# ysyx_23060025_lsu

`src/rtl/ysyx_23060025_define.sv`:
```
// Shared encodings for the LSU: memory-op codes, FSM states and small
// decode helpers used by both the control path and the load aligner.
package ysyx_23060025_define;

    typedef enum logic [3:0] {
        OP_NONE = 4'd0,
        OP_LB   = 4'd1,
        OP_LH   = 4'd2,
        OP_LW   = 4'd3,
        OP_LBU  = 4'd4,
        OP_LHU  = 4'd5,
        OP_SB   = 4'd6,
        OP_SH   = 4'd7,
        OP_SW   = 4'd8
    } mem_op_e;

    typedef enum logic [1:0] {
        S_IDLE = 2'd0,
        S_REQ  = 2'd1,
        S_WAIT = 2'd2,
        S_DONE = 2'd3
    } lsu_state_e;

    function automatic logic op_is_load(input logic [3:0] op);
        return op inside {OP_LB, OP_LH, OP_LW, OP_LBU, OP_LHU};
    endfunction

    function automatic logic op_is_store(input logic [3:0] op);
        return op inside {OP_SB, OP_SH, OP_SW};
    endfunction

    function automatic logic op_misaligned(input logic [3:0] op, input logic [1:0] off);
        case (op)
            OP_LH, OP_LHU, OP_SH: return off[0];
            OP_LW, OP_SW:         return off != 2'b00;
            default:              return 1'b0;
        endcase
    endfunction

    // Loads drive no strobes; the bus ignores wstrb when we=0.
    function automatic logic [3:0] store_strb(input logic [3:0] op, input logic [1:0] off);
        case (op)
            OP_SB:   return 4'b0001 << off;
            OP_SH:   return 4'b0011 << off;
            OP_SW:   return 4'b1111;
            default: return 4'b0000;
        endcase
    endfunction

endpackage

```
`src/rtl/ysyx_23060025_load_align.sv`:
```
// Picks the addressed byte/halfword out of a loaded word and extends it
// to the register width; lw and unknown ops pass the word through.
module ysyx_23060025_load_align
    import ysyx_23060025_define::*;
#(
    parameter int DATA_LEN = 32
) (
    input  logic [3:0]          op_i,
    input  logic [1:0]          off_i,
    input  logic [DATA_LEN-1:0] rdata_i,
    output logic [DATA_LEN-1:0] data_o
);

    logic [DATA_LEN-1:0] lane;

    assign lane = rdata_i >> {off_i, 3'b000};

    always_comb begin
        data_o = rdata_i;
        case (op_i)
            OP_LB:   data_o = {{(DATA_LEN-8){lane[7]}}, lane[7:0]};
            OP_LH:   data_o = {{(DATA_LEN-16){lane[15]}}, lane[15:0]};
            OP_LBU:  data_o = {{(DATA_LEN-8){1'b0}}, lane[7:0]};
            OP_LHU:  data_o = {{(DATA_LEN-16){1'b0}}, lane[15:0]};
            default: data_o = rdata_i;
        endcase
    end

endmodule

```
`src/rtl/ysyx_23060025_lsu.sv`:
```
// Memory stage: accepts one instruction at a time, issues an aligned bus
// request for loads/stores and hands the result to writeback.
module ysyx_23060025_lsu
    import ysyx_23060025_define::*;
#(
    parameter int DATA_LEN = 32,
    parameter int ADDR_LEN = 32
) (
    input  logic                clock,
    input  logic                reset,
    input  logic                es_to_ms_valid,
    output logic                ms_allowin_o,
    input  logic [3:0]          mem_op_i,
    input  logic [ADDR_LEN-1:0] alu_result_i,
    input  logic [DATA_LEN-1:0] store_data_i,
    input  logic                wd_i,
    input  logic [4:0]          wreg_i,
    output logic                ms_to_ws_valid,
    input  logic                ws_allowin_i,
    output logic                wd_o,
    output logic [4:0]          wreg_o,
    output logic [DATA_LEN-1:0] reg_wdata_o,
    output logic                mem_req_valid_o,
    input  logic                mem_req_ready_i,
    output logic                mem_req_we_o,
    output logic [ADDR_LEN-1:0] mem_req_addr_o,
    output logic [DATA_LEN-1:0] mem_req_wdata_o,
    output logic [3:0]          mem_req_wstrb_o,
    input  logic                mem_rsp_valid_i,
    input  logic [DATA_LEN-1:0] mem_rsp_rdata_i,
    output logic                misalign_o
);

    lsu_state_e          state_q, state_d;
    logic [3:0]          op_q, op_d;
    logic [1:0]          off_q, off_d;
    logic                wd_q, wd_d;
    logic [4:0]          wreg_q, wreg_d;
    logic [DATA_LEN-1:0] result_q, result_d;
    logic                misalign_q, misalign_d;
    logic                we_q, we_d;
    logic [ADDR_LEN-1:0] addr_q, addr_d;
    logic [DATA_LEN-1:0] sdata_q, sdata_d;
    logic [3:0]          strb_q, strb_d;
    logic                accept;
    logic [DATA_LEN-1:0] load_data;

    ysyx_23060025_load_align #(
        .DATA_LEN (DATA_LEN)
    ) u_load_align (
        .op_i    (op_q),
        .off_i   (off_q),
        .rdata_i (mem_rsp_rdata_i),
        .data_o  (load_data)
    );

    assign ms_allowin_o    = (state_q == S_IDLE) || ((state_q == S_DONE) && ws_allowin_i);
    assign accept          = es_to_ms_valid && ms_allowin_o;
    assign ms_to_ws_valid  = (state_q == S_DONE);
    assign mem_req_valid_o = (state_q == S_REQ);
    assign wd_o            = wd_q;
    assign wreg_o          = wreg_q;
    assign reg_wdata_o     = result_q;
    assign misalign_o      = misalign_q;
    assign mem_req_we_o    = we_q;
    assign mem_req_addr_o  = addr_q;
    assign mem_req_wdata_o = sdata_q;
    assign mem_req_wstrb_o = strb_q;

    always_comb begin
        state_d    = state_q;
        op_d       = op_q;
        off_d      = off_q;
        wd_d       = wd_q;
        wreg_d     = wreg_q;
        result_d   = result_q;
        misalign_d = 1'b0;
        we_d       = we_q;
        addr_d     = addr_q;
        sdata_d    = sdata_q;
        strb_d     = strb_q;

        // Responses are only looked at in WAIT, so one coinciding with the
        // request handshake, or arriving after a reset, is dropped.
        case (state_q)
            S_REQ:   if (mem_req_ready_i) state_d = S_WAIT;
            S_WAIT:  if (mem_rsp_valid_i) begin
                         state_d  = S_DONE;
                         result_d = op_is_store(op_q) ? '0 : load_data;
                     end
            S_DONE:  if (ws_allowin_i) state_d = S_IDLE;
            default: ;
        endcase

        if (accept) begin
            wreg_d = wreg_i;
            if (!op_is_load(mem_op_i) && !op_is_store(mem_op_i)) begin
                state_d  = S_DONE;
                wd_d     = wd_i;
                result_d = DATA_LEN'(alu_result_i);
            end else if (op_misaligned(mem_op_i, alu_result_i[1:0])) begin
                state_d    = S_DONE;
                wd_d       = 1'b0;
                result_d   = '0;
                misalign_d = 1'b1;
            end else begin
                state_d = S_REQ;
                op_d    = mem_op_i;
                off_d   = alu_result_i[1:0];
                wd_d    = op_is_store(mem_op_i) ? 1'b0 : wd_i;
                we_d    = op_is_store(mem_op_i);
                addr_d  = {alu_result_i[ADDR_LEN-1:2], 2'b00};
                sdata_d = store_data_i << {alu_result_i[1:0], 3'b000};
                strb_d  = store_strb(mem_op_i, alu_result_i[1:0]);
            end
        end
    end

    always_ff @(posedge clock or negedge reset) begin
        if (!reset) begin
            state_q    <= S_IDLE;
            op_q       <= '0;
            off_q      <= '0;
            wd_q       <= 1'b0;
            wreg_q     <= '0;
            result_q   <= '0;
            misalign_q <= 1'b0;
            we_q       <= 1'b0;
            addr_q     <= '0;
            sdata_q    <= '0;
            strb_q     <= '0;
        end else begin
            state_q    <= state_d;
            op_q       <= op_d;
            off_q      <= off_d;
            wd_q       <= wd_d;
            wreg_q     <= wreg_d;
            result_q   <= result_d;
            misalign_q <= misalign_d;
            we_q       <= we_d;
            addr_q     <= addr_d;
            sdata_q    <= sdata_d;
            strb_q     <= strb_d;
        end
    end

endmodule
```
`config.mk`:
```
export PLATFORM = sky130hd
export DESIGN_NAME = ysyx_23060025_lsu
export DESIGN_NICKNAME = d
export VERILOG_FILES = /design/src/rtl/ysyx_23060025_define.sv /design/src/rtl/ysyx_23060025_load_align.sv /design/src/rtl/ysyx_23060025_lsu.sv
export SDC_FILE = /design/constraint.sdc
export NUM_CORES = 1
export LEC_CHECK = 0
export CAP_MARGIN = 0
export CORE_MARGIN = 2
export CORE_UTILIZATION = 45
export DETAILED_ROUTE_END_ITERATION = 16
export PLACE_DENSITY_LB_ADDON = 0.1
export SYNTH_ARGS = -nofsm -noshare
export SYNTH_HDL_FRONTEND = slang
export SYNTH_SLANG_ARGS = --single-unit
```
`constraint.sdc`:
```
create_clock -name clock -period 2.4 [get_ports clock]
set_input_delay 0.36 -clock clock [delete_from_list [all_inputs] [get_ports clock]]
set_output_delay 0.36 -clock clock [all_outputs]
set_load 0.03 [all_outputs]
```
# psum_buffer_flat

## src/rtl/psum_buffer_if.sv

```systemverilog
// ----------------------------------------------------------------------------
// psum_buffer_if
// Groups the partial-sum buffer's control/write inputs and its drain
// handshake into one bundle.
//   clr_psum_addr  rewind the write pointer for a new accumulation pass
//   wen_psum       write/accumulate psum_in at the write pointer
//   acc_en         1 = accumulate into the stored entry, 0 = overwrite
//   psum_in        partial sum from the PE pipeline
//   done_psum      drain request
//   psum_ready     downstream accepts psum_out
//   psum_out       drained entry
//   psum_valid     psum_out is valid
//   co_psum        last entry transferred (or empty drain acknowledged)
// master = controller/pipeline side, slave = the buffer.
// ----------------------------------------------------------------------------
interface psum_buffer_if #(
  parameter int DATA_W = 16
);
  logic              clr_psum_addr;
  logic              wen_psum;
  logic              acc_en;
  logic [DATA_W-1:0] psum_in;
  logic              done_psum;
  logic              psum_ready;
  logic [DATA_W-1:0] psum_out;
  logic              psum_valid;
  logic              co_psum;

  modport master (
    output clr_psum_addr, wen_psum, acc_en, psum_in, done_psum, psum_ready,
    input  psum_out, psum_valid, co_psum
  );

  modport slave (
    input  clr_psum_addr, wen_psum, acc_en, psum_in, done_psum, psum_ready,
    output psum_out, psum_valid, co_psum
  );
endinterface

```

## src/rtl/psum_buffer.sv

```systemverilog
// ----------------------------------------------------------------------------
// psum_buffer
// Stores partial sums from the PE pipeline, accumulating across passes when
// the controller re-walks the same addresses, and drains all valid entries
// over a valid/ready handshake when asked.
// Ports:
//   clk       rising-edge clock
//   rst       synchronous active-high reset
//   bus       psum_buffer_if.slave (write controls, drain handshake, co_psum)
//   count     number of valid entries (registered)
//   full      count == DEPTH (registered)
//   overflow  sticky: a write was dropped because the buffer was full;
//             cleared by clr_psum_addr
// ----------------------------------------------------------------------------
module psum_buffer #(
  parameter int DATA_W = 16,
  parameter int DEPTH  = 16,
  parameter int AW     = 4
) (
  input  logic               clk,
  input  logic               rst,
  psum_buffer_if.slave       bus,
  output logic [AW:0]        count,
  output logic               full,
  output logic               overflow
);

  typedef enum logic [1:0] {
    IDLE  = 2'd0,
    FILL  = 2'd1,
    DRAIN = 2'd2
  } state_t;

  localparam logic [AW:0]   ZERO_C  = {(AW+1){1'b0}};
  localparam logic [AW:0]   ONE_C   = {{AW{1'b0}}, 1'b1};
  localparam logic [AW:0]   DEPTH_C = (AW+1)'(DEPTH);
  localparam logic [AW-1:0] RD_ONE_C = {{(AW-1){1'b0}}, 1'b1};

  // Registered state
  state_t            state_r;
  logic [AW:0]       wr_ptr_r;      // may reach DEPTH, hence AW+1 bits
  logic [AW-1:0]     rd_ptr_r;
  logic [AW:0]       count_r;
  logic              full_r;
  logic              overflow_r;
  logic              empty_done_r;  // one-cycle acknowledge of a drain with nothing stored
  logic [DATA_W-1:0] mem_r [DEPTH];

  // Next-state values
  state_t            state_s;
  logic [AW:0]       wr_ptr_s;
  logic [AW-1:0]     rd_ptr_s;
  logic [AW:0]       count_s;
  logic              overflow_s;
  logic              empty_done_s;
  logic              mem_we_s;
  logic [DATA_W-1:0] mem_wdata_s;
  logic [AW-1:0]     wr_idx_s;
  logic              last_s;
  logic              co_final_s;

  // Next-state, datapath and handshake decode for the fill/drain FSM
  always_comb begin
    state_s      = state_r;
    wr_ptr_s     = wr_ptr_r;
    rd_ptr_s     = rd_ptr_r;
    count_s      = count_r;
    overflow_s   = overflow_r;
    empty_done_s = 1'b0;
    mem_we_s     = 1'b0;
    wr_idx_s     = wr_ptr_r[AW-1:0];
    mem_wdata_s  = bus.psum_in;
    co_final_s   = 1'b0;
    // Final transfer is when the entry being presented is the last valid one.
    last_s       = ({1'b0, rd_ptr_r} == (count_r - ONE_C));

    case (state_r)
      IDLE, FILL: begin
        // A rewind wins over a same-cycle write; that write is silently lost.
        if (bus.clr_psum_addr) begin
          wr_ptr_s   = ZERO_C;
          overflow_s = 1'b0;
        end else if (bus.wen_psum) begin
          // wr_ptr never runs ahead of count, so these three cases are exhaustive.
          if (wr_ptr_r < count_r) begin
            mem_we_s    = 1'b1;
            mem_wdata_s = bus.acc_en ? (mem_r[wr_idx_s] + bus.psum_in) : bus.psum_in;
            wr_ptr_s    = wr_ptr_r + ONE_C;
          end else if (wr_ptr_r < DEPTH_C) begin
            // Fresh entry holds no data, so acc_en is irrelevant here.
            mem_we_s    = 1'b1;
            mem_wdata_s = bus.psum_in;
            wr_ptr_s    = wr_ptr_r + ONE_C;
            count_s     = count_r + ONE_C;
          end else begin
            overflow_s = 1'b1;
          end
        end else begin
          wr_ptr_s = wr_ptr_r;
        end

        // Drain decision uses the post-write count so a same-cycle write is included.
        if (bus.done_psum) begin
          if (count_s != ZERO_C) begin
            state_s  = DRAIN;
            rd_ptr_s = {AW{1'b0}};
          end else begin
            state_s      = IDLE;
            empty_done_s = 1'b1;
          end
        end else if (count_s != ZERO_C) begin
          state_s = FILL;
        end else begin
          state_s = IDLE;
        end
      end

      DRAIN: begin
        // psum_valid is constantly high here, so a transfer is just psum_ready.
        if (bus.psum_ready) begin
          if (last_s) begin
            co_final_s = 1'b1;
            state_s    = IDLE;
            count_s    = ZERO_C;
            wr_ptr_s   = ZERO_C;
            rd_ptr_s   = {AW{1'b0}};
          end else begin
            rd_ptr_s = rd_ptr_r + RD_ONE_C;
          end
        end else begin
          rd_ptr_s = rd_ptr_r;
        end
      end

      default: begin
        state_s = IDLE;
      end
    endcase
  end

  // FSM state, pointers, counters and status flags
  always_ff @(posedge clk) begin
    if (rst) begin
      state_r      <= IDLE;
      wr_ptr_r     <= ZERO_C;
      rd_ptr_r     <= {AW{1'b0}};
      count_r      <= ZERO_C;
      full_r       <= 1'b0;
      overflow_r   <= 1'b0;
      empty_done_r <= 1'b0;
    end else begin
      state_r      <= state_s;
      wr_ptr_r     <= wr_ptr_s;
      rd_ptr_r     <= rd_ptr_s;
      count_r      <= count_s;
      full_r       <= (count_s == DEPTH_C);
      overflow_r   <= overflow_s;
      empty_done_r <= empty_done_s;
    end
  end

  // Entry storage; contents are deliberately left unreset
  always_ff @(posedge clk) begin
    if (mem_we_s) begin
      mem_r[wr_idx_s] <= mem_wdata_s;
    end
  end

  assign bus.psum_valid = (state_r == DRAIN);
  assign bus.psum_out   = mem_r[rd_ptr_r];
  assign bus.co_psum    = co_final_s | empty_done_r;
  assign count          = count_r;
  assign full           = full_r;
  assign overflow       = overflow_r;

endmodule

```

## src/flat_wrapper.sv

```systemverilog
// flat-port wrapper written by rule: the top's interface ports become plain ports
module psum_buffer_flat 
#(
  parameter int DATA_W = 16,
  parameter int DEPTH  = 16,
  parameter int AW     = 4
)
  (clk, rst, count, full, overflow, bus_clr_psum_addr, bus_wen_psum, bus_acc_en, bus_psum_in, bus_done_psum, bus_psum_ready, bus_psum_out, bus_psum_valid, bus_co_psum);
  psum_buffer_if #(.DATA_W(DATA_W)) bus_i ();
  input  logic clk;
  input  logic rst;
  output logic [AW:0] count;
  output logic full;
  output logic overflow;
  input wire logic [$bits(bus_i.clr_psum_addr)-1:0] bus_clr_psum_addr;
  input wire logic [$bits(bus_i.wen_psum)-1:0] bus_wen_psum;
  input wire logic [$bits(bus_i.acc_en)-1:0] bus_acc_en;
  input wire logic [$bits(bus_i.psum_in)-1:0] bus_psum_in;
  input wire logic [$bits(bus_i.done_psum)-1:0] bus_done_psum;
  input wire logic [$bits(bus_i.psum_ready)-1:0] bus_psum_ready;
  output wire logic [$bits(bus_i.psum_out)-1:0] bus_psum_out;
  output wire logic [$bits(bus_i.psum_valid)-1:0] bus_psum_valid;
  output wire logic [$bits(bus_i.co_psum)-1:0] bus_co_psum;
  assign bus_i.clr_psum_addr = bus_clr_psum_addr;
  assign bus_i.wen_psum = bus_wen_psum;
  assign bus_i.acc_en = bus_acc_en;
  assign bus_i.psum_in = bus_psum_in;
  assign bus_i.done_psum = bus_done_psum;
  assign bus_i.psum_ready = bus_psum_ready;
  assign bus_psum_out = bus_i.psum_out;
  assign bus_psum_valid = bus_i.psum_valid;
  assign bus_co_psum = bus_i.co_psum;
  psum_buffer #(.DATA_W(DATA_W), .DEPTH(DEPTH), .AW(AW)) u_core (.clk(clk), .rst(rst), .bus(bus_i), .count(count), .full(full), .overflow(overflow));
endmodule
```

## config.mk

```make
export PLATFORM = sky130hd
export DESIGN_NAME = psum_buffer_flat
export DESIGN_NICKNAME = d
export VERILOG_FILES = /design/src/rtl/psum_buffer_if.sv /design/src/rtl/psum_buffer.sv /design/src/flat_wrapper.sv
export SDC_FILE = /design/constraint.sdc
export NUM_CORES = 1
export LEC_CHECK = 0
export ABC_CLOCK_PERIOD_IN_PS = 4400
export CAP_MARGIN = 40
export CORE_MARGIN = 2
export CORE_UTILIZATION = 56
export CTS_CLUSTER_SIZE = 16
export DETAILED_ROUTE_END_ITERATION = 7
export PLACE_DENSITY_LB_ADDON = 0.3
export SLEW_MARGIN = 20
export SYNTH_ARGS = -nofsm -noshare
export SYNTH_HDL_FRONTEND = slang
export SYNTH_SLANG_ARGS = --single-unit
```

## constraint.sdc

```tcl
create_clock -name clk -period 4.4 [get_ports clk]
set_input_delay 0.88 -clock clk [delete_from_list [all_inputs] [get_ports clk]]
set_output_delay 0.88 -clock clk [all_outputs]
set_load 0.005 [all_outputs]
```

# fifo_reader_flat

===== src/rtl/fifo_reader_if.sv =====
// Handshake bundle for fifo_reader: block-side FIFO read port plus the word output stream.
// master = the reader, slave = the blocks and the word consumer.
interface fifo_reader_if #(
  parameter int unsigned NUM_BLOCKS = 4,
  parameter int unsigned IDX_W      = (NUM_BLOCKS > 1) ? $clog2(NUM_BLOCKS) : 1,
  parameter int unsigned WORD_W     = 36
);
  logic [NUM_BLOCKS-1:0] fifo_empty;
  logic [NUM_BLOCKS-1:0] fifo_bit;
  logic [NUM_BLOCKS-1:0] fifo_req;
  logic                  out_valid;
  logic                  out_ready;
  logic [WORD_W-1:0]     out_word;
  logic [IDX_W-1:0]      out_idx;

  modport master (
    input  fifo_empty, fifo_bit, out_ready,
    output fifo_req, out_valid, out_word, out_idx
  );

  modport slave (
    output fifo_empty, fifo_bit, out_ready,
    input  fifo_req, out_valid, out_word, out_idx
  );
endinterface


===== src/rtl/fifo_reader.sv =====
// Round-robin collector of serial result words from NUM_BLOCKS block FIFOs (fifo_clk domain).
// Optional guard-bit / header check enabled by FIFO_READER_FRAME_CHECK_EN.
module fifo_reader #(
  parameter int unsigned NUM_BLOCKS = 4,
  parameter int unsigned IDX_W      = (NUM_BLOCKS > 1) ? $clog2(NUM_BLOCKS) : 1,
  parameter int unsigned WORD_W     = 36
) (
  input  logic            fifo_clk,
  input  logic            fifo_rst,
  input  logic            enable,
  fifo_reader_if.master   bus,
  output logic            busy
`ifdef FIFO_READER_FRAME_CHECK_EN
  ,
  output logic            frame_err
`endif
);

  localparam int unsigned CNT_W = $clog2(WORD_W + 1);
`ifdef FIFO_READER_FRAME_CHECK_EN
  // One extra SHIFT cycle samples the guard bit after the last data bit.
  localparam logic [CNT_W-1:0] EndCnt = CNT_W'(WORD_W);
`else
  localparam logic [CNT_W-1:0] EndCnt = CNT_W'(WORD_W - 1);
`endif

  typedef enum logic [2:0] {StIdle, StReq, StWait, StShift, StHold} state_e;

  state_e                state_q, state_d;
  logic [IDX_W-1:0]      sel_q, sel_d;
  logic [IDX_W-1:0]      rr_q, rr_d;
  logic [CNT_W-1:0]      cnt_q, cnt_d;
  logic [WORD_W-1:0]     sh_q, sh_d;
  logic [NUM_BLOCKS-1:0] req_q, req_d;
  logic                  valid_q, valid_d;
  logic [WORD_W-1:0]     word_q, word_d;
  logic [IDX_W-1:0]      idx_q, idx_d;
  logic                  ferr_q, ferr_d;

  logic [IDX_W-1:0]      pick;
  logic                  pick_found;
  logic                  sel_bit;
  logic                  slot_free;
  logic                  done;
  logic                  load;
  logic [WORD_W-1:0]     load_word;

  assign sel_bit   = bus.fifo_bit[sel_q];
  assign slot_free = !valid_q || bus.out_ready;

  // First non-empty block scanning upward from the round-robin pointer.
  always_comb begin
    int unsigned      j;
    logic [IDX_W-1:0] jj;
    pick       = '0;
    pick_found = 1'b0;
    j          = 0;
    jj         = '0;
    for (int unsigned i = 0; i < NUM_BLOCKS; i++) begin
      j  = (32'(rr_q) + i) % NUM_BLOCKS;
      jj = j[IDX_W-1:0];
      if (!pick_found && !bus.fifo_empty[jj]) begin
        pick_found = 1'b1;
        pick       = jj;
      end
    end
  end

  always_comb begin
    state_d   = state_q;
    sel_d     = sel_q;
    rr_d      = rr_q;
    cnt_d     = cnt_q;
    sh_d      = sh_q;
    req_d     = '0;
    valid_d   = valid_q;
    word_d    = word_q;
    idx_d     = idx_q;
    ferr_d    = ferr_q;
    done      = 1'b0;
    load      = 1'b0;
    load_word = sh_q;

    if (valid_q && bus.out_ready) valid_d = 1'b0;

    unique case (state_q)
      StIdle: begin
        if (enable && pick_found) begin
          sel_d   = pick;
          req_d   = NUM_BLOCKS'(1) << pick;
          state_d = StReq;
        end
      end
      StReq: begin
        rr_d    = (sel_q == IDX_W'(NUM_BLOCKS - 1)) ? '0 : sel_q + 1'b1;
        state_d = StWait;
      end
      StWait: begin
        cnt_d   = '0;
        state_d = StShift;
      end
      StShift: begin
        cnt_d = cnt_q + 1'b1;
`ifdef FIFO_READER_FRAME_CHECK_EN
        if (cnt_q == EndCnt) begin
          done   = 1'b1;
          ferr_d = ferr_q | sel_bit | (|sh_q[WORD_W-1 -: 4]);
        end else begin
          sh_d = {sel_bit, sh_q[WORD_W-1:1]};
        end
`else
        // LSB-first: after WORD_W shifts the first received bit sits at bit 0.
        sh_d      = {sel_bit, sh_q[WORD_W-1:1]};
        load_word = sh_d;
        done      = (cnt_q == EndCnt);
`endif
        if (done) begin
          if (slot_free) begin
            load    = 1'b1;
            state_d = StIdle;
          end else begin
            state_d = StHold;
          end
        end
      end
      StHold: begin
        if (slot_free) begin
          load    = 1'b1;
          state_d = StIdle;
        end
      end
      default: state_d = StIdle;
    endcase

    // A new load wins over the clear from an accepted word on the same edge.
    if (load) begin
      valid_d = 1'b1;
      word_d  = load_word;
      idx_d   = sel_q;
    end
  end

  always_ff @(posedge fifo_clk) begin
    if (fifo_rst) begin
      state_q <= StIdle;
      sel_q   <= '0;
      rr_q    <= '0;
      cnt_q   <= '0;
      sh_q    <= '0;
      req_q   <= '0;
      valid_q <= 1'b0;
      word_q  <= '0;
      idx_q   <= '0;
      ferr_q  <= 1'b0;
    end else begin
      state_q <= state_d;
      sel_q   <= sel_d;
      rr_q    <= rr_d;
      cnt_q   <= cnt_d;
      sh_q    <= sh_d;
      req_q   <= req_d;
      valid_q <= valid_d;
      word_q  <= word_d;
      idx_q   <= idx_d;
      ferr_q  <= ferr_d;
    end
  end

  assign bus.fifo_req  = req_q;
  assign bus.out_valid = valid_q;
  assign bus.out_word  = word_q;
  assign bus.out_idx   = idx_q;
  assign busy          = (state_q != StIdle);

`ifdef FIFO_READER_FRAME_CHECK_EN
  assign frame_err = ferr_q;
`else
  logic unused_ferr;
  assign unused_ferr = ferr_q ^ ferr_d;
`endif

endmodule

===== src/flat_wrapper.sv =====
// flat-port wrapper written by rule: the top's interface ports become plain ports
module fifo_reader_flat 
#(
  parameter int unsigned NUM_BLOCKS = 4,
  parameter int unsigned IDX_W      = (NUM_BLOCKS > 1) ? $clog2(NUM_BLOCKS) : 1,
  parameter int unsigned WORD_W     = 36
)
  (fifo_clk, fifo_rst, enable, busy, bus_fifo_empty, bus_fifo_bit, bus_out_ready, bus_fifo_req, bus_out_valid, bus_out_word, bus_out_idx);
  fifo_reader_if #(.NUM_BLOCKS(NUM_BLOCKS), .IDX_W(IDX_W), .WORD_W(WORD_W)) bus_i ();
  input  logic fifo_clk;
  input  logic fifo_rst;
  input  logic enable;
  output logic busy;
  input wire logic [$bits(bus_i.fifo_empty)-1:0] bus_fifo_empty;
  input wire logic [$bits(bus_i.fifo_bit)-1:0] bus_fifo_bit;
  input wire logic [$bits(bus_i.out_ready)-1:0] bus_out_ready;
  output wire logic [$bits(bus_i.fifo_req)-1:0] bus_fifo_req;
  output wire logic [$bits(bus_i.out_valid)-1:0] bus_out_valid;
  output wire logic [$bits(bus_i.out_word)-1:0] bus_out_word;
  output wire logic [$bits(bus_i.out_idx)-1:0] bus_out_idx;
  assign bus_i.fifo_empty = bus_fifo_empty;
  assign bus_i.fifo_bit = bus_fifo_bit;
  assign bus_i.out_ready = bus_out_ready;
  assign bus_fifo_req = bus_i.fifo_req;
  assign bus_out_valid = bus_i.out_valid;
  assign bus_out_word = bus_i.out_word;
  assign bus_out_idx = bus_i.out_idx;
  fifo_reader #(.NUM_BLOCKS(NUM_BLOCKS), .IDX_W(IDX_W), .WORD_W(WORD_W)) u_core (.fifo_clk(fifo_clk), .fifo_rst(fifo_rst), .enable(enable), .bus(bus_i), .busy(busy));
endmodule

===== config.mk =====
export PLATFORM = sky130hd
export DESIGN_NAME = fifo_reader_flat
export DESIGN_NICKNAME = d
export VERILOG_FILES = /design/src/rtl/fifo_reader_if.sv /design/src/rtl/fifo_reader.sv /design/src/flat_wrapper.sv
export SDC_FILE = /design/constraint.sdc
export NUM_CORES = 1
export LEC_CHECK = 0
export CAP_MARGIN = 20
export CORE_ASPECT_RATIO = 1.75
export CORE_UTILIZATION = 45
export DETAILED_ROUTE_END_ITERATION = 7
export PLACE_DENSITY = 0.76
export SLEW_MARGIN = 15
export SYNTH_ARGS = -nofsm -noshare
export SYNTH_HDL_FRONTEND = slang
export SYNTH_SLANG_ARGS = --single-unit

===== constraint.sdc =====
create_clock -name fifo_clk -period 5.1 [get_ports fifo_clk]
set_input_delay 1.02 -clock fifo_clk [delete_from_list [all_inputs] [get_ports fifo_clk]]
set_output_delay 1.02 -clock fifo_clk [all_outputs]
set_load 0.05 [all_outputs]

# shift_sequencer

### src/rtl/shift_sequencer_pkg.sv
// Shared definitions for the shift-register sequencer: state encoding and
// default datapath/count widths.
package shift_sequencer_pkg;

  localparam int WIDTH_DEF = 8;
  localparam int CNT_W_DEF = 4;

  typedef enum logic [1:0] {
    ST_IDLE    = 2'd0,
    ST_LOAD    = 2'd1,
    ST_SHIFT   = 2'd2,
    ST_CAPTURE = 2'd3
  } state_t;

endpackage

### src/rtl/shift_sequencer_counter.sv
// Loadable down-counter with decrement enable and zero flag; holds the
// remaining shift count for the sequencer.
module shift_counter #(
  parameter int CNT_W = 4
) (
  input  logic             clock,
  input  logic             reset_n,
  input  logic             i_load,
  input  logic [CNT_W-1:0] i_load_val,
  input  logic             i_dec,
  output logic [CNT_W-1:0] o_count,
  output logic             o_zero
);

  logic [CNT_W-1:0] r_count;

  // Load wins over decrement; decrement stops at zero so it can never wrap.
  always_ff @(posedge clock) begin
    if (!reset_n) begin
      r_count <= '0;
    end else if (i_load) begin
      r_count <= i_load_val;
    end else if (i_dec && (r_count != '0)) begin
      r_count <= r_count - 1'b1;
    end
  end

  assign o_count = r_count;
  assign o_zero  = (r_count == '0);

endmodule

### src/rtl/shift_sequencer.sv
// Sequencer for the 8-bit shift-register datapath: load, N right shifts
// (logical or arithmetic, pausable by hold), then capture with a done pulse.
//
// state   | meaning
// IDLE    | waiting for start; done pulse shows here after CAPTURE
// LOAD    | shifter loads the latched value
// SHIFT   | one right shift per cycle while hold is low
// CAPTURE | shifter output is registered into result
module shift_sequencer
  import shift_sequencer_pkg::*;
#(
  parameter int WIDTH = WIDTH_DEF,
  parameter int CNT_W = CNT_W_DEF
) (
  input  logic             clock,
  input  logic             reset_n,
  input  logic             i_start,
  input  logic [WIDTH-1:0] i_load_value,
  input  logic [CNT_W-1:0] i_shift_count,
  input  logic             i_arith,
  input  logic             i_hold,
  input  logic [WIDTH-1:0] i_q_in,
  output logic             o_sh_load,
  output logic             o_sh_shift,
  output logic             o_sh_asr,
  output logic [WIDTH-1:0] o_sh_load_val,
  output logic             o_busy,
  output logic             o_done,
  output logic [WIDTH-1:0] o_result
);

  state_t           r_state;
  state_t           w_next;
  logic [WIDTH-1:0] r_value;
  logic             r_arith;
  logic [WIDTH-1:0] r_result;
  logic             r_done;
  logic [CNT_W-1:0] w_clamped;
  logic [CNT_W-1:0] w_count;
  logic             w_zero;
  logic             w_accept;
  logic             w_dec;

  assign w_clamped = (i_shift_count > CNT_W'(WIDTH)) ? CNT_W'(WIDTH) : i_shift_count;
  assign w_accept  = (r_state == ST_IDLE) && i_start;
  assign w_dec     = (r_state == ST_SHIFT) && !i_hold;

  shift_counter #(.CNT_W(CNT_W)) u_count (
    .clock      (clock),
    .reset_n    (reset_n),
    .i_load     (w_accept),
    .i_load_val (w_clamped),
    .i_dec      (w_dec),
    .o_count    (w_count),
    .o_zero     (w_zero)
  );

  always_ff @(posedge clock) begin
    if (!reset_n) begin
      r_state  <= ST_IDLE;
      r_value  <= '0;
      r_arith  <= 1'b0;
      r_result <= '0;
      r_done   <= 1'b0;
    end else begin
      r_state <= w_next;
      r_done  <= (r_state == ST_CAPTURE);
      if (w_accept) begin
        r_value <= i_load_value;
        r_arith <= i_arith;
      end
      if (r_state == ST_CAPTURE) begin
        r_result <= i_q_in;
      end
    end
  end

  always_comb begin
    w_next        = r_state;
    o_sh_load     = 1'b0;
    o_sh_shift    = 1'b0;
    o_sh_asr      = 1'b0;
    o_sh_load_val = '0;
    case (r_state)
      ST_IDLE: begin
        if (i_start) w_next = ST_LOAD;
      end
      ST_LOAD: begin
        o_sh_load     = 1'b1;
        o_sh_load_val = r_value;
        w_next        = w_zero ? ST_CAPTURE : ST_SHIFT;
      end
      ST_SHIFT: begin
        if (!i_hold) begin
          o_sh_shift = 1'b1;
          o_sh_asr   = r_arith;
          // Last shift leaves when the count is at 1; <= guards an unreachable 0.
          if (w_count <= CNT_W'(1)) w_next = ST_CAPTURE;
        end
      end
      ST_CAPTURE: begin
        w_next = ST_IDLE;
      end
      default: begin
        w_next = ST_IDLE;
      end
    endcase
  end

  assign o_busy   = (r_state != ST_IDLE);
  assign o_done   = r_done;
  assign o_result = r_result;

endmodule
### config.mk
export PLATFORM = sky130hd
export DESIGN_NAME = shift_sequencer
export DESIGN_NICKNAME = d
export VERILOG_FILES = /design/src/rtl/shift_sequencer_pkg.sv /design/src/rtl/shift_sequencer_counter.sv /design/src/rtl/shift_sequencer.sv
export SDC_FILE = /design/constraint.sdc
export NUM_CORES = 1
export LEC_CHECK = 0
export CAP_MARGIN = 0
export CORE_MARGIN = 1
export CORE_UTILIZATION = 45
export DETAILED_ROUTE_END_ITERATION = 6
export GPL_TIMING_DRIVEN = 0
export PLACE_DENSITY_LB_ADDON = 0.3
export SYNTH_ARGS = -nofsm -noshare
export SYNTH_HDL_FRONTEND = slang
export SYNTH_SLANG_ARGS = --single-unit
### constraint.sdc
create_clock -name clock -period 3.8 [get_ports clock]
set_input_delay 0.76 -clock clock [delete_from_list [all_inputs] [get_ports clock]]
set_output_delay 0.76 -clock clock [all_outputs]
set_load 0.005 [all_outputs]

## Gallery

Wire density map.
Plate I
32 x 32 tiles, from dark blue (low) to red (high), scaled to the fullest tile. Values are wire area over tile area, all layers added.
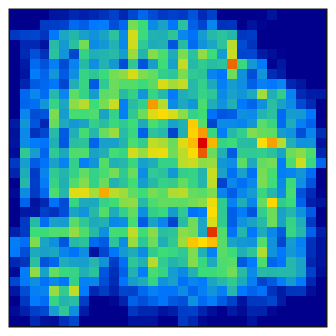
Plate II
24 x 24 tiles, from dark blue (low) to red (high), scaled to the fullest tile. Values are wire area over tile area, all layers added.
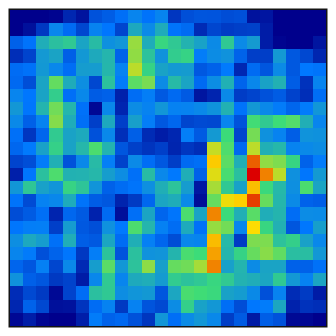
Plate III
10 x 10 tiles, from dark blue (low) to red (high), scaled to the fullest tile. Values are wire area over tile area, all layers added.
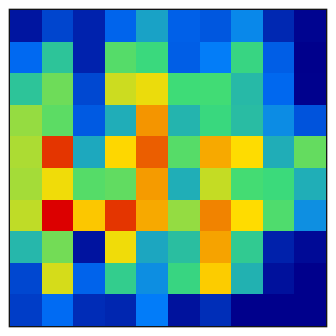
Plate IV
14 x 25 tiles, from dark blue (low) to red (high), scaled to the fullest tile. Values are wire area over tile area, all layers added.
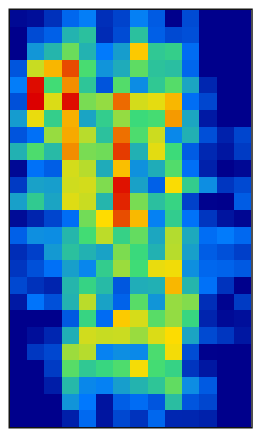
| from | picture |
|---|---|
| shift_sequencer | Plate III |
| ysyx_23060025_lsu | Plate II |
| psum_buffer_flat | Plate I |
| fifo_reader_flat | Plate IV |

Key to Plate III:
tiles over half the peak: 38%
nearly empty tiles: 7.0%
fullest tile: 0.38
mean over tiles: 0.15

### Placed standard cells, shift_sequencer

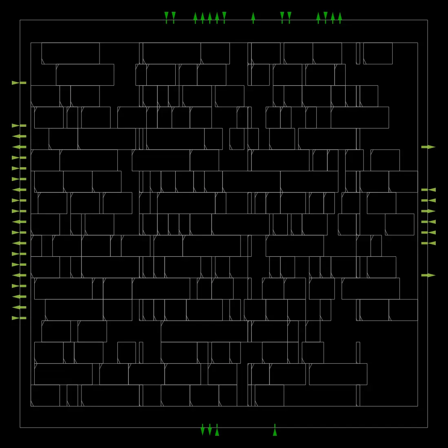
Layout Utilization: 72.3%
register share of the cell area: 29.2%
count of flip-flops and latches: 24
standard cell core area: 2280 um2

==> impl_metrics.json, shift_sequencer <==
{
  "outcome": "complete, no violations",
  "wl_met2_um": 1400,
  "worstSetupEndpoint": "o_sh_asr",
  "start_kind": "primary input",
  "synth_area_um2": 1120,
  "remaining_global_route_overflow": 0,
  "antenna_cells": 0,
  "layout_worst_path_cycle_share_pct": 77.4,
  "cp_num_buf_inv": 3,
  "worstReg2RegEnd": "u_count.o_count[3]",
  "final.setup_skew_ps": 1.97,
  "synth.cellmix.compoundShare_pct": 10.4,
  "estimated_wirelength_of_the_detail_placed_design_um": 1970,
  "worst-slew-pin-transition_ps": 550,
  "first_pass_grt_wire_length_um": 4510,
  "hold_end": "r_value[2]",
  "number_of_buffer_cells_added_on_primary_ports": 44,
  "muxShareOfSynthArea_pct": 8.05,
  "rsz0062_at_grt": "no",
  "hold_buffers": 0,
  "synth-edff-count": 0,
  "num_tap_cells": 28,
  "critical_path_class": "primary input to output port",
  "finalHoldViolations": 0,
  "dominant_power_group": "combinational cells",
  "clock_path_buffers": 2,
  "fmax_mhz": 340,
  "cpPeakStageDelay_ps": 490,
  "timing.critical_path.cells": "clkdlybuf4s50_1, or2b_1, inv_1, and2_1, clkdlybuf4s50_1"
}
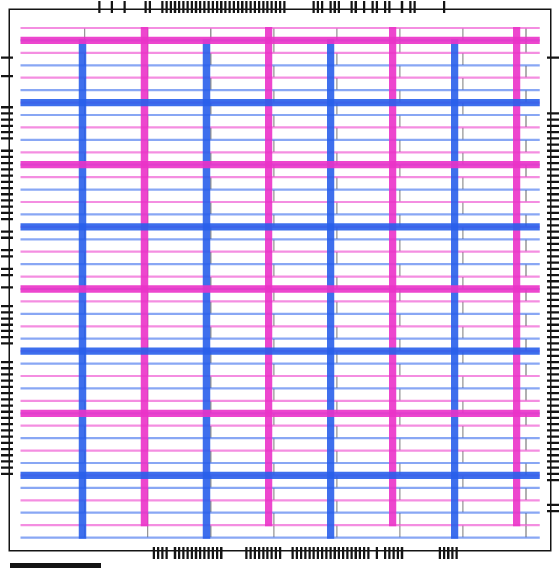
*Power grid, ysyx_23060025_lsu*
Scale bar: 20 um. Pins as bars on the die edge. Tap cells in gray.
legend:
  blue:
    net: VSS
  magenta:
    net: VDD
rows: 41
met5 straps: 8
die outline height: 118 um
standard cell core area: 12,700 um2
VDD IR max: 0.656 mV
die width: 118 um

==> impl_metrics.json, ysyx_23060025_lsu <==
{
  "wl_met2_um": 8720,
  "buffers": 253,
  "design_power_total_uw": 12100,
  "outcome": "finished with violations",
  "cts_root_buf": "clkbuf_16",
  "finalHoldViolations": 1,
  "ff_latch_area_um2": 2850,
  "synth-edff-count": 0,
  "worstPathRequired_ps": 2690,
  "cts.sinks": 114,
  "synth_largest_type_area_fraction_pct": 48.6,
  "failed_checks": "hold timing",
  "hold_slack_ps": -0.992,
  "drive_above_1_share_pct": 15.2,
  "setup.reg_to_reg.worst_slack_ps": 240,
  "layout_top_cells_excl_fill_tap": "218 x clkdlybuf4s50_1, 114 x dfrtp_1, 69 x nand2_1",
  "syn_to_final_growth_pct": 53.2,
  "comb_power_share_pct": 51.9,
  "bufAreaShareNonClock_pct": 28.2,
  "worstSkewPairLatency_ps": 410,
  "cts_buffers": 17,
  "synth.area.top_cells": "dfrtp_1 49%, mux2_2 7.7%, nand2_1 4.4%"
}
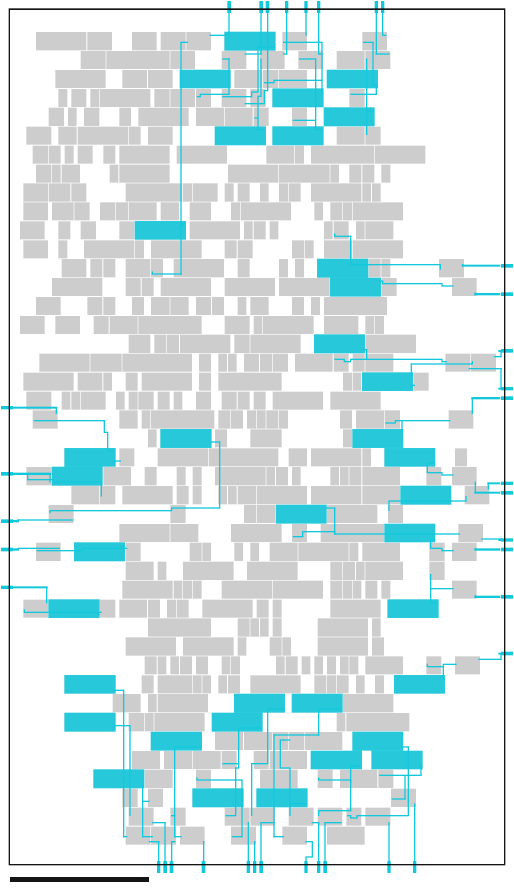
*I/O nets highlighted, fifo_reader_flat*
Scale bar: 20 um.
legend:
  cyan:
    port: `bus_out_word`
    bits: 36
    direction: output
    end_cells: 36
    buffers: 36
    wire: 803 um

==> impl_metrics.json, fifo_reader_flat <==
{
  "ff_latch_area_um2": 1840,
  "drive_above_1_share_pct": 9.77,
  "cpPeakStageDelay_ps": 800,
  "setup_violation_total_in_the_final_timing_report": 0,
  "number_of_warning_messages_in_the_logs": 26,
  "first_pass_grt_wire_length_um": 11400,
  "wl_met2_um": 3580,
  "power_switching_uw": 310,
  "clock_path_buffers": 2,
  "clk_pin_slew_worst_paths_ps": 60,
  "worstReg2RegEnd": "u_core.bus.out_word[20]",
  "drt-total-wl_um": 6890,
  "outcome": "complete, no violations",
  "comb_power_share_pct": 5.4,
  "synth.cellmix.compoundShare_pct": 9.37,
  "syn_nets": 408
}
### Power grid, psum_buffer_flat

Scale bar: 50 um. Pins as bars on the die edge. Tap cells in gray.
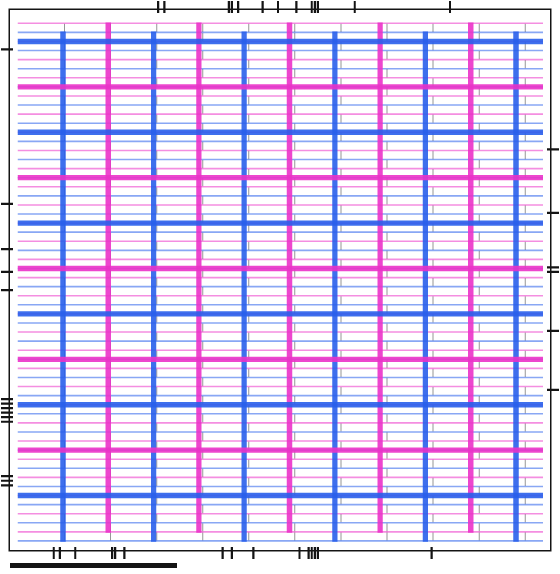
legend:
  magenta:
    net: VDD
  blue:
    net: VSS
signal pins: 48
met1 rails: 58
standard cell core area: 24,400 um2
die outline height: 162 um
die width: 162 um
VDD IR max: 0.364 mV

### Placed standard cells, psum_buffer_flat

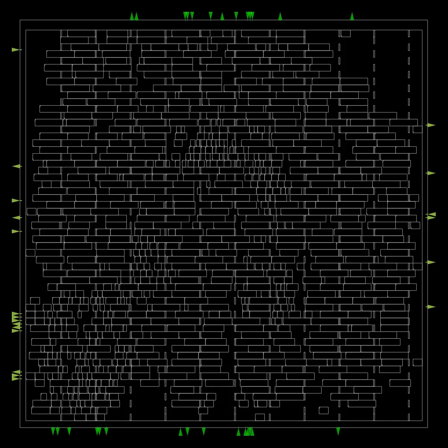
count of flip-flops and latches: 283
Layout Utilization: 66.7%
register share of the cell area: 50.7%
number of tap instances: 324

==> impl_metrics.json, psum_buffer_flat <==
{
  "setup.reg_to_reg.worst_slack_ps": 140,
  "clock_path_buffers": 3,
  "hold_slack_ps": 527,
  "p_comb_uw": 641,
  "worstSkewPairLatency_ps": 540,
  "synth-edff-count": 256,
  "dominant_power_group": "registers",
  "synth_top_cell_by_area": "edfxtp_1",
  "bufAreaShareNonClock_pct": 7.33,
  "syn_to_final_growth_pct": 16.7,
  "worstPathRequired_ps": 4780,
  "outcome": "complete, no violations",
  "post-cts-setup-buffer-count": 0,
  "maximum_number_of_pins_on_one_net_before_global_route_repair": 37,
  "worst_path_dominant_cell_family": "AND-OR/OR-AND gates"
}

# led_scan_driver_flat

### I/O nets highlighted, led_scan_driver_flat

Scale bar: 20 um.
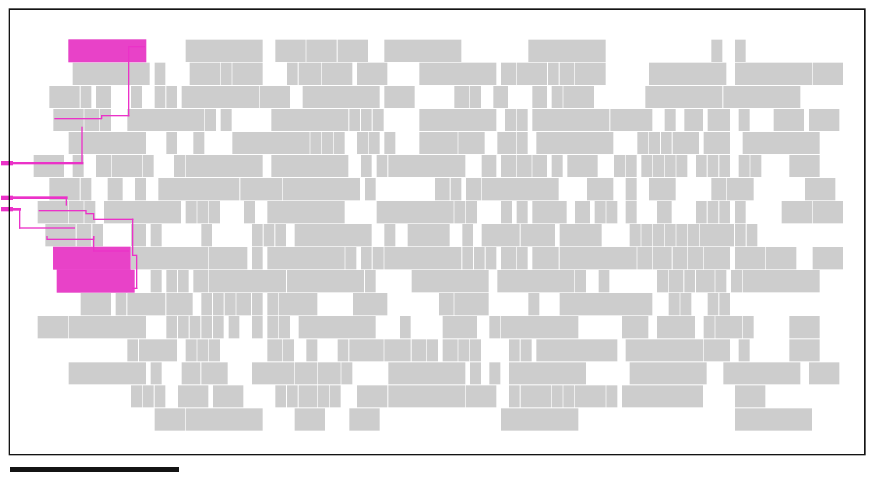

==> config.mk <==
export PLATFORM = sky130hd
export DESIGN_NAME = led_scan_driver_flat
export DESIGN_NICKNAME = d
export VERILOG_FILES = /design/src/rtl/led_scan_pkg.sv /design/src/rtl/led_scan_driver_if.sv /design/src/rtl/led_scan_tag_pipe.sv /design/src/rtl/led_scan_driver.sv /design/src/flat_wrapper.sv
export SDC_FILE = /design/constraint.sdc
export NUM_CORES = 1
export LEC_CHECK = 0
export ABC_AREA = 1
export CORE_ASPECT_RATIO = 0.5
export CORE_MARGIN = 2
export CORE_UTILIZATION = 55
export DETAILED_ROUTE_END_ITERATION = 10
export PLACE_DENSITY_LB_ADDON = 0.2
export SYNTH_ARGS = -nofsm -noshare
export SYNTH_HDL_FRONTEND = slang
export SYNTH_HIERARCHICAL = 1
export SYNTH_SLANG_ARGS = --single-unit
==> constraint.sdc <==
create_clock -name clk -period 2.5 [get_ports clk]
set_clock_uncertainty 0.1 [all_clocks]
set_input_delay 0.25 -clock clk [delete_from_list [all_inputs] [get_ports clk]]
set_output_delay 0.25 -clock clk [all_outputs]
set_load 0.005 [all_outputs]
==> src/rtl/led_scan_pkg.sv <==
// Shared definitions for the HUB75 scan driver: scan FSM states, half tags, brightness step.
package led_scan_pkg;

   typedef enum logic [2:0] {
      SHIFT   = 3'd0,
      DRAIN   = 3'd1,
      BLANK   = 3'd2,
      LATCH   = 3'd3,
      UNBLANK = 3'd4
   } scan_state_e;

   localparam logic HALF_TOP    = 1'b0;
   localparam logic HALF_BOTTOM = 1'b1;
   localparam int   BRIGHT_STEP = 16;

endpackage

==> src/rtl/led_scan_driver_if.sv <==
// Painter request/response and panel pin bundle for led_scan_driver.
// brightness exists only when LED_SCAN_BRIGHTNESS_EN is defined.
interface led_scan_driver_if #(
   parameter int FRAME_BITS = 13
);
   logic [FRAME_BITS-1:0] frame;
   logic [5:0]            x;
   logic [5:0]            y;
   logic [2:0]            rgb;
   logic [2:0]            panel_rgb0;
   logic [2:0]            panel_rgb1;
   logic [4:0]            panel_addr;
   logic                  panel_clk;
   logic                  panel_lat;
   logic                  panel_oe_n;
`ifdef LED_SCAN_BRIGHTNESS_EN
   logic [2:0]            brightness;
`endif

   modport master (
      input  rgb,
`ifdef LED_SCAN_BRIGHTNESS_EN
      input  brightness,
`endif
      output frame, x, y, panel_rgb0, panel_rgb1, panel_addr,
             panel_clk, panel_lat, panel_oe_n
   );

   modport slave (
      output rgb,
`ifdef LED_SCAN_BRIGHTNESS_EN
      output brightness,
`endif
      input  frame, x, y, panel_rgb0, panel_rgb1, panel_addr,
             panel_clk, panel_lat, panel_oe_n
   );
endinterface

==> src/rtl/led_scan_tag_pipe.sv <==
// Delays the {valid, half, col_last} request tag so it lines up with the painter's rgb response.
module led_scan_tag_pipe #(
   parameter int LATENCY = 0
) (
   input  logic clk,
   input  logic rst,
   input  logic in_vld,
   input  logic in_half,
   input  logic in_last,
   output logic out_vld,
   output logic out_half,
   output logic out_last
);
   generate
      if (LATENCY == 0) begin : g_pass
         logic unused_clk_rst;
         assign unused_clk_rst = clk ^ rst;
         assign out_vld  = in_vld;
         assign out_half = in_half;
         assign out_last = in_last;
      end else begin : g_pipe
         logic [LATENCY-1:0][2:0] stage_q, stage_d;

         always_comb begin
            stage_d[0] = {in_vld, in_half, in_last};
            for (int i = 1; i < LATENCY; i++) stage_d[i] = stage_q[i-1];
         end

         always_ff @(posedge clk or posedge rst) begin
            if (rst) stage_q <= '0;
            else     stage_q <= stage_d;
         end

         assign {out_vld, out_half, out_last} = stage_q[LATENCY-1];
      end
   endgenerate
endmodule

==> src/rtl/led_scan_driver.sv <==
// HUB75 64x64 1/32-scan initiator: requests top/bottom pixels from a painter, shifts, latches, advances rows.
// Defining LED_SCAN_BRIGHTNESS_EN adds a per-row on-time limit driven by bus.brightness.
module led_scan_driver
   import led_scan_pkg::*;
#(
   parameter int WIDTH           = 64,
   parameter int ROWS            = 32,
   parameter int PAINTER_LATENCY = 0,
   parameter int FRAME_BITS      = 13
) (
   input logic               clk,
   input logic               reset,
   led_scan_driver_if.master bus
);
   localparam logic [6:0] LAST_REQ = 7'(2*WIDTH - 1);
   localparam logic [5:0] LAST_COL = 6'(WIDTH - 1);
   localparam logic [4:0] LAST_ROW = 5'(ROWS - 1);
   localparam logic [5:0] ROW_OFS  = 6'(ROWS);

   scan_state_e           state_q, state_d;
   logic [6:0]            cnt_q, cnt_d, cnt_nxt;
   logic [4:0]            row_q, row_d, row_nxt;
   logic [FRAME_BITS-1:0] frame_q, frame_d;
   logic                  first_pass_q, first_pass_d;
   logic [5:0]            x_q, x_d, y_q, y_d;
   logic                  req_vld_q, req_vld_d, req_half_q, req_half_d, req_last_q, req_last_d;
   logic [2:0]            shadow_q, shadow_d, rgb0_q, rgb0_d, rgb1_q, rgb1_d;
   logic                  pend_q, pend_d, pend_last_q, pend_last_d;
   logic                  clk_q, clk_d, clk_last_q, clk_last_d;
   logic                  lat_q, lat_d, oe_n_q, oe_n_d;
   logic [4:0]            addr_q, addr_d;
   logic                  active_d;
   logic                  tag_vld, tag_half, tag_last;
`ifdef LED_SCAN_BRIGHTNESS_EN
   logic [7:0]            on_q, on_d;
`endif

   led_scan_tag_pipe #(.LATENCY(PAINTER_LATENCY)) u_tag_pipe (
      .clk      (clk),
      .rst      (reset),
      .in_vld   (req_vld_q),
      .in_half  (req_half_q),
      .in_last  (req_last_q),
      .out_vld  (tag_vld),
      .out_half (tag_half),
      .out_last (tag_last)
   );

   always_comb begin
      state_d      = state_q;
      cnt_d        = cnt_q;
      cnt_nxt      = cnt_q + 7'd1;
      row_d        = row_q;
      row_nxt      = (row_q == LAST_ROW) ? 5'd0 : row_q + 5'd1;
      frame_d      = frame_q;
      first_pass_d = first_pass_q;
      x_d          = x_q;
      y_d          = y_q;
      req_vld_d    = 1'b0;
      req_half_d   = req_half_q;
      req_last_d   = req_last_q;
      shadow_d     = shadow_q;
      rgb0_d       = rgb0_q;
      rgb1_d       = rgb1_q;
      pend_d       = 1'b0;
      pend_last_d  = 1'b0;
      addr_d       = addr_q;
      lat_d        = 1'b0;
      // A bottom capture is followed by one low and one high panel_clk cycle.
      clk_d        = pend_q;
      clk_last_d   = pend_last_q;

      if (tag_vld) begin
         if (tag_half == HALF_TOP) begin
            shadow_d = bus.rgb;
         end else begin
            rgb0_d      = shadow_q;
            rgb1_d      = bus.rgb;
            pend_d      = 1'b1;
            pend_last_d = tag_last;
         end
      end

      case (state_q)
         SHIFT: begin
            if (cnt_q == LAST_REQ) begin
               state_d = DRAIN;
            end else begin
               cnt_d      = cnt_nxt;
               x_d        = cnt_nxt[6:1];
               y_d        = {1'b0, row_q} + (cnt_nxt[0] ? ROW_OFS : 6'd0);
               req_vld_d  = 1'b1;
               req_half_d = cnt_nxt[0] ? HALF_BOTTOM : HALF_TOP;
               req_last_d = (cnt_nxt[6:1] == LAST_COL);
            end
         end
         DRAIN: begin
            if (clk_q && clk_last_q) state_d = BLANK;
         end
         BLANK: begin
            state_d = LATCH;
            lat_d   = 1'b1;
            addr_d  = row_q;
         end
         LATCH: begin
            state_d      = UNBLANK;
            first_pass_d = 1'b0;
         end
         UNBLANK: begin
            state_d    = SHIFT;
            cnt_d      = 7'd0;
            row_d      = row_nxt;
            if (row_q == LAST_ROW) frame_d = frame_q + FRAME_BITS'(1);
            x_d        = 6'd0;
            y_d        = {1'b0, row_nxt};
            req_vld_d  = 1'b1;
            req_half_d = HALF_TOP;
            req_last_d = (WIDTH == 1);
         end
         default: state_d = SHIFT;
      endcase

      active_d = (state_d == SHIFT) || (state_d == DRAIN);
`ifdef LED_SCAN_BRIGHTNESS_EN
      // On-time budget counts down from the first SHIFT cycle; leaving DRAIN clamps it.
      if (state_q == UNBLANK)  on_d = 8'((int'(bus.brightness) + 1) * BRIGHT_STEP);
      else if (on_q != 8'd0)   on_d = on_q - 8'd1;
      else                     on_d = on_q;
      oe_n_d = first_pass_d || !active_d || (on_d == 8'd0);
`else
      oe_n_d = first_pass_d || !active_d;
`endif
   end

   always_ff @(posedge clk or posedge reset) begin
      if (reset) begin
         state_q      <= SHIFT;
         cnt_q        <= 7'd0;
         row_q        <= 5'd0;
         frame_q      <= '0;
         first_pass_q <= 1'b1;
         x_q          <= 6'd0;
         y_q          <= 6'd0;
         req_vld_q    <= 1'b1;
         req_half_q   <= HALF_TOP;
         req_last_q   <= (WIDTH == 1);
         shadow_q     <= 3'd0;
         rgb0_q       <= 3'd0;
         rgb1_q       <= 3'd0;
         pend_q       <= 1'b0;
         pend_last_q  <= 1'b0;
         clk_q        <= 1'b0;
         clk_last_q   <= 1'b0;
         lat_q        <= 1'b0;
         oe_n_q       <= 1'b1;
         addr_q       <= 5'd0;
`ifdef LED_SCAN_BRIGHTNESS_EN
         on_q         <= 8'd0;
`endif
      end else begin
         state_q      <= state_d;
         cnt_q        <= cnt_d;
         row_q        <= row_d;
         frame_q      <= frame_d;
         first_pass_q <= first_pass_d;
         x_q          <= x_d;
         y_q          <= y_d;
         req_vld_q    <= req_vld_d;
         req_half_q   <= req_half_d;
         req_last_q   <= req_last_d;
         shadow_q     <= shadow_d;
         rgb0_q       <= rgb0_d;
         rgb1_q       <= rgb1_d;
         pend_q       <= pend_d;
         pend_last_q  <= pend_last_d;
         clk_q        <= clk_d;
         clk_last_q   <= clk_last_d;
         lat_q        <= lat_d;
         oe_n_q       <= oe_n_d;
         addr_q       <= addr_d;
`ifdef LED_SCAN_BRIGHTNESS_EN
         on_q         <= on_d;
`endif
      end
   end

   assign bus.frame      = frame_q;
   assign bus.x          = x_q;
   assign bus.y          = y_q;
   assign bus.panel_rgb0 = rgb0_q;
   assign bus.panel_rgb1 = rgb1_q;
   assign bus.panel_addr = addr_q;
   assign bus.panel_clk  = clk_q;
   assign bus.panel_lat  = lat_q;
   assign bus.panel_oe_n = oe_n_q;
endmodule

==> src/flat_wrapper.sv <==
// flat-port wrapper written by rule: the top's interface ports become plain ports
module led_scan_driver_flat import led_scan_pkg::*;
#(
   parameter int WIDTH           = 64,
   parameter int ROWS            = 32,
   parameter int PAINTER_LATENCY = 0,
   parameter int FRAME_BITS      = 13
)
  (clk, reset, bus_rgb, bus_frame, bus_x, bus_y, bus_panel_rgb0, bus_panel_rgb1, bus_panel_addr, bus_panel_clk, bus_panel_lat, bus_panel_oe_n);
  led_scan_driver_if #(.FRAME_BITS(FRAME_BITS)) bus_i ();
  input logic clk;
  input logic reset;
  input wire logic [$bits(bus_i.rgb)-1:0] bus_rgb;
  output wire logic [$bits(bus_i.frame)-1:0] bus_frame;
  output wire logic [$bits(bus_i.x)-1:0] bus_x;
  output wire logic [$bits(bus_i.y)-1:0] bus_y;
  output wire logic [$bits(bus_i.panel_rgb0)-1:0] bus_panel_rgb0;
  output wire logic [$bits(bus_i.panel_rgb1)-1:0] bus_panel_rgb1;
  output wire logic [$bits(bus_i.panel_addr)-1:0] bus_panel_addr;
  output wire logic [$bits(bus_i.panel_clk)-1:0] bus_panel_clk;
  output wire logic [$bits(bus_i.panel_lat)-1:0] bus_panel_lat;
  output wire logic [$bits(bus_i.panel_oe_n)-1:0] bus_panel_oe_n;
  assign bus_i.rgb = bus_rgb;
  assign bus_frame = bus_i.frame;
  assign bus_x = bus_i.x;
  assign bus_y = bus_i.y;
  assign bus_panel_rgb0 = bus_i.panel_rgb0;
  assign bus_panel_rgb1 = bus_i.panel_rgb1;
  assign bus_panel_addr = bus_i.panel_addr;
  assign bus_panel_clk = bus_i.panel_clk;
  assign bus_panel_lat = bus_i.panel_lat;
  assign bus_panel_oe_n = bus_i.panel_oe_n;
  led_scan_driver #(.WIDTH(WIDTH), .ROWS(ROWS), .PAINTER_LATENCY(PAINTER_LATENCY), .FRAME_BITS(FRAME_BITS)) u_core (.clk(clk), .reset(reset), .bus(bus_i));
endmodule
# ahb_arbiter_flat

`src/rtl/ahb_arbiter_pkg.sv`:
```
// Shared AHB types and helpers for the bus arbiter.
// Latency: none (types and a pure function only).
// Backpressure: n/a.
package ahb_pkg;

  typedef enum logic [1:0] {
    IDLE   = 2'd0,
    BUSY   = 2'd1,
    NONSEQ = 2'd2,
    SEQ    = 2'd3
  } trans_t;

  typedef enum logic [2:0] {
    SINGLE = 3'd0,
    INCR   = 3'd1,
    WRAP4  = 3'd2,
    INCR4  = 3'd3,
    WRAP8  = 3'd4,
    INCR8  = 3'd5,
    WRAP16 = 3'd6,
    INCR16 = 3'd7
  } burst_t;

  typedef enum logic [1:0] {
    ARB    = 2'd0,
    BURST  = 2'd1,
    LOCKED = 2'd2
  } arb_state_t;

  // Wide enough to hold the largest remaining-beat count (15).
  localparam int BeatCntWidth = 4;

  // Beats in a fixed-length burst; SINGLE and undefined-length INCR report 1.
  function automatic logic [4:0] burst_len(burst_t b);
    case (b)
      WRAP4, INCR4:   return 5'd4;
      WRAP8, INCR8:   return 5'd8;
      WRAP16, INCR16: return 5'd16;
      default:        return 5'd1;
    endcase
  endfunction

endpackage

```
`src/rtl/ahb_arbiter_if.sv`:
```
// Arbiter-side view of the shared AHB bus: requests and muxed bus state in, ownership out.
// Latency: none (wires only).
// Backpressure: ready is the only stall; the arbiter freezes while it is low.
interface ahb_arbiter_if #(
  parameter int NumManagers = 4,
  parameter int IdxWidth    = $clog2(NumManagers)
);
  logic [NumManagers-1:0] req;
  logic [NumManagers-1:0] lockReq;
  logic [2:0]             trans;
  logic [2:0]             burst;
  logic                   ready;
  logic [NumManagers-1:0] grant;
  logic [IdxWidth-1:0]    addrOwner;
  logic [IdxWidth-1:0]    dataOwner;
  logic                   mastLock;

  // Managers / shared-bus side.
  modport master (
    output req, lockReq, trans, burst, ready,
    input  grant, addrOwner, dataOwner, mastLock
  );

  // Arbiter side.
  modport slave (
    input  req, lockReq, trans, burst, ready,
    output grant, addrOwner, dataOwner, mastLock
  );
endinterface

```
`src/rtl/ahb_rr_picker.sv`:
```
// Picks the next bus owner from the request vector (round-robin after rr_ptr, or fixed priority).
// Latency: combinational.
// Backpressure: none; valid is low when nobody requests.
module ahb_rr_picker
  import ahb_pkg::*;
#(
  parameter int NumManagers = 4,
  parameter int IdxWidth    = $clog2(NumManagers)
) (
  input  logic [NumManagers-1:0] req,
  input  logic [IdxWidth-1:0]    rr_ptr,
  output logic [IdxWidth-1:0]    winner,
  output logic                   valid
);

`ifdef AHB_ARB_FIXED_PRIO_EN
  logic unused_rr;
  assign unused_rr = ^rr_ptr;

  // Lowest index wins: scan downward so the last hit is the smallest requester.
  always_comb begin
    winner = '0;
    valid  = 1'b0;
    for (int i = NumManagers - 1; i >= 0; i--) begin
      if (req[IdxWidth'(i)]) begin
        winner = IdxWidth'(i);
        valid  = 1'b1;
      end
    end
  end
`else
  int idx;

  // Search rr_ptr+1 .. rr_ptr+NumManagers (mod N); scanning backward leaves the nearest hit.
  always_comb begin
    winner = '0;
    valid  = 1'b0;
    idx    = 0;
    for (int i = NumManagers; i >= 1; i--) begin
      idx = (int'(rr_ptr) + i) % NumManagers;
      if (req[IdxWidth'(idx)]) begin
        winner = IdxWidth'(idx);
        valid  = 1'b1;
      end
    end
  end
`endif

endmodule

```
`src/rtl/ahb_arbiter.sv`:
```
// AHB bus arbiter: round-robin grant that never splits fixed bursts or locked sequences.
// Latency: ownership changes one ready edge after the deciding transfer; dataOwner lags addrOwner by one ready edge.
// Backpressure: every register holds while ready is low. Optional macro AHB_ARB_FIXED_PRIO_EN selects fixed priority.
module ahb_arbiter
  import ahb_pkg::*;
#(
  parameter int NumManagers = 4,
  parameter int IdxWidth    = $clog2(NumManagers),
  parameter int DefaultMgr  = 0
) (
  input logic          clk,
  input logic          reset,
  ahb_arbiter_if.slave bus
);

  localparam logic [IdxWidth-1:0] DefaultIdx = IdxWidth'(DefaultMgr);

  arb_state_t              state_q, state_d;
  logic [BeatCntWidth-1:0] beat_q, beat_d;
  logic [IdxWidth-1:0]     addr_q, addr_d;
  logic [IdxWidth-1:0]     data_q;
  logic [IdxWidth-1:0]     rr_q, rr_d;
  logic                    lock_q;

  // Outcome of an arbitration-state evaluation, shared by ARB and early burst termination.
  arb_state_t              arb_state;
  logic [BeatCntWidth-1:0] arb_beat;
  logic [IdxWidth-1:0]     arb_owner;
  logic [IdxWidth-1:0]     arb_rr;

  trans_t                  trans_v;
  burst_t                  burst_v;
  logic [4:0]              len;
  logic [IdxWidth-1:0]     winner;
  logic                    winner_vld;
  logic                    unused_trans;

  assign trans_v      = trans_t'(bus.trans[1:0]);
  assign burst_v      = burst_t'(bus.burst);
  assign len          = burst_len(burst_v);
  assign unused_trans = bus.trans[2];

  ahb_rr_picker #(
    .NumManagers (NumManagers),
    .IdxWidth    (IdxWidth)
  ) u_picker (
    .req    (bus.req),
    .rr_ptr (rr_q),
    .winner (winner),
    .valid  (winner_vld)
  );

  // Arbitration decision: start a fixed burst, enter a lock, keep an active INCR owner, or hand over.
  always_comb begin
    arb_state = ARB;
    arb_beat  = '0;
    arb_owner = addr_q;
    arb_rr    = rr_q;
    if (trans_v == NONSEQ && len != 5'd1) begin
      arb_state = BURST;
      arb_beat  = BeatCntWidth'(len - 5'd1);
    end else if (bus.lockReq[addr_q] && bus.req[addr_q]) begin
      arb_state = LOCKED;
    end else if ((trans_v == BUSY || trans_v == SEQ) && bus.req[addr_q]) begin
      arb_state = ARB;
    end else if (winner_vld) begin
      if (winner != addr_q) begin
        arb_owner = winner;
        arb_rr    = winner;
      end
    end else if (DefaultIdx != addr_q) begin
      arb_owner = DefaultIdx;
      arb_rr    = DefaultIdx;
    end
  end

  // Next-state logic: bursts count down on SEQ, locks release only on IDLE with lockReq dropped.
  always_comb begin
    state_d = state_q;
    beat_d  = beat_q;
    addr_d  = addr_q;
    rr_d    = rr_q;
    case (state_q)
      ARB: begin
        state_d = arb_state;
        beat_d  = arb_beat;
        addr_d  = arb_owner;
        rr_d    = arb_rr;
      end
      BURST: begin
        if (trans_v == SEQ) begin
          if (beat_q <= BeatCntWidth'(1)) begin
            beat_d  = '0;
            state_d = ARB;
          end else begin
            beat_d = beat_q - BeatCntWidth'(1);
          end
        end else if (trans_v == IDLE || trans_v == NONSEQ) begin
          state_d = arb_state;
          beat_d  = arb_beat;
          addr_d  = arb_owner;
          rr_d    = arb_rr;
        end
      end
      LOCKED: begin
        if (!bus.lockReq[addr_q] && trans_v == IDLE) begin
          state_d = ARB;
        end
      end
      default: state_d = ARB;
    endcase
  end

  // Ownership and FSM registers advance only on completed transfers.
  always_ff @(posedge clk or posedge reset) begin
    if (reset) begin
      state_q <= ARB;
      beat_q  <= '0;
      addr_q  <= DefaultIdx;
      data_q  <= DefaultIdx;
      lock_q  <= 1'b0;
    end else if (bus.ready) begin
      state_q <= state_d;
      beat_q  <= beat_d;
      addr_q  <= addr_d;
      data_q  <= addr_q;
      lock_q  <= bus.lockReq[addr_q];
    end
  end

`ifdef AHB_ARB_FIXED_PRIO_EN
  logic unused_rr;
  assign unused_rr = ^rr_d;
  assign rr_q      = '0;
`else
  // Rotation pointer remembers the last manager that won a handover.
  always_ff @(posedge clk or posedge reset) begin
    if (reset) begin
      rr_q <= DefaultIdx;
    end else if (bus.ready) begin
      rr_q <= rr_d;
    end
  end
`endif

  assign bus.grant     = {{(NumManagers-1){1'b0}}, 1'b1} << addr_q;
  assign bus.addrOwner = addr_q;
  assign bus.dataOwner = data_q;
  assign bus.mastLock  = lock_q;

endmodule

```
`src/flat_wrapper.sv`:
```
// flat-port wrapper written by rule: the top's interface ports become plain ports
module ahb_arbiter_flat import ahb_pkg::*;
#(
  parameter int NumManagers = 4,
  parameter int IdxWidth    = $clog2(NumManagers),
  parameter int DefaultMgr  = 0
)
  (clk, reset, bus_req, bus_lockReq, bus_trans, bus_burst, bus_ready, bus_grant, bus_addrOwner, bus_dataOwner, bus_mastLock);
  ahb_arbiter_if #(.NumManagers(NumManagers), .IdxWidth(IdxWidth)) bus_i ();
  input logic clk;
  input logic reset;
  input wire logic [$bits(bus_i.req)-1:0] bus_req;
  input wire logic [$bits(bus_i.lockReq)-1:0] bus_lockReq;
  input wire logic [$bits(bus_i.trans)-1:0] bus_trans;
  input wire logic [$bits(bus_i.burst)-1:0] bus_burst;
  input wire logic [$bits(bus_i.ready)-1:0] bus_ready;
  output wire logic [$bits(bus_i.grant)-1:0] bus_grant;
  output wire logic [$bits(bus_i.addrOwner)-1:0] bus_addrOwner;
  output wire logic [$bits(bus_i.dataOwner)-1:0] bus_dataOwner;
  output wire logic [$bits(bus_i.mastLock)-1:0] bus_mastLock;
  assign bus_i.req = bus_req;
  assign bus_i.lockReq = bus_lockReq;
  assign bus_i.trans = bus_trans;
  assign bus_i.burst = bus_burst;
  assign bus_i.ready = bus_ready;
  assign bus_grant = bus_i.grant;
  assign bus_addrOwner = bus_i.addrOwner;
  assign bus_dataOwner = bus_i.dataOwner;
  assign bus_mastLock = bus_i.mastLock;
  ahb_arbiter #(.NumManagers(NumManagers), .IdxWidth(IdxWidth), .DefaultMgr(DefaultMgr)) u_core (.clk(clk), .reset(reset), .bus(bus_i));
endmodule
```
`config.mk`:
```
export PLATFORM = sky130hd
export DESIGN_NAME = ahb_arbiter_flat
export DESIGN_NICKNAME = d
export VERILOG_FILES = /design/src/rtl/ahb_arbiter_pkg.sv /design/src/rtl/ahb_arbiter_if.sv /design/src/rtl/ahb_rr_picker.sv /design/src/rtl/ahb_arbiter.sv /design/src/flat_wrapper.sv
export SDC_FILE = /design/constraint.sdc
export NUM_CORES = 1
export LEC_CHECK = 0
export CAP_MARGIN = 20
export CORE_ASPECT_RATIO = 1.4
export CORE_MARGIN = 1
export CORE_UTILIZATION = 50
export DETAILED_ROUTE_END_ITERATION = 10
export DONT_BUFFER_PORTS = 1
export GPL_TIMING_DRIVEN = 0
export SETUP_SLACK_MARGIN = 0.2
export SLEW_MARGIN = 20
export SYNTH_ARGS = -nofsm -noshare
export SYNTH_HDL_FRONTEND = slang
export SYNTH_SLANG_ARGS = --single-unit
```
`constraint.sdc`:
```
create_clock -name clk -period 2.65 [get_ports clk]
set_clock_uncertainty 0.2 [all_clocks]
set_input_delay 0.795 -clock clk [delete_from_list [all_inputs] [get_ports clk]]
set_output_delay 0.795 -clock clk [all_outputs]
set_load 0.02 [all_outputs]
```

==> screenshots <==
Placed standard cells.
shot_01.png
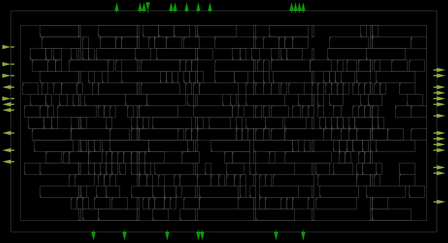
shot_02.png
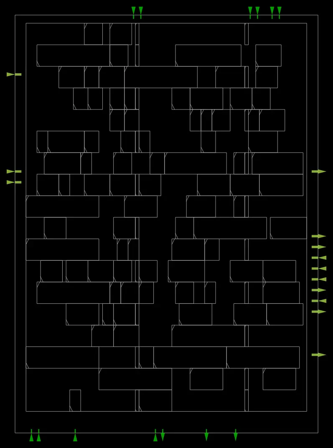
- shot_02.png = ahb_arbiter_flat
- shot_01.png = led_scan_driver_flat

### Power grid, led_scan_driver_flat

Scale bar: 20 um. Pins as bars on the die edge. Tap cells in gray.
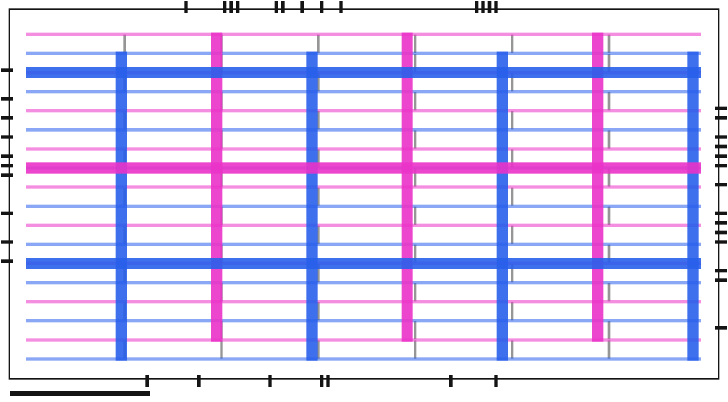
legend:
  blue:
    net: VSS
  magenta:
    net: VDD
signal pins: 44
met5 straps: 3
rows: 17
tap cells: 57

### Wire density map, led_scan_driver_flat

20 x 10 tiles, from dark blue (low) to red (high), scaled to the fullest tile. Values are wire area over tile area, all layers added.
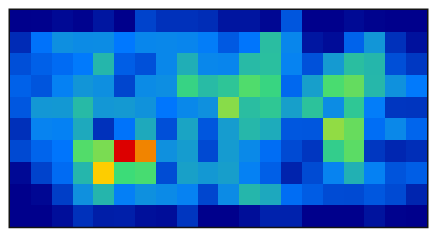
nearly empty tiles: 12%
emptiest ninth of the die: south-east
densest ninth of the die: center
fullest tile: 0.60

Notes on 'I/O nets highlighted' of led_scan_driver_flat above:
legend:
  magenta:
    port: `bus_panel_rgb1`
    bits: 3
    direction: output
    end_cells: 3
    buffers: 3
    wire: 81.0 um
# IOs: 44
number of buffer cells added on primary ports: 43

==> impl_metrics.json, led_scan_driver_flat <==
{
  "clockNetworkAreaShare_pct": 3.43,
  "power.share.sequential_pct": 59.9,
  "cts.htree.levels": 2,
  "rsz0062_at_grt": "no",
  "drt_pass1_iterations": 5,
  "r2r_cells": 11,
  "final.signal_inverter_count": 41,
  "design_power_total_uw": 1530,
  "top_layer": "met4",
  "p_sw_share_pct": 19.8,
  "maxSlewViolCount": 0,
  "outcome": "complete, no violations",
  "start_kind": "register",
  "yosysChipArea_um2": 2580,
  "finalWorstSetupSlack_ps": 475,
  "final.clkbuf_count": 6,
  "layout_top_cells_excl_fill_tap": "96 x nand2_1, 53 x dfrtp_1, 43 x clkdlybuf4s50_1",
  "drive_above_1_share_pct": 9.85,
  "post-cts-setup-buffer-count": 0,
  "muxShareOfSynthArea_pct": 0,
  "biggestCellCategory": "registers",
  "power.leakage_uw": 0.00151,
  "yosys_warnings": 6,
  "clk-power_uw": 574,
  "numPlacedInstances": 384,
  "holdCritPathClass": "register to register"
}
### Power grid, ahb_arbiter_flat

Scale bar: 10 um. Pins as bars on the die edge. Tap cells in gray.
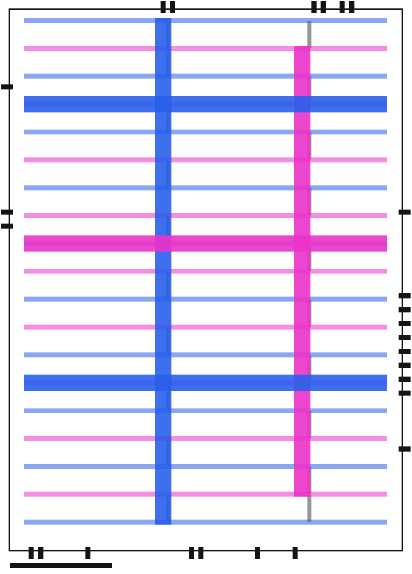
legend:
  blue:
    net: VSS
  magenta:
    net: VDD
tap cells: 20
rows: 18
met1 rails: 19
met5 straps: 3
signal pins: 26
die width: 38.2 um
standard cell core area: 1730 um2

==> impl_metrics.json, ahb_arbiter_flat <==
{
  "initial_utilization_pct": 53.0,
  "start_kind": "register",
  "holdCritPathClass": "primary input to async pin",
  "outcome": "complete, no violations",
  "intPower_uw": 566,
  "worstSkewPairLatency_ps": 290,
  "power_frac_clock_pct": 12.0,
  "dp_worst_setup_slack_ps": 360,
  "synthTopLogicFamily": "AND-OR/OR-AND gates",
  "clock_path_buffers": 2,
  "boundaryPins": 26,
  "yosys.stat.seqShare_pct": 30.0,
  "syn_to_final_growth_pct": 5.99,
  "design_power_total_uw": 1070,
  "p_sw_share_pct": 47.0,
  "gr-usage-met1_pct": 22.8,
  "detailroute.via_count": 721,
  "num_tap_cells": 20,
  "via_to_cell_ratio": 6.22,
  "finish.net_count": 120,
  "p_comb_uw": 582,
  "yosys_stat_cell_total": 92,
  "first_pass_grt_wire_length_um": 2970
}

# ir_packet_tx

### I/O nets highlighted, ir_packet_tx

Scale bar: 20 um.
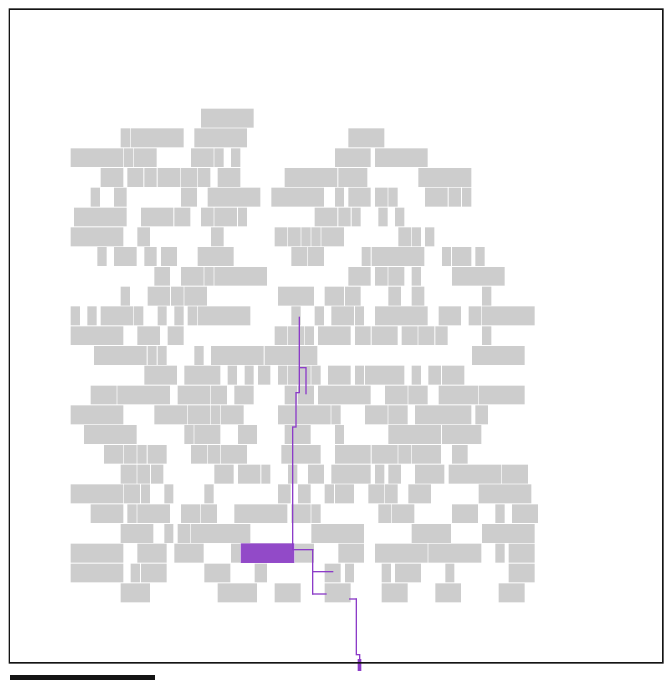

[src/rtl/ir_packet_tx.sv]
// Per-car IR packet transmitter: serialises a latched 4-bit drive command into
// carrier-modulated start / car-select / command-bit bursts separated by gaps.
module ir_packet_tx #(
   parameter int unsigned HCYC_PULSE  = 1388,
   parameter int unsigned SZ_START    = 190,
   parameter int unsigned SZ_CARSEL   = 46,
   parameter int unsigned SZ_GAP      = 24,
   parameter int unsigned SZ_ASSERT   = 46,
   parameter int unsigned SZ_DEASSERT = 21
) (
   input  logic       CLK,
   input  logic       RESET,
   input  logic [3:0] COMMAND,
   input  logic       SEND_PACKET,
   output logic       IR_LED,
   output logic       BUSY
);

   localparam int unsigned MAX_A   = (SZ_START > SZ_CARSEL) ? SZ_START : SZ_CARSEL;
   localparam int unsigned MAX_B   = (SZ_GAP > SZ_ASSERT) ? SZ_GAP : SZ_ASSERT;
   localparam int unsigned MAX_C   = (SZ_DEASSERT > HCYC_PULSE) ? SZ_DEASSERT : HCYC_PULSE;
   localparam int unsigned MAX_AB  = (MAX_A > MAX_B) ? MAX_A : MAX_B;
   localparam int unsigned CNT_MAX = (MAX_AB > MAX_C) ? MAX_AB : MAX_C;
   localparam int unsigned CW      = (CNT_MAX > 0) ? $clog2(CNT_MAX + 1) : 1;

   typedef enum logic [3:0] {
      S_IDLE, S_START, S_GAP0, S_CARSEL, S_GAP1, S_RIGHT, S_GAP2,
      S_LEFT, S_GAP3, S_BACK, S_GAP4, S_FWD, S_GAP5
   } state_t;

   state_t          state_q, state_d;
   logic [CW-1:0]   cnt_q, cnt_d;
   logic [CW-1:0]   hc_q;
   logic            carrier_q;
   logic [3:0]      cmd_q;
   logic            busy_q, busy_d;
   logic            led_q, led_d;
   logic            hc_wrap_c, tick_c, accept_c, carrier_d_c;
   logic [CW-1:0]   field_sz_c;

   function automatic state_t next_field(input state_t s);
      case (s)
         S_START:  return S_GAP0;
         S_GAP0:   return S_CARSEL;
         S_CARSEL: return S_GAP1;
         S_GAP1:   return S_RIGHT;
         S_RIGHT:  return S_GAP2;
         S_GAP2:   return S_LEFT;
         S_LEFT:   return S_GAP3;
         S_GAP3:   return S_BACK;
         S_BACK:   return S_GAP4;
         S_GAP4:   return S_FWD;
         S_FWD:    return S_GAP5;
         default:  return S_IDLE;
      endcase
   endfunction

   function automatic logic [CW-1:0] bit_len(input logic b);
      return b ? CW'(SZ_ASSERT) : CW'(SZ_DEASSERT);
   endfunction

   function automatic logic [CW-1:0] field_len(input state_t s, input logic [3:0] c);
      case (s)
         S_START:  return CW'(SZ_START);
         S_CARSEL: return CW'(SZ_CARSEL);
         S_RIGHT:  return bit_len(c[0]);
         S_LEFT:   return bit_len(c[1]);
         S_BACK:   return bit_len(c[2]);
         S_FWD:    return bit_len(c[3]);
         default:  return CW'(SZ_GAP);
      endcase
   endfunction

   function automatic logic is_burst(input state_t s);
      case (s)
         S_START, S_CARSEL, S_RIGHT, S_LEFT, S_BACK, S_FWD: return 1'b1;
         default: return 1'b0;
      endcase
   endfunction

   assign hc_wrap_c  = (hc_q == CW'(HCYC_PULSE));
   assign tick_c     = hc_wrap_c && !carrier_q;
   assign accept_c   = SEND_PACKET && !busy_q;
   assign field_sz_c = field_len(state_q, cmd_q);

   // Free-running carrier and command latch
   always_ff @(posedge CLK) begin
      if (RESET) begin
         hc_q      <= '0;
         carrier_q <= 1'b0;
         cmd_q     <= 4'b0000;
      end else begin
         hc_q <= hc_wrap_c ? '0 : hc_q + CW'(1);
         if (hc_wrap_c) carrier_q <= ~carrier_q;
         if (accept_c)  cmd_q     <= COMMAND;
      end
   end

   // State register with registered outputs
   always_ff @(posedge CLK) begin
      if (RESET) begin
         state_q <= S_IDLE;
         cnt_q   <= '0;
         busy_q  <= 1'b0;
         led_q   <= 1'b0;
      end else begin
         state_q <= state_d;
         cnt_q   <= cnt_d;
         busy_q  <= busy_d;
         led_q   <= led_d;
      end
   end

   // Next state: fields advance only on carrier period ticks
   always_comb begin
      state_d = state_q;
      cnt_d   = cnt_q;
      busy_d  = busy_q;
      if (accept_c) busy_d = 1'b1;
      if (tick_c) begin
         if (state_q == S_IDLE) begin
            if (busy_q) begin
               state_d = S_START;
               cnt_d   = '0;
            end
         end else if (cnt_q == field_sz_c) begin
            state_d = next_field(state_q);
            cnt_d   = '0;
            if (state_q == S_GAP5) busy_d = 1'b0;
         end else begin
            cnt_d = cnt_q + CW'(1);
         end
      end
   end

   // LED register tracks next-cycle carrier so bursts start on carrier rise
   always_comb begin
      carrier_d_c = carrier_q ^ hc_wrap_c;
      led_d       = carrier_d_c && is_burst(state_d);
   end

   assign IR_LED = led_q;
   assign BUSY   = busy_q;

endmodule
[config.mk]
export PLATFORM = sky130hd
export DESIGN_NAME = ir_packet_tx
export DESIGN_NICKNAME = d
export VERILOG_FILES = /design/src/rtl/ir_packet_tx.sv
export SDC_FILE = /design/constraint.sdc
export NUM_CORES = 1
export LEC_CHECK = 0
export CORE_MARGIN = 8
export CORE_UTILIZATION = 40
export CTS_CLUSTER_SIZE = 16
export DETAILED_ROUTE_END_ITERATION = 8
export GPL_TIMING_DRIVEN = 0
export HOLD_SLACK_MARGIN = 0.05
export PLACE_DENSITY = 0.62
export SYNTH_ARGS = -nofsm -noshare
export SYNTH_HDL_FRONTEND = slang
export SYNTH_SLANG_ARGS = --single-unit
[constraint.sdc]
create_clock -name CLK -period 5.2 [get_ports CLK]
set_input_delay 0.78 -clock CLK [delete_from_list [all_inputs] [get_ports CLK]]
set_output_delay 0.78 -clock CLK [all_outputs]
set_load 0.01 [all_outputs]
# adc_pipe_packer_flat

### config.mk
export PLATFORM = sky130hd
export DESIGN_NAME = adc_pipe_packer_flat
export DESIGN_NICKNAME = d
export VERILOG_FILES = /design/src/rtl/adc_pipe_packer_if.sv /design/src/rtl/adc_pipe_packer.sv /design/src/flat_wrapper.sv
export SDC_FILE = /design/constraint.sdc
export NUM_CORES = 1
export LEC_CHECK = 0
export CORE_MARGIN = 5
export CORE_UTILIZATION = 55
export DETAILED_ROUTE_END_ITERATION = 8
export PLACE_DENSITY_LB_ADDON = 0.2
export SYNTH_ARGS = -nofsm -noshare
export SYNTH_HDL_FRONTEND = slang
export SYNTH_SLANG_ARGS = --single-unit
### constraint.sdc
create_clock -name clk -period 2.8 [get_ports clk]
set_input_delay 0.7 -clock clk [delete_from_list [all_inputs] [get_ports clk]]
set_output_delay 0.7 -clock clk [all_outputs]
set_load 0.02 [all_outputs]
### src/rtl/adc_pipe_packer_if.sv
// Handshake bundle between the ADC sample FIFO, the packer and the Pipe Out endpoint.
// master = packer side, slave = FIFO/host side.
interface adc_pipe_packer_if #(
  parameter int PRECISION        = 10,
  parameter int FIFO_COUNT_WIDTH = 12,
  parameter int PIPE_WIDTH       = 16
);
  logic                        start;
  logic [FIFO_COUNT_WIDTH-1:0] frame_len;
  logic                        abort;
  logic [PRECISION-1:0]        fifo_dout;
  logic                        fifo_empty;
  logic                        fifo_rd_en;
  logic                        pipe_read;
  logic [PIPE_WIDTH-1:0]       pipe_data;
  logic                        pipe_valid;
  logic                        busy;
  logic                        done;
  logic                        underrun;

  modport master (
    input  start, frame_len, abort, fifo_dout, fifo_empty, pipe_read,
    output fifo_rd_en, pipe_data, pipe_valid, busy, done, underrun
  );

  modport slave (
    output start, frame_len, abort, fifo_dout, fifo_empty, pipe_read,
    input  fifo_rd_en, pipe_data, pipe_valid, busy, done, underrun
  );
endinterface

### src/rtl/adc_pipe_packer.sv
// Drains frame_len ADC codes from the sample FIFO and presents them as tagged
// {first, seq, code} Pipe Out words through a 2-entry buffer with back-pressure.
module adc_pipe_packer #(
  parameter int PRECISION        = 10,
  parameter int FIFO_COUNT_WIDTH = 12,
  parameter int PIPE_WIDTH       = 16
) (
  input  logic              clk,
  input  logic              rst_n,
  adc_pipe_packer_if.master bus
);
  localparam int SEQ_WIDTH = PIPE_WIDTH - 1 - PRECISION;
  localparam logic [FIFO_COUNT_WIDTH-1:0] CNT_ONE = FIFO_COUNT_WIDTH'(1);

  typedef enum logic [1:0] {S_IDLE, S_STREAM, S_DONE} state_t;

  state_t                      r_state;
  logic [FIFO_COUNT_WIDTH-1:0] r_len;
  logic [FIFO_COUNT_WIDTH-1:0] r_fetched;
  logic [FIFO_COUNT_WIDTH-1:0] r_delivered;
  logic [FIFO_COUNT_WIDTH-1:0] r_wr_idx;
  logic                        r_vld_p1;
  logic                        r_head;
  logic [1:0]                  r_occ;
  logic                        r_underrun;
  logic [PIPE_WIDTH-1:0]       r_buf [2];

  logic w_accept, w_rd_en, w_push, w_pop, w_last, w_wr_ptr;

  function automatic logic [PIPE_WIDTH-1:0] pack_word(
    input logic [FIFO_COUNT_WIDTH-1:0] idx,
    input logic [PRECISION-1:0]        code
  );
    pack_word                            = '0;
    pack_word[PIPE_WIDTH-1]              = (idx == '0);
    pack_word[PIPE_WIDTH-2 -: SEQ_WIDTH] = idx[SEQ_WIDTH-1:0];
    pack_word[PRECISION-1:0]             = code;
  endfunction

  assign w_accept = (r_state == S_IDLE) && bus.start && !bus.abort && (bus.frame_len != '0);
  // Reserve a buffer slot for every in-flight read so a returning word always fits.
  assign w_rd_en  = (r_state == S_STREAM) && !bus.abort && !bus.fifo_empty &&
                    (r_fetched < r_len) && ((r_occ + {1'b0, r_vld_p1}) < 2'd2);
  assign w_push   = (r_state == S_STREAM) && r_vld_p1 && !bus.abort;
  assign w_pop    = (r_state == S_STREAM) && bus.pipe_read && (r_occ != 2'd0);
  assign w_last   = w_pop && (r_delivered == (r_len - CNT_ONE));
  assign w_wr_ptr = r_head ^ r_occ[0];

  // p0 -> p1: read strobe issued; FIFO data returns one cycle later
  always_ff @(posedge clk or negedge rst_n) begin
    if (!rst_n) begin
      r_state     <= S_IDLE;
      r_len       <= '0;
      r_fetched   <= '0;
      r_delivered <= '0;
      r_wr_idx    <= '0;
      r_vld_p1    <= 1'b0;
      r_head      <= 1'b0;
      r_occ       <= 2'd0;
      r_underrun  <= 1'b0;
    end else begin
      r_vld_p1 <= w_rd_en;
      if (bus.abort) begin
        r_state <= S_IDLE;
        r_occ   <= 2'd0;
        r_head  <= 1'b0;
      end else begin
        case (r_state)
          S_IDLE: begin
            if (w_accept) begin
              r_state     <= S_STREAM;
              r_len       <= bus.frame_len;
              r_fetched   <= '0;
              r_delivered <= '0;
              r_wr_idx    <= '0;
              r_underrun  <= 1'b0;
              r_occ       <= 2'd0;
              r_head      <= 1'b0;
            end
          end
          S_STREAM: begin
            if (w_rd_en) r_fetched <= r_fetched + CNT_ONE;
            if (w_push)  r_wr_idx  <= r_wr_idx + CNT_ONE;
            if (w_pop) begin
              r_head      <= ~r_head;
              r_delivered <= r_delivered + CNT_ONE;
            end
            r_occ <= r_occ + {1'b0, w_push} - {1'b0, w_pop};
            if (bus.pipe_read && (r_occ == 2'd0)) r_underrun <= 1'b1;
            if (w_last) r_state <= S_DONE;
          end
          S_DONE:  r_state <= S_IDLE;
          default: r_state <= S_IDLE;
        endcase
      end
    end
  end

  // p1 -> p2: returned code tagged and written behind the current head
  always_ff @(posedge clk) begin
    if (w_push) r_buf[w_wr_ptr] <= pack_word(r_wr_idx, bus.fifo_dout);
  end

  assign bus.fifo_rd_en = w_rd_en;
  assign bus.pipe_valid = (r_occ != 2'd0);
  assign bus.pipe_data  = (r_occ != 2'd0) ? r_buf[r_head] : '0;
  assign bus.busy       = (r_state == S_STREAM);
  assign bus.done       = (r_state == S_DONE);
  assign bus.underrun   = r_underrun;
endmodule

### src/flat_wrapper.sv
// flat-port wrapper written by rule: the top's interface ports become plain ports
module adc_pipe_packer_flat 
#(
  parameter int PRECISION        = 10,
  parameter int FIFO_COUNT_WIDTH = 12,
  parameter int PIPE_WIDTH       = 16
)
  (clk, rst_n, bus_start, bus_frame_len, bus_abort, bus_fifo_dout, bus_fifo_empty, bus_pipe_read, bus_fifo_rd_en, bus_pipe_data, bus_pipe_valid, bus_busy, bus_done, bus_underrun);
  adc_pipe_packer_if #(.PRECISION(PRECISION), .FIFO_COUNT_WIDTH(FIFO_COUNT_WIDTH), .PIPE_WIDTH(PIPE_WIDTH)) bus_i ();
  input  logic clk;
  input  logic rst_n;
  input wire logic [$bits(bus_i.start)-1:0] bus_start;
  input wire logic [$bits(bus_i.frame_len)-1:0] bus_frame_len;
  input wire logic [$bits(bus_i.abort)-1:0] bus_abort;
  input wire logic [$bits(bus_i.fifo_dout)-1:0] bus_fifo_dout;
  input wire logic [$bits(bus_i.fifo_empty)-1:0] bus_fifo_empty;
  input wire logic [$bits(bus_i.pipe_read)-1:0] bus_pipe_read;
  output wire logic [$bits(bus_i.fifo_rd_en)-1:0] bus_fifo_rd_en;
  output wire logic [$bits(bus_i.pipe_data)-1:0] bus_pipe_data;
  output wire logic [$bits(bus_i.pipe_valid)-1:0] bus_pipe_valid;
  output wire logic [$bits(bus_i.busy)-1:0] bus_busy;
  output wire logic [$bits(bus_i.done)-1:0] bus_done;
  output wire logic [$bits(bus_i.underrun)-1:0] bus_underrun;
  assign bus_i.start = bus_start;
  assign bus_i.frame_len = bus_frame_len;
  assign bus_i.abort = bus_abort;
  assign bus_i.fifo_dout = bus_fifo_dout;
  assign bus_i.fifo_empty = bus_fifo_empty;
  assign bus_i.pipe_read = bus_pipe_read;
  assign bus_fifo_rd_en = bus_i.fifo_rd_en;
  assign bus_pipe_data = bus_i.pipe_data;
  assign bus_pipe_valid = bus_i.pipe_valid;
  assign bus_busy = bus_i.busy;
  assign bus_done = bus_i.done;
  assign bus_underrun = bus_i.underrun;
  adc_pipe_packer #(.PRECISION(PRECISION), .FIFO_COUNT_WIDTH(FIFO_COUNT_WIDTH), .PIPE_WIDTH(PIPE_WIDTH)) u_core (.clk(clk), .rst_n(rst_n), .bus(bus_i));
endmodule
### Wire density map, ir_packet_tx

18 x 18 tiles, from dark blue (low) to red (high), scaled to the fullest tile. Values are wire area over tile area, all layers added.
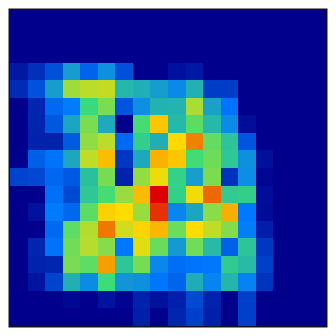
densest ninth of the die: center
mean over tiles: 0.084
fullest tile: 0.40
nearly empty tiles: 44%

About 'I/O nets highlighted' of ir_packet_tx:
legend:
  purple:
    port: `BUSY`
    bits: 1
    direction: output
    end_cells: 1
    buffers: 1
    wire: 60.6 um
# IOs: 9
number of buffer cells added on primary ports: 8

==> impl_metrics.json, ir_packet_tx <==
{
  "cts.htree.levels": 2,
  "layout.filler_cells": 538,
  "register_share_of_the_cell_area_pct": 30.5,
  "ff_latch_area_um2": 741,
  "muxShareOfSynthArea_pct": 8.01,
  "syn_to_final_growth_pct": 11.8,
  "synthTopLogicFamily": "simple AND/OR/NAND/NOR gates",
  "layout_worst_path_cycle_share_pct": 70.0,
  "rsz0062_at_grt": "no",
  "estimated_wirelength_of_the_detail_placed_design_um": 3280,
  "globalplace.congestion": 0.839,
  "worst_path_dominant_cell_family": "simple AND/OR/NAND/NOR gates",
  "adder_share_pct": 4.03,
  "fmax_mhz": 275,
  "outcome": "complete, no violations",
  "cts_buffers": 5
}
### I/O nets highlighted, adc_pipe_packer_flat

Scale bar: 20 um.
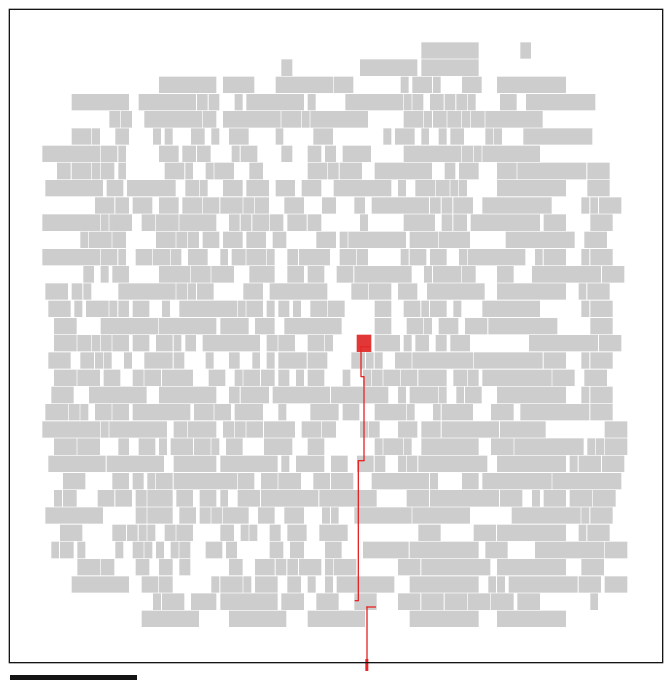
legend:
  red:
    port: `bus_busy`
    bits: 1
    direction: output
    end_cells: 1
    buffers: 1
    wire: 53.1 um

==> impl_metrics.json, adc_pipe_packer_flat <==
{
  "outcome": "complete, no violations",
  "n_sequential_cell": 87,
  "ff_latch_area_um2": 2340,
  "drive_above_1_share_pct": 16.4,
  "syn_nets": 508,
  "fmax_mhz": 359,
  "yosys_warnings": 0,
  "layout.filler_cells": 672,
  "final.setup_skew_ps": 13.2,
  "final.signal_inverter_count": 24,
  "track_usage_pct": 20.9,
  "register_share_of_the_cell_area_pct": 39.5,
  "layout.comb_gates.multi_input": 330,
  "floorplan.die.width_um": 103,
  "syn_to_final_growth_pct": 24.5,
  "seq_power_uw": 1430
}

==> screenshots <==
Power grid.
Scale bar: 20 um. Pins as bars on the die edge. Tap cells in gray.
picture 1
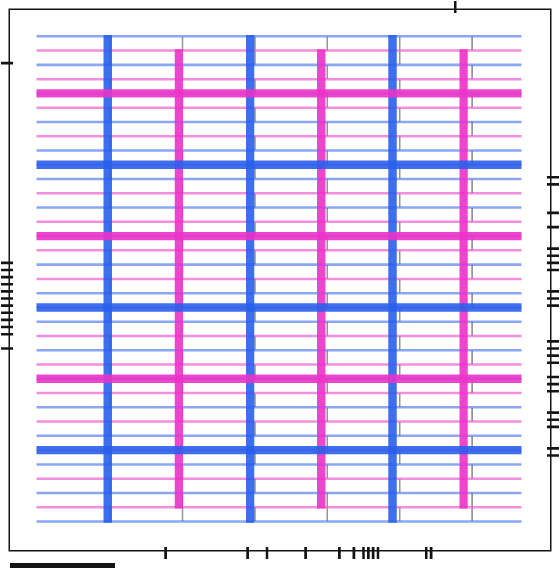
picture 2
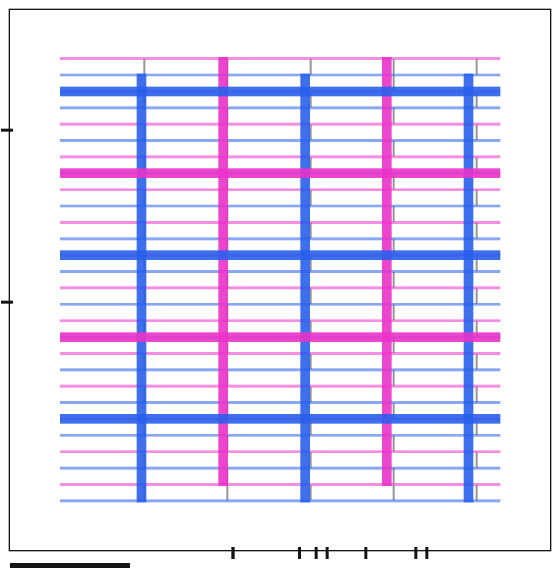
- picture 2 = ir_packet_tx
- picture 1 = adc_pipe_packer_flat
The one with the largest die is picture 1.
The one with the most pins is picture 1.

Key to picture 1:
legend:
  magenta:
    net: VDD
  blue:
    net: VSS
met5 straps: 6
signal pins: 49
rows: 34
met4 straps: 6


# s3g_rx_dbuf

### I/O nets highlighted, s3g_rx_dbuf

Scale bar: 100 um.
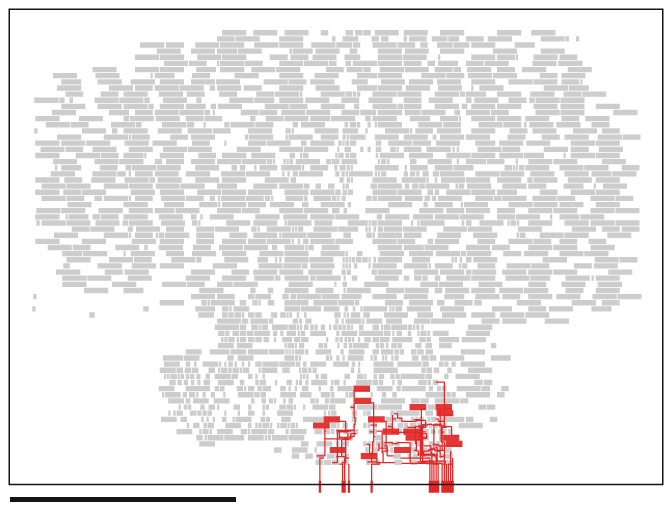

$ cat config.mk
export PLATFORM = sky130hd
export DESIGN_NAME = s3g_rx_dbuf
export DESIGN_NICKNAME = d
export VERILOG_FILES = /design/src/rtl/s3g_pkg.sv /design/src/rtl/s3g_crc8.sv /design/src/rtl/s3g_rx_dbuf.sv
export SDC_FILE = /design/constraint.sdc
export NUM_CORES = 1
export LEC_CHECK = 0
export CAP_MARGIN = 0
export CORE_AREA = 8 8 281 202
export DETAILED_ROUTE_END_ITERATION = 12
export DIE_AREA = 0 0 289 210
export PLACE_DENSITY = 0.71
export SLEW_MARGIN = 0
export SYNTH_ARGS = -nofsm -noshare
export SYNTH_HDL_FRONTEND = slang
export SYNTH_SLANG_ARGS = --single-unit
$ cat constraint.sdc
create_clock -name clk -period 3.64 [get_ports clk]
set_input_delay 0.364 -clock clk [delete_from_list [all_inputs] [get_ports clk]]
set_output_delay 0.364 -clock clk [all_outputs]
set_load 0.03 [all_outputs]
$ cat src/rtl/s3g_pkg.sv
// rtl/s3g_pkg.sv - shared S3G framing constants, error codes and receiver states
package s3g_pkg;

  localparam logic [7:0] S3G_START    = 8'hD5;
  localparam logic [7:0] S3G_CRC_POLY = 8'h8C;

  localparam logic [1:0] ERR_CRC      = 2'd0;
  localparam logic [1:0] ERR_LEN      = 2'd1;
  localparam logic [1:0] ERR_TIMEOUT  = 2'd2;
  localparam logic [1:0] ERR_OVERRUN  = 2'd3;

  typedef enum logic [1:0] {
    ST_IDLE    = 2'd0,
    ST_LEN     = 2'd1,
    ST_PAYLOAD = 2'd2,
    ST_CRC     = 2'd3
  } rx_state_e;

endpackage

$ cat src/rtl/s3g_crc8.sv
// rtl/s3g_crc8.sv - combinational one-byte update of the reflected Maxim/1-Wire CRC-8
module s3g_crc8
  import s3g_pkg::*;
(
  input  logic [7:0] crc_in,
  input  logic [7:0] data_in,
  output logic [7:0] crc_next
);

  logic [7:0] c;

  // Fold the byte in, then shift out eight bits LSB-first through the reflected polynomial
  always_comb begin
    c = crc_in ^ data_in;
    for (int i = 0; i < 8; i++) begin
      c = c[0] ? ((c >> 1) ^ S3G_CRC_POLY) : (c >> 1);
    end
    crc_next = c;
  end

endmodule

$ cat src/rtl/s3g_rx_dbuf.sv
// rtl/s3g_rx_dbuf.sv - S3G packet receiver with two-bank payload queue and error reporting
module s3g_rx_dbuf
  import s3g_pkg::*;
#(
  parameter int MAX_PAYLOAD    = 32,
  parameter int TIMEOUT_CYCLES = 100000,
  parameter int AW             = (MAX_PAYLOAD > 1) ? $clog2(MAX_PAYLOAD) : 1
) (
  input  logic          clk,
  input  logic          rst,
  input  logic [7:0]    rx_data,
  input  logic          rx_done,
  output logic          packet_valid,
  output logic [7:0]    packet_len,
  input  logic          packet_ack,
  input  logic [AW-1:0] rd_addr,
  output logic [7:0]    rd_data,
  output logic          packet_error,
  output logic [1:0]    error_code,
  output logic [15:0]   err_count,
  output logic          busy
);

  localparam int          DEPTH   = 2 ** (AW + 1);
  localparam logic [7:0]  MAX_LEN = 8'(MAX_PAYLOAD);
  localparam bit          TO_EN   = (TIMEOUT_CYCLES > 0);
  localparam logic [31:0] TO_LAST = TO_EN ? 32'(TIMEOUT_CYCLES - 1) : 32'd0;

  rx_state_e   state;
  logic [7:0]  len_q;
  logic [7:0]  idx_q;
  logic [7:0]  crc_q;
  logic [7:0]  crc_next;
  logic        drop_q;
  logic [31:0] idle_cnt;
  logic [1:0]  count;
  logic        wr_bank;
  logic        rd_bank;
  logic [7:0]  bank_len [2];
  logic [7:0]  mem [DEPTH];

  logic        timeout_hit;
  logic        do_commit;
  logic        do_pop;
  logic        err_fire;
  logic [1:0]  err_sel;

  s3g_crc8 u_crc (
    .crc_in   (crc_q),
    .data_in  (rx_data),
    .crc_next (crc_next)
  );

  assign timeout_hit  = TO_EN && (state != ST_IDLE) && !rx_done && (idle_cnt == TO_LAST);
  assign do_commit    = rx_done && (state == ST_CRC) && (rx_data == crc_q) && !drop_q;
  assign do_pop       = packet_ack && (count != 2'd0);
  assign packet_valid = (count != 2'd0);
  assign packet_len   = bank_len[rd_bank];
  assign busy         = (state != ST_IDLE);

  // Classify the frame failure, if any, caused by this cycle's byte or silence
  always_comb begin
    err_fire = 1'b0;
    err_sel  = ERR_CRC;
    if (timeout_hit) begin
      err_fire = 1'b1;
      err_sel  = ERR_TIMEOUT;
    end else if (rx_done) begin
      case (state)
        ST_LEN: begin
          if (rx_data > MAX_LEN) begin
            err_fire = 1'b1;
            err_sel  = ERR_LEN;
          end
        end
        ST_CRC: begin
          if (rx_data != crc_q) begin
            err_fire = 1'b1;
            err_sel  = ERR_CRC;
          end else if (drop_q) begin
            err_fire = 1'b1;
            err_sel  = ERR_OVERRUN;
          end
        end
        default: ;
      endcase
    end
  end

  // Frame parser, bank queue bookkeeping and error reporting
  always_ff @(posedge clk) begin
    if (!rst) begin
      state        <= ST_IDLE;
      len_q        <= 8'd0;
      idx_q        <= 8'd0;
      crc_q        <= 8'd0;
      drop_q       <= 1'b0;
      idle_cnt     <= 32'd0;
      count        <= 2'd0;
      wr_bank      <= 1'b0;
      rd_bank      <= 1'b0;
      bank_len[0]  <= 8'd0;
      bank_len[1]  <= 8'd0;
      packet_error <= 1'b0;
      error_code   <= ERR_CRC;
      err_count    <= 16'd0;
    end else begin
      if (rx_done || state == ST_IDLE) idle_cnt <= 32'd0;
      else                             idle_cnt <= idle_cnt + 32'd1;

      if (timeout_hit) begin
        state <= ST_IDLE;
      end else if (rx_done) begin
        case (state)
          ST_IDLE: begin
            if (rx_data == S3G_START) begin
              state  <= ST_LEN;
              crc_q  <= 8'd0;
              drop_q <= (count == 2'd2);
            end
          end
          ST_LEN: begin
            len_q <= rx_data;
            idx_q <= 8'd0;
            if (rx_data > MAX_LEN)      state <= ST_IDLE;
            else if (rx_data == 8'd0)   state <= ST_CRC;
            else                        state <= ST_PAYLOAD;
          end
          ST_PAYLOAD: begin
            crc_q <= crc_next;
            idx_q <= idx_q + 8'd1;
            if (idx_q == len_q - 8'd1) state <= ST_CRC;
          end
          ST_CRC: begin
            state <= ST_IDLE;
          end
          default: state <= ST_IDLE;
        endcase
      end

      if (do_commit) begin
        bank_len[wr_bank] <= len_q;
        wr_bank           <= ~wr_bank;
      end
      if (do_pop) rd_bank <= ~rd_bank;
      if (do_commit && !do_pop)      count <= count + 2'd1;
      else if (!do_commit && do_pop) count <= count - 2'd1;

      packet_error <= err_fire;
      if (err_fire) begin
        error_code <= err_sel;
        if (err_count != 16'hFFFF) err_count <= err_count + 16'd1;
      end
    end
  end

  // Payload RAM write port; bytes of an overrun frame are never stored
  always_ff @(posedge clk) begin
    if (rx_done && state == ST_PAYLOAD && !drop_q) begin
      mem[{wr_bank, idx_q[AW-1:0]}] <= rx_data;
    end
  end

  // Registered read of the head bank
  always_ff @(posedge clk) begin
    if (!rst) rd_data <= 8'd0;
    else      rd_data <= mem[{rd_bank, rd_addr}];
  end

endmodule

# burst_sequencer_flat

==> src/rtl/mem_seq_pkg.sv <==
// ---------------------------------------------------------------------------
// mem_seq_pkg
// Shared types and width helpers for the burst sequencer that sits in front of
// the BRAM-backed memory array.
//   seq_state_t  : sequencer FSM state encoding (IDLE / WRITE / READ)
//   addr_width() : word-address width for a given array depth
//   idx_width()  : burst-index width (offset / beat counter) for a burst length
// ---------------------------------------------------------------------------
package mem_seq_pkg;

   typedef enum logic [1:0] {
      IDLE  = 2'd0,
      WRITE = 2'd1,
      READ  = 2'd2
   } seq_state_t;

   // Never returns 0 so that a degenerate size still yields a legal vector.
   function automatic int addr_width(input int depth);
      return (depth > 1) ? $clog2(depth) : 1;
   endfunction

   function automatic int idx_width(input int bl);
      return (bl > 1) ? $clog2(bl) : 1;
   endfunction

endpackage

==> src/rtl/burst_sequencer_if.sv <==
// ---------------------------------------------------------------------------
// burst_sequencer_if
// Bundles the command, write-beat, read-beat and array-side signals of the
// burst sequencer.
//   modport slave  : the sequencer (accepts commands, drives the array)
//   modport master : the surrounding logic (issues commands, models the array)
// Optional: cmd_bc exists only when BURST_CHOP_EN is defined.
// ---------------------------------------------------------------------------
interface burst_sequencer_if #(
   parameter int WIDTH = 8,
   parameter int DEPTH = 2048
);
   import mem_seq_pkg::*;

   localparam int AW = addr_width(DEPTH);

   logic             cmd_valid;
   logic             cmd_ready;
   logic             cmd_wr;
   logic [AW-1:0]    cmd_addr;
`ifdef BURST_CHOP_EN
   logic             cmd_bc;
`endif
   logic [WIDTH-1:0] wr_data;
   logic             wr_valid;
   logic             wr_ready;
   logic [WIDTH-1:0] rd_data;
   logic             rd_valid;
   logic             rd_last;
   logic [AW-1:0]    arr_addr;
   logic             arr_rd_o_wr;
   logic [WIDTH-1:0] arr_i_data;
   logic [WIDTH-1:0] arr_o_data;

   modport slave (
      input  cmd_valid, cmd_wr, cmd_addr,
`ifdef BURST_CHOP_EN
      input  cmd_bc,
`endif
      input  wr_data, wr_valid, arr_o_data,
      output cmd_ready, wr_ready, rd_data, rd_valid, rd_last,
      output arr_addr, arr_rd_o_wr, arr_i_data
   );

   modport master (
      output cmd_valid, cmd_wr, cmd_addr,
`ifdef BURST_CHOP_EN
      output cmd_bc,
`endif
      output wr_data, wr_valid, arr_o_data,
      input  cmd_ready, wr_ready, rd_data, rd_valid, rd_last,
      input  arr_addr, arr_rd_o_wr, arr_i_data
   );

endinterface

==> src/rtl/burst_addr_gen.sv <==
// ---------------------------------------------------------------------------
// burst_addr_gen
// Holds the burst base/offset registers and produces the array word address
// with sequential wrap inside the aligned burst group (critical word first).
// Ports:
//   clk, reset_n : clock, asynchronous active-low reset
//   i_load       : capture i_addr as the start of a new burst (wins over advance)
//   i_advance    : step the offset by one beat
//   i_chop       : current burst is half length (wrap in the BL/2 group)
//   i_addr       : start word address
//   o_addr       : base | offset, straight from the registers
// ---------------------------------------------------------------------------
module burst_addr_gen
   import mem_seq_pkg::*;
#(
   parameter  int DEPTH = 2048,
   parameter  int BL    = 8,
   localparam int AW    = addr_width(DEPTH),
   localparam int OW    = idx_width(BL)
) (
   input  logic          clk,
   input  logic          reset_n,
   input  logic          i_load,
   input  logic          i_advance,
   input  logic          i_chop,
   input  logic [AW-1:0] i_addr,
   output logic [AW-1:0] o_addr
);

   localparam logic [AW-1:0] BASE_MASK = ~(AW'(BL - 1));
   localparam logic [OW-1:0] FULL_WRAP = '1;

   logic [AW-1:0] r_base;
   logic [OW-1:0] r_offset;
   logic [OW-1:0] w_inc;
   logic [OW-1:0] w_wrap_mask;
   logic [OW-1:0] w_offset_next;

   // For a chopped burst the top offset bit stays frozen, so it behaves as
   // part of the base and the low bits wrap inside the BL/2 group.
   assign w_wrap_mask   = i_chop ? (FULL_WRAP >> 1) : FULL_WRAP;
   assign w_inc         = r_offset + OW'(1);
   assign w_offset_next = (r_offset & ~w_wrap_mask) | (w_inc & w_wrap_mask);

   always_ff @(posedge clk or negedge reset_n) begin
      if (!reset_n) begin
         r_base   <= '0;
         r_offset <= '0;
      end else if (i_load) begin
         r_base   <= i_addr & BASE_MASK;
         r_offset <= i_addr[OW-1:0];
      end else if (i_advance) begin
         r_offset <= w_offset_next;
      end
   end

   // Base has its low OW bits cleared, so OR is a carry-free concatenation.
   assign o_addr = r_base | AW'(r_offset);

endmodule

==> src/rtl/burst_sequencer.sv <==
// ---------------------------------------------------------------------------
// burst_sequencer
// Accepts one column command at a time and expands it into BL single-word
// accesses to a BRAM array (registered read, 1-cycle latency). Reads stream
// back with rd_valid/rd_last; writes consume one beat per wr_valid cycle and
// stall when wr_valid is low. A new command is accepted on the last beat of a
// burst so consecutive bursts run without a bubble.
// Ports:
//   clk     : clock
//   reset_n : asynchronous active-low reset
//   bus     : burst_sequencer_if.slave (command, write beat, read beat, array)
// Optional: define BURST_CHOP_EN to add cmd_bc (half-length burst chop).
// ---------------------------------------------------------------------------
module burst_sequencer
   import mem_seq_pkg::*;
#(
   parameter int WIDTH = 8,
   parameter int DEPTH = 2048,
   parameter int BL    = 8
) (
   input  logic clk,
   input  logic reset_n,
   burst_sequencer_if.slave bus
);

   localparam int AW = addr_width(DEPTH);
   localparam int OW = idx_width(BL);

   localparam logic [OW-1:0] LAST_FULL = OW'(BL - 1);
   localparam logic [OW-1:0] LAST_CHOP = OW'(BL / 2 - 1);

   seq_state_t       r_state;
   seq_state_t       w_state_next;
   logic [OW-1:0]    r_beat;
   logic             r_rd_valid;
   logic             r_rd_last;

   logic             w_chop;
   logic [OW-1:0]    w_last_beat;
   logic             w_issue;
   logic             w_last;
   logic             w_cmd_ready;
   logic             w_accept;
   logic             w_wr_ready;
   logic             w_arr_we;
   logic [AW-1:0]    w_arr_addr;
   logic [WIDTH-1:0] w_rd_data;

`ifdef BURST_CHOP_EN
   logic r_chop;

   always_ff @(posedge clk or negedge reset_n) begin
      if (!reset_n) begin
         r_chop <= 1'b0;
      end else if (w_accept) begin
         r_chop <= bus.cmd_bc;
      end
   end

   assign w_chop = r_chop;
`else
   assign w_chop = 1'b0;
`endif

   assign w_last_beat = w_chop ? LAST_CHOP : LAST_FULL;
   assign w_accept    = bus.cmd_valid && w_cmd_ready;

   // FSM state register
   always_ff @(posedge clk or negedge reset_n) begin
      if (!reset_n) begin
         r_state <= IDLE;
      end else begin
         r_state <= w_state_next;
      end
   end

   // FSM next state: an accept (from IDLE or on a last beat) always starts
   // the new burst; otherwise a finished burst falls back to IDLE.
   always_comb begin
      w_state_next = r_state;
      if (w_accept) begin
         w_state_next = bus.cmd_wr ? WRITE : READ;
      end else if (w_last) begin
         w_state_next = IDLE;
      end
   end

   // FSM outputs
   always_comb begin
      w_issue    = 1'b0;
      w_wr_ready = 1'b0;
      w_arr_we   = 1'b0;
      case (r_state)
         WRITE: begin
            w_wr_ready = 1'b1;
            w_arr_we   = bus.wr_valid;
            w_issue    = bus.wr_valid;
         end
         READ: begin
            w_issue = 1'b1;
         end
         default: begin
         end
      endcase
      w_last      = w_issue && (r_beat == w_last_beat);
      w_cmd_ready = (r_state == IDLE) || w_last;
   end

   // Beat counter
   always_ff @(posedge clk or negedge reset_n) begin
      if (!reset_n) begin
         r_beat <= '0;
      end else if (w_accept) begin
         r_beat <= '0;
      end else if (w_issue) begin
         r_beat <= r_beat + OW'(1);
      end
   end

   // Read strobes trail the issued address by the array's read latency.
   always_ff @(posedge clk or negedge reset_n) begin
      if (!reset_n) begin
         r_rd_valid <= 1'b0;
         r_rd_last  <= 1'b0;
      end else begin
         r_rd_valid <= (r_state == READ);
         r_rd_last  <= (r_state == READ) && w_last;
      end
   end

   burst_addr_gen #(
      .DEPTH (DEPTH),
      .BL    (BL)
   ) u_addr_gen (
      .clk       (clk),
      .reset_n   (reset_n),
      .i_load    (w_accept),
      .i_advance (w_issue),
      .i_chop    (w_chop),
      .i_addr    (bus.cmd_addr),
      .o_addr    (w_arr_addr)
   );

   assign w_rd_data = bus.arr_o_data;

   assign bus.cmd_ready   = w_cmd_ready;
   assign bus.wr_ready    = w_wr_ready;
   assign bus.arr_addr    = w_arr_addr;
   assign bus.arr_rd_o_wr = w_arr_we;
   assign bus.arr_i_data  = bus.wr_data;
   assign bus.rd_data     = w_rd_data;
   assign bus.rd_valid    = r_rd_valid;
   assign bus.rd_last     = r_rd_last;

endmodule

==> src/flat_wrapper.sv <==
// flat-port wrapper written by rule: the top's interface ports become plain ports
module burst_sequencer_flat import mem_seq_pkg::*;
#(
   parameter int WIDTH = 8,
   parameter int DEPTH = 2048,
   parameter int BL    = 8
)
  (clk, reset_n, bus_cmd_valid, bus_cmd_wr, bus_cmd_addr, bus_wr_data, bus_wr_valid, bus_arr_o_data, bus_cmd_ready, bus_wr_ready, bus_rd_data, bus_rd_valid, bus_rd_last, bus_arr_addr, bus_arr_rd_o_wr, bus_arr_i_data);
  burst_sequencer_if #(.WIDTH(WIDTH), .DEPTH(DEPTH)) bus_i ();
  input  logic clk;
  input  logic reset_n;
  input wire logic [$bits(bus_i.cmd_valid)-1:0] bus_cmd_valid;
  input wire logic [$bits(bus_i.cmd_wr)-1:0] bus_cmd_wr;
  input wire logic [$bits(bus_i.cmd_addr)-1:0] bus_cmd_addr;
  input wire logic [$bits(bus_i.wr_data)-1:0] bus_wr_data;
  input wire logic [$bits(bus_i.wr_valid)-1:0] bus_wr_valid;
  input wire logic [$bits(bus_i.arr_o_data)-1:0] bus_arr_o_data;
  output wire logic [$bits(bus_i.cmd_ready)-1:0] bus_cmd_ready;
  output wire logic [$bits(bus_i.wr_ready)-1:0] bus_wr_ready;
  output wire logic [$bits(bus_i.rd_data)-1:0] bus_rd_data;
  output wire logic [$bits(bus_i.rd_valid)-1:0] bus_rd_valid;
  output wire logic [$bits(bus_i.rd_last)-1:0] bus_rd_last;
  output wire logic [$bits(bus_i.arr_addr)-1:0] bus_arr_addr;
  output wire logic [$bits(bus_i.arr_rd_o_wr)-1:0] bus_arr_rd_o_wr;
  output wire logic [$bits(bus_i.arr_i_data)-1:0] bus_arr_i_data;
  assign bus_i.cmd_valid = bus_cmd_valid;
  assign bus_i.cmd_wr = bus_cmd_wr;
  assign bus_i.cmd_addr = bus_cmd_addr;
  assign bus_i.wr_data = bus_wr_data;
  assign bus_i.wr_valid = bus_wr_valid;
  assign bus_i.arr_o_data = bus_arr_o_data;
  assign bus_cmd_ready = bus_i.cmd_ready;
  assign bus_wr_ready = bus_i.wr_ready;
  assign bus_rd_data = bus_i.rd_data;
  assign bus_rd_valid = bus_i.rd_valid;
  assign bus_rd_last = bus_i.rd_last;
  assign bus_arr_addr = bus_i.arr_addr;
  assign bus_arr_rd_o_wr = bus_i.arr_rd_o_wr;
  assign bus_arr_i_data = bus_i.arr_i_data;
  burst_sequencer #(.WIDTH(WIDTH), .DEPTH(DEPTH), .BL(BL)) u_core (.clk(clk), .reset_n(reset_n), .bus(bus_i));
endmodule
==> config.mk <==
export PLATFORM = sky130hd
export DESIGN_NAME = burst_sequencer_flat
export DESIGN_NICKNAME = d
export VERILOG_FILES = /design/src/rtl/mem_seq_pkg.sv /design/src/rtl/burst_sequencer_if.sv /design/src/rtl/burst_addr_gen.sv /design/src/rtl/burst_sequencer.sv /design/src/flat_wrapper.sv
export SDC_FILE = /design/constraint.sdc
export NUM_CORES = 1
export LEC_CHECK = 0
export ABC_AREA = 1
export CAP_MARGIN = 20
export CORE_UTILIZATION = 36
export DETAILED_ROUTE_END_ITERATION = 8
export GPL_ROUTABILITY_DRIVEN = 0
export PLACE_DENSITY = 0.79
export SYNTH_ARGS = -nofsm -noshare
export SYNTH_HDL_FRONTEND = slang
export SYNTH_SLANG_ARGS = --single-unit
==> constraint.sdc <==
create_clock -name clk -period 1.6 [get_ports clk]
set_input_delay 0.32 -clock clk [delete_from_list [all_inputs] [get_ports clk]]
set_output_delay 0.32 -clock clk [all_outputs]
set_load 0.01 [all_outputs]
### Placed cells, one color a class, s3g_rx_dbuf

Fill, decap, tap and diode cells in gray.
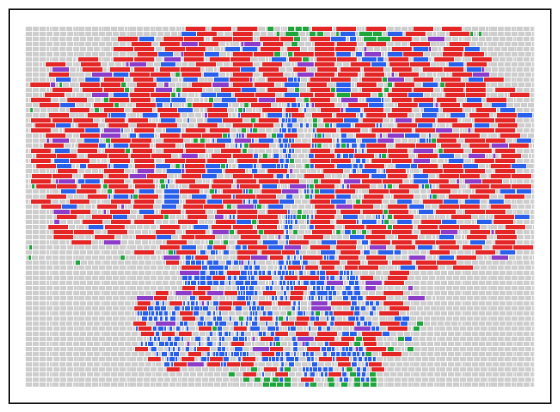
legend:
  blue:
    class: all other logic
    cells: 731
    share_of_their_area: 25%
  red:
    class: flops
    cells: 619
    share_of_their_area: 64%
  green:
    class: other buffers and delay cells
    cells: 146
    share_of_their_area: 4.5%
  purple:
    class: clock drivers and dummy loads
    cells: 103
    share_of_their_area: 6.5%

### Wire density map, s3g_rx_dbuf

29 x 21 tiles, from dark blue (low) to red (high), scaled to the fullest tile. Values are wire area over tile area, all layers added.
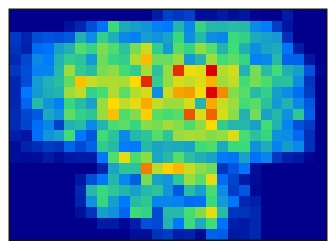
tiles over half the peak: 22%
emptiest ninth of the die: south-east
mean over tiles: 0.15
nearly empty tiles: 23%

About 'I/O nets highlighted' of s3g_rx_dbuf:
legend:
  red:
    port: `err_count`
    bits: 16
    direction: output
    end_cells: 16
    buffers: 16
    wire: 829 um
# IOs: 54
number of buffer cells added on primary ports: 53

==> impl_metrics.json, s3g_rx_dbuf <==
{
  "gr-max-usage-layer": "met1",
  "layout.filler_cells": 4058,
  "fp.coreArea_um2": 52600,
  "detailroute.via_count": 13595,
  "outcome": "complete, no violations",
  "power_density_nw_per_um2": 498,
  "floorplan.die.width_um": 289,
  "rsz0062_at_grt": "no",
  "intPower_uw": 11200,
  "estimated_wirelength_of_the_detail_placed_design_um": 36500,
  "clk_pin_slew_worst_paths_ps": 60,
  "track_usage_pct": 18.8,
  "instances_no_fill": 2292,
  "grt_pass1_vias": 13462,
  "post_synth.cell_area_avg_um2": 17.5,
  "worst_path_dominant_cell_family": "simple AND/OR/NAND/NOR gates",
  "final.clkbuf_count": 80,
  "comb_power_share_pct": 4.6,
  "top_layer": "met4",
  "n_sequential_cell": 619
}
### Wire density map, burst_sequencer_flat

11 x 11 tiles, from dark blue (low) to red (high), scaled to the fullest tile. Values are wire area over tile area, all layers added.
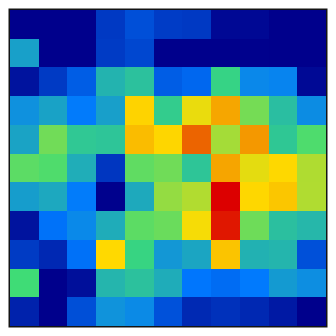
tiles over half the peak: 27%
densest ninth of the die: east
nearly empty tiles: 17%
emptiest ninth of the die: north-west

### I/O nets highlighted, burst_sequencer_flat

Scale bar: 20 um.
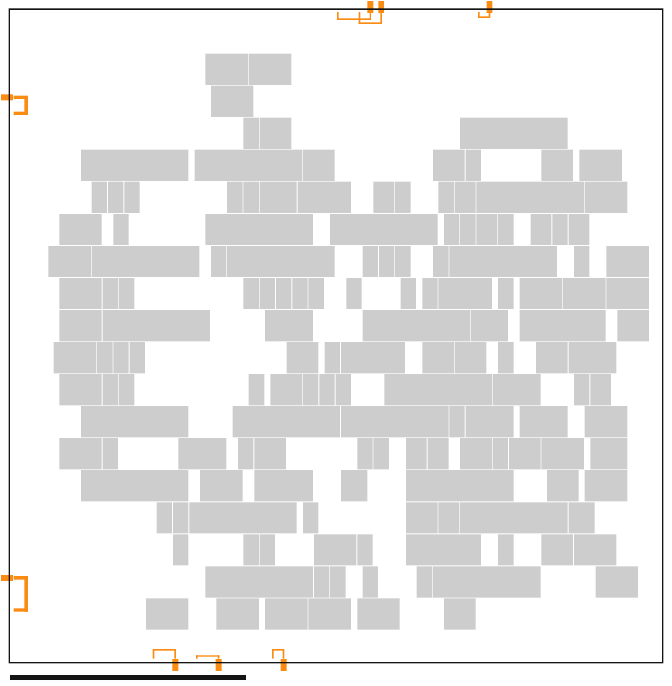
legend:
  orange:
    port: `bus_rd_data`
    bits: 8
    direction: output
    end_cells: 0
    buffers: 0
    wire: 24.5 um
# IOs: 64
number of buffer cells added on primary ports: 31

==> impl_metrics.json, burst_sequencer_flat <==
{
  "via_to_cell_ratio": 4.73,
  "timing.critical_path.cells": "inv_2, ha_4, nand3_4, nand2_4, buf_6",
  "syn_to_final_growth_pct": 40.8,
  "synth_area_um2": 1020,
  "layout_top_cell_excl_fill_tap": "nand2_1",
  "slew-limit-headroom_pct": 73.1,
  "xor_share_pct": 1.71,
  "path_depth": 5,
  "tritoncts": "done",
  "worstPathRequired_ps": 1280,
  "numPlacedInstances": 170,
  "outcome": "finished with violations",
  "cpPeakStageDelay_ps": 440,
  "cts_root_buf": "clkbuf_4",
  "setup_violation_total_in_the_final_timing_report": 1,
  "failed_checks": "setup timing",
  "start_kind": "register",
  "grt_antenna_before_repair": 0,
  "finalWorstSetupSlack_ps": -89.9,
  "remaining_global_route_overflow": 0,
  "synth_largest_type_area_fraction_pct": 44.0,
  "drt_pass1_iterations": 4,
  "synth_simple_gate_area_share_pct": 27.4,
  "critical_path.reg2reg.startpoint": "u_core.r_state[0]"
}


==> notes/layouts.md <==
Pictures saved along the way, in no particular order.

Power grid.
panel A
Scale bar: 20 um. Pins as bars on the die edge. Tap cells in gray.
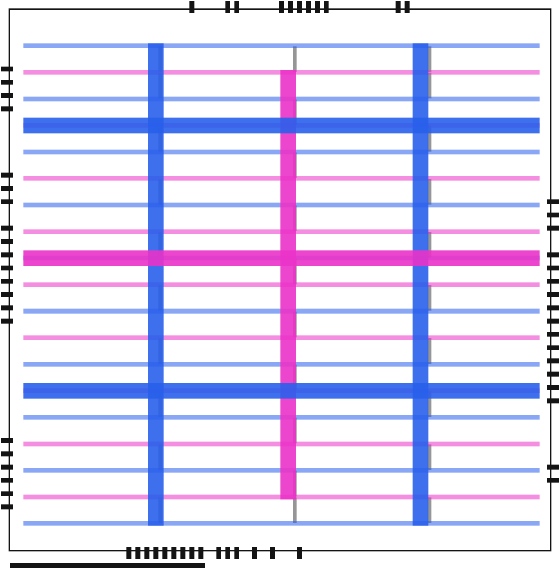
panel B
Scale bar: 100 um. Pins as bars on the die edge. Tap cells in gray.
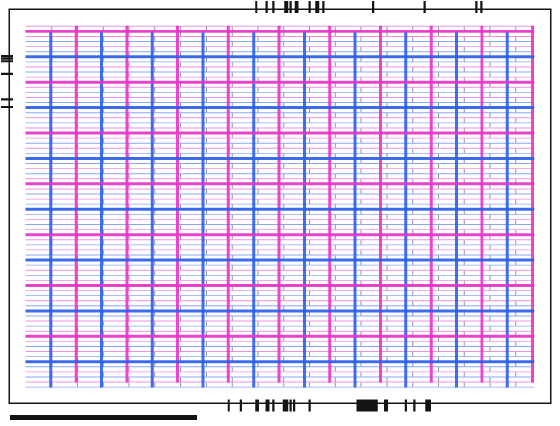
panel C
Scale bar: 20 um. Pins as bars on the die edge. Tap cells in gray.
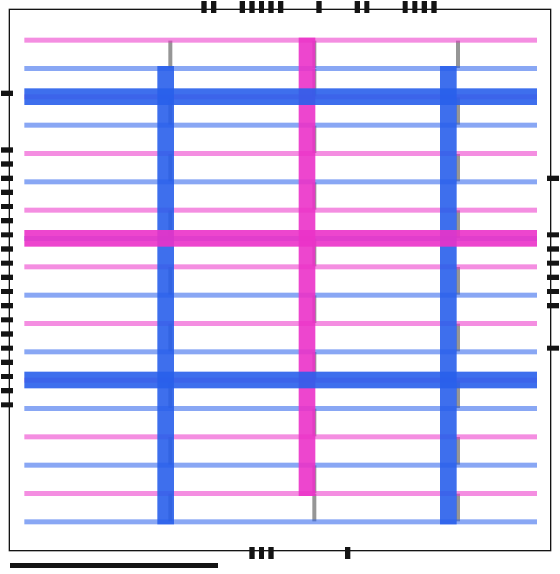
panel D
Scale bar: 20 um. Pins as bars on the die edge. Tap cells in gray.
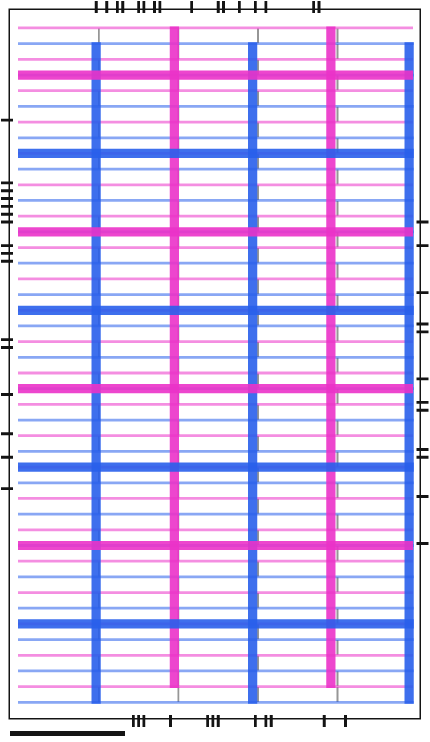
panel B -> s3g_rx_dbuf
panel C -> shift_sequencer
panel A -> burst_sequencer_flat
panel D -> fifo_reader_flat

Key to panel A:
legend:
  magenta:
    net: VDD
  blue:
    net: VSS
rows: 18
met1 rails: 19
tap cells: 30
signal pins: 64
met5 straps: 3


==> notes/layouts.md <==
Pictures saved along the way, in no particular order.

I/O nets highlighted.
image #1
Scale bar: 50 um.
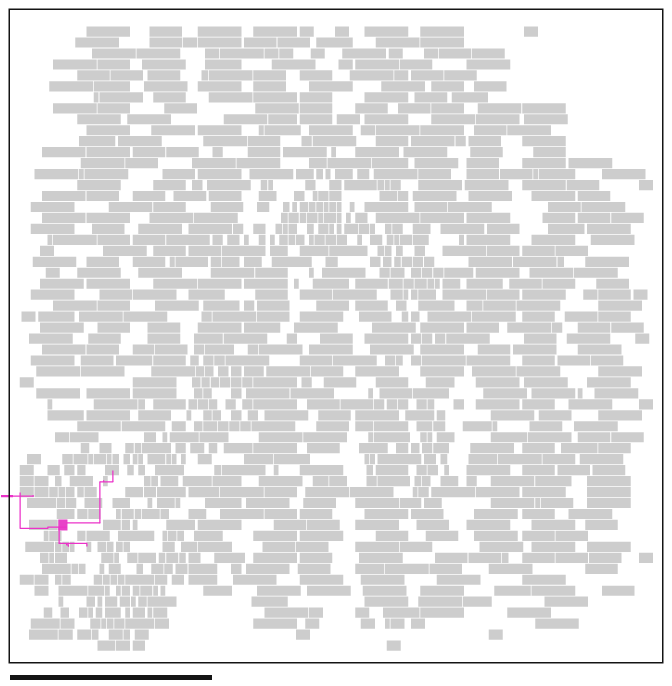
image #2
Scale bar: 20 um.
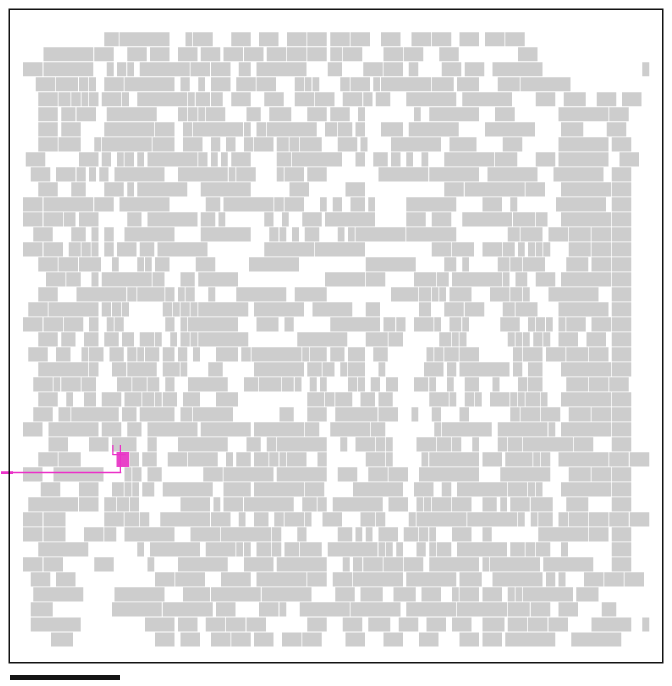
image #3
Scale bar: 20 um.
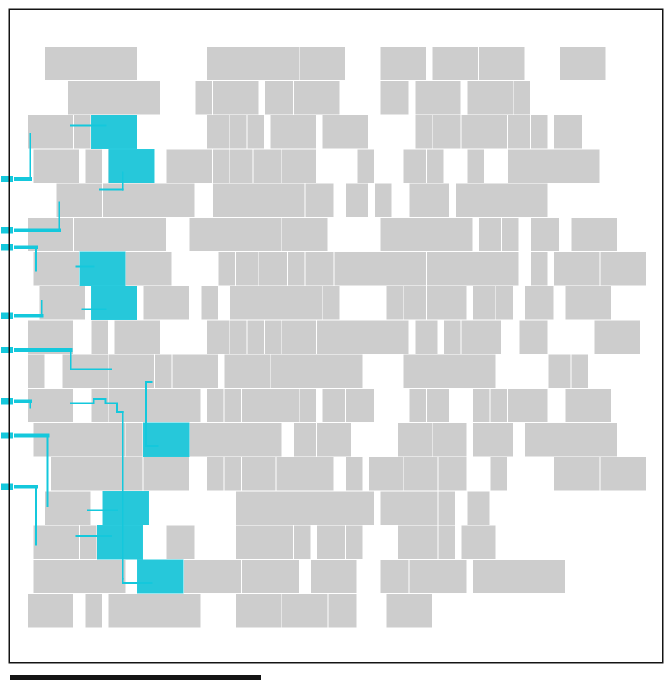
image #4
Scale bar: 10 um.
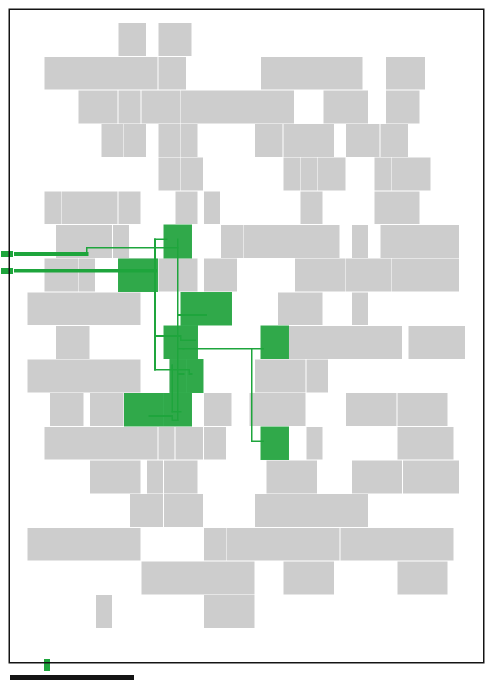
The one with the smallest die is image #4.
The one with the largest die is image #1.
Image #4 is ahb_arbiter_flat.
Image #1 is psum_buffer_flat.
Image #2 is ysyx_23060025_lsu.
Image #3 is shift_sequencer.

Key to image #3:
legend:
  cyan:
    port: `i_q_in`
    bits: 8
    direction: input
    end_cells: 8
    buffers: 8
    wire: 84.4 um

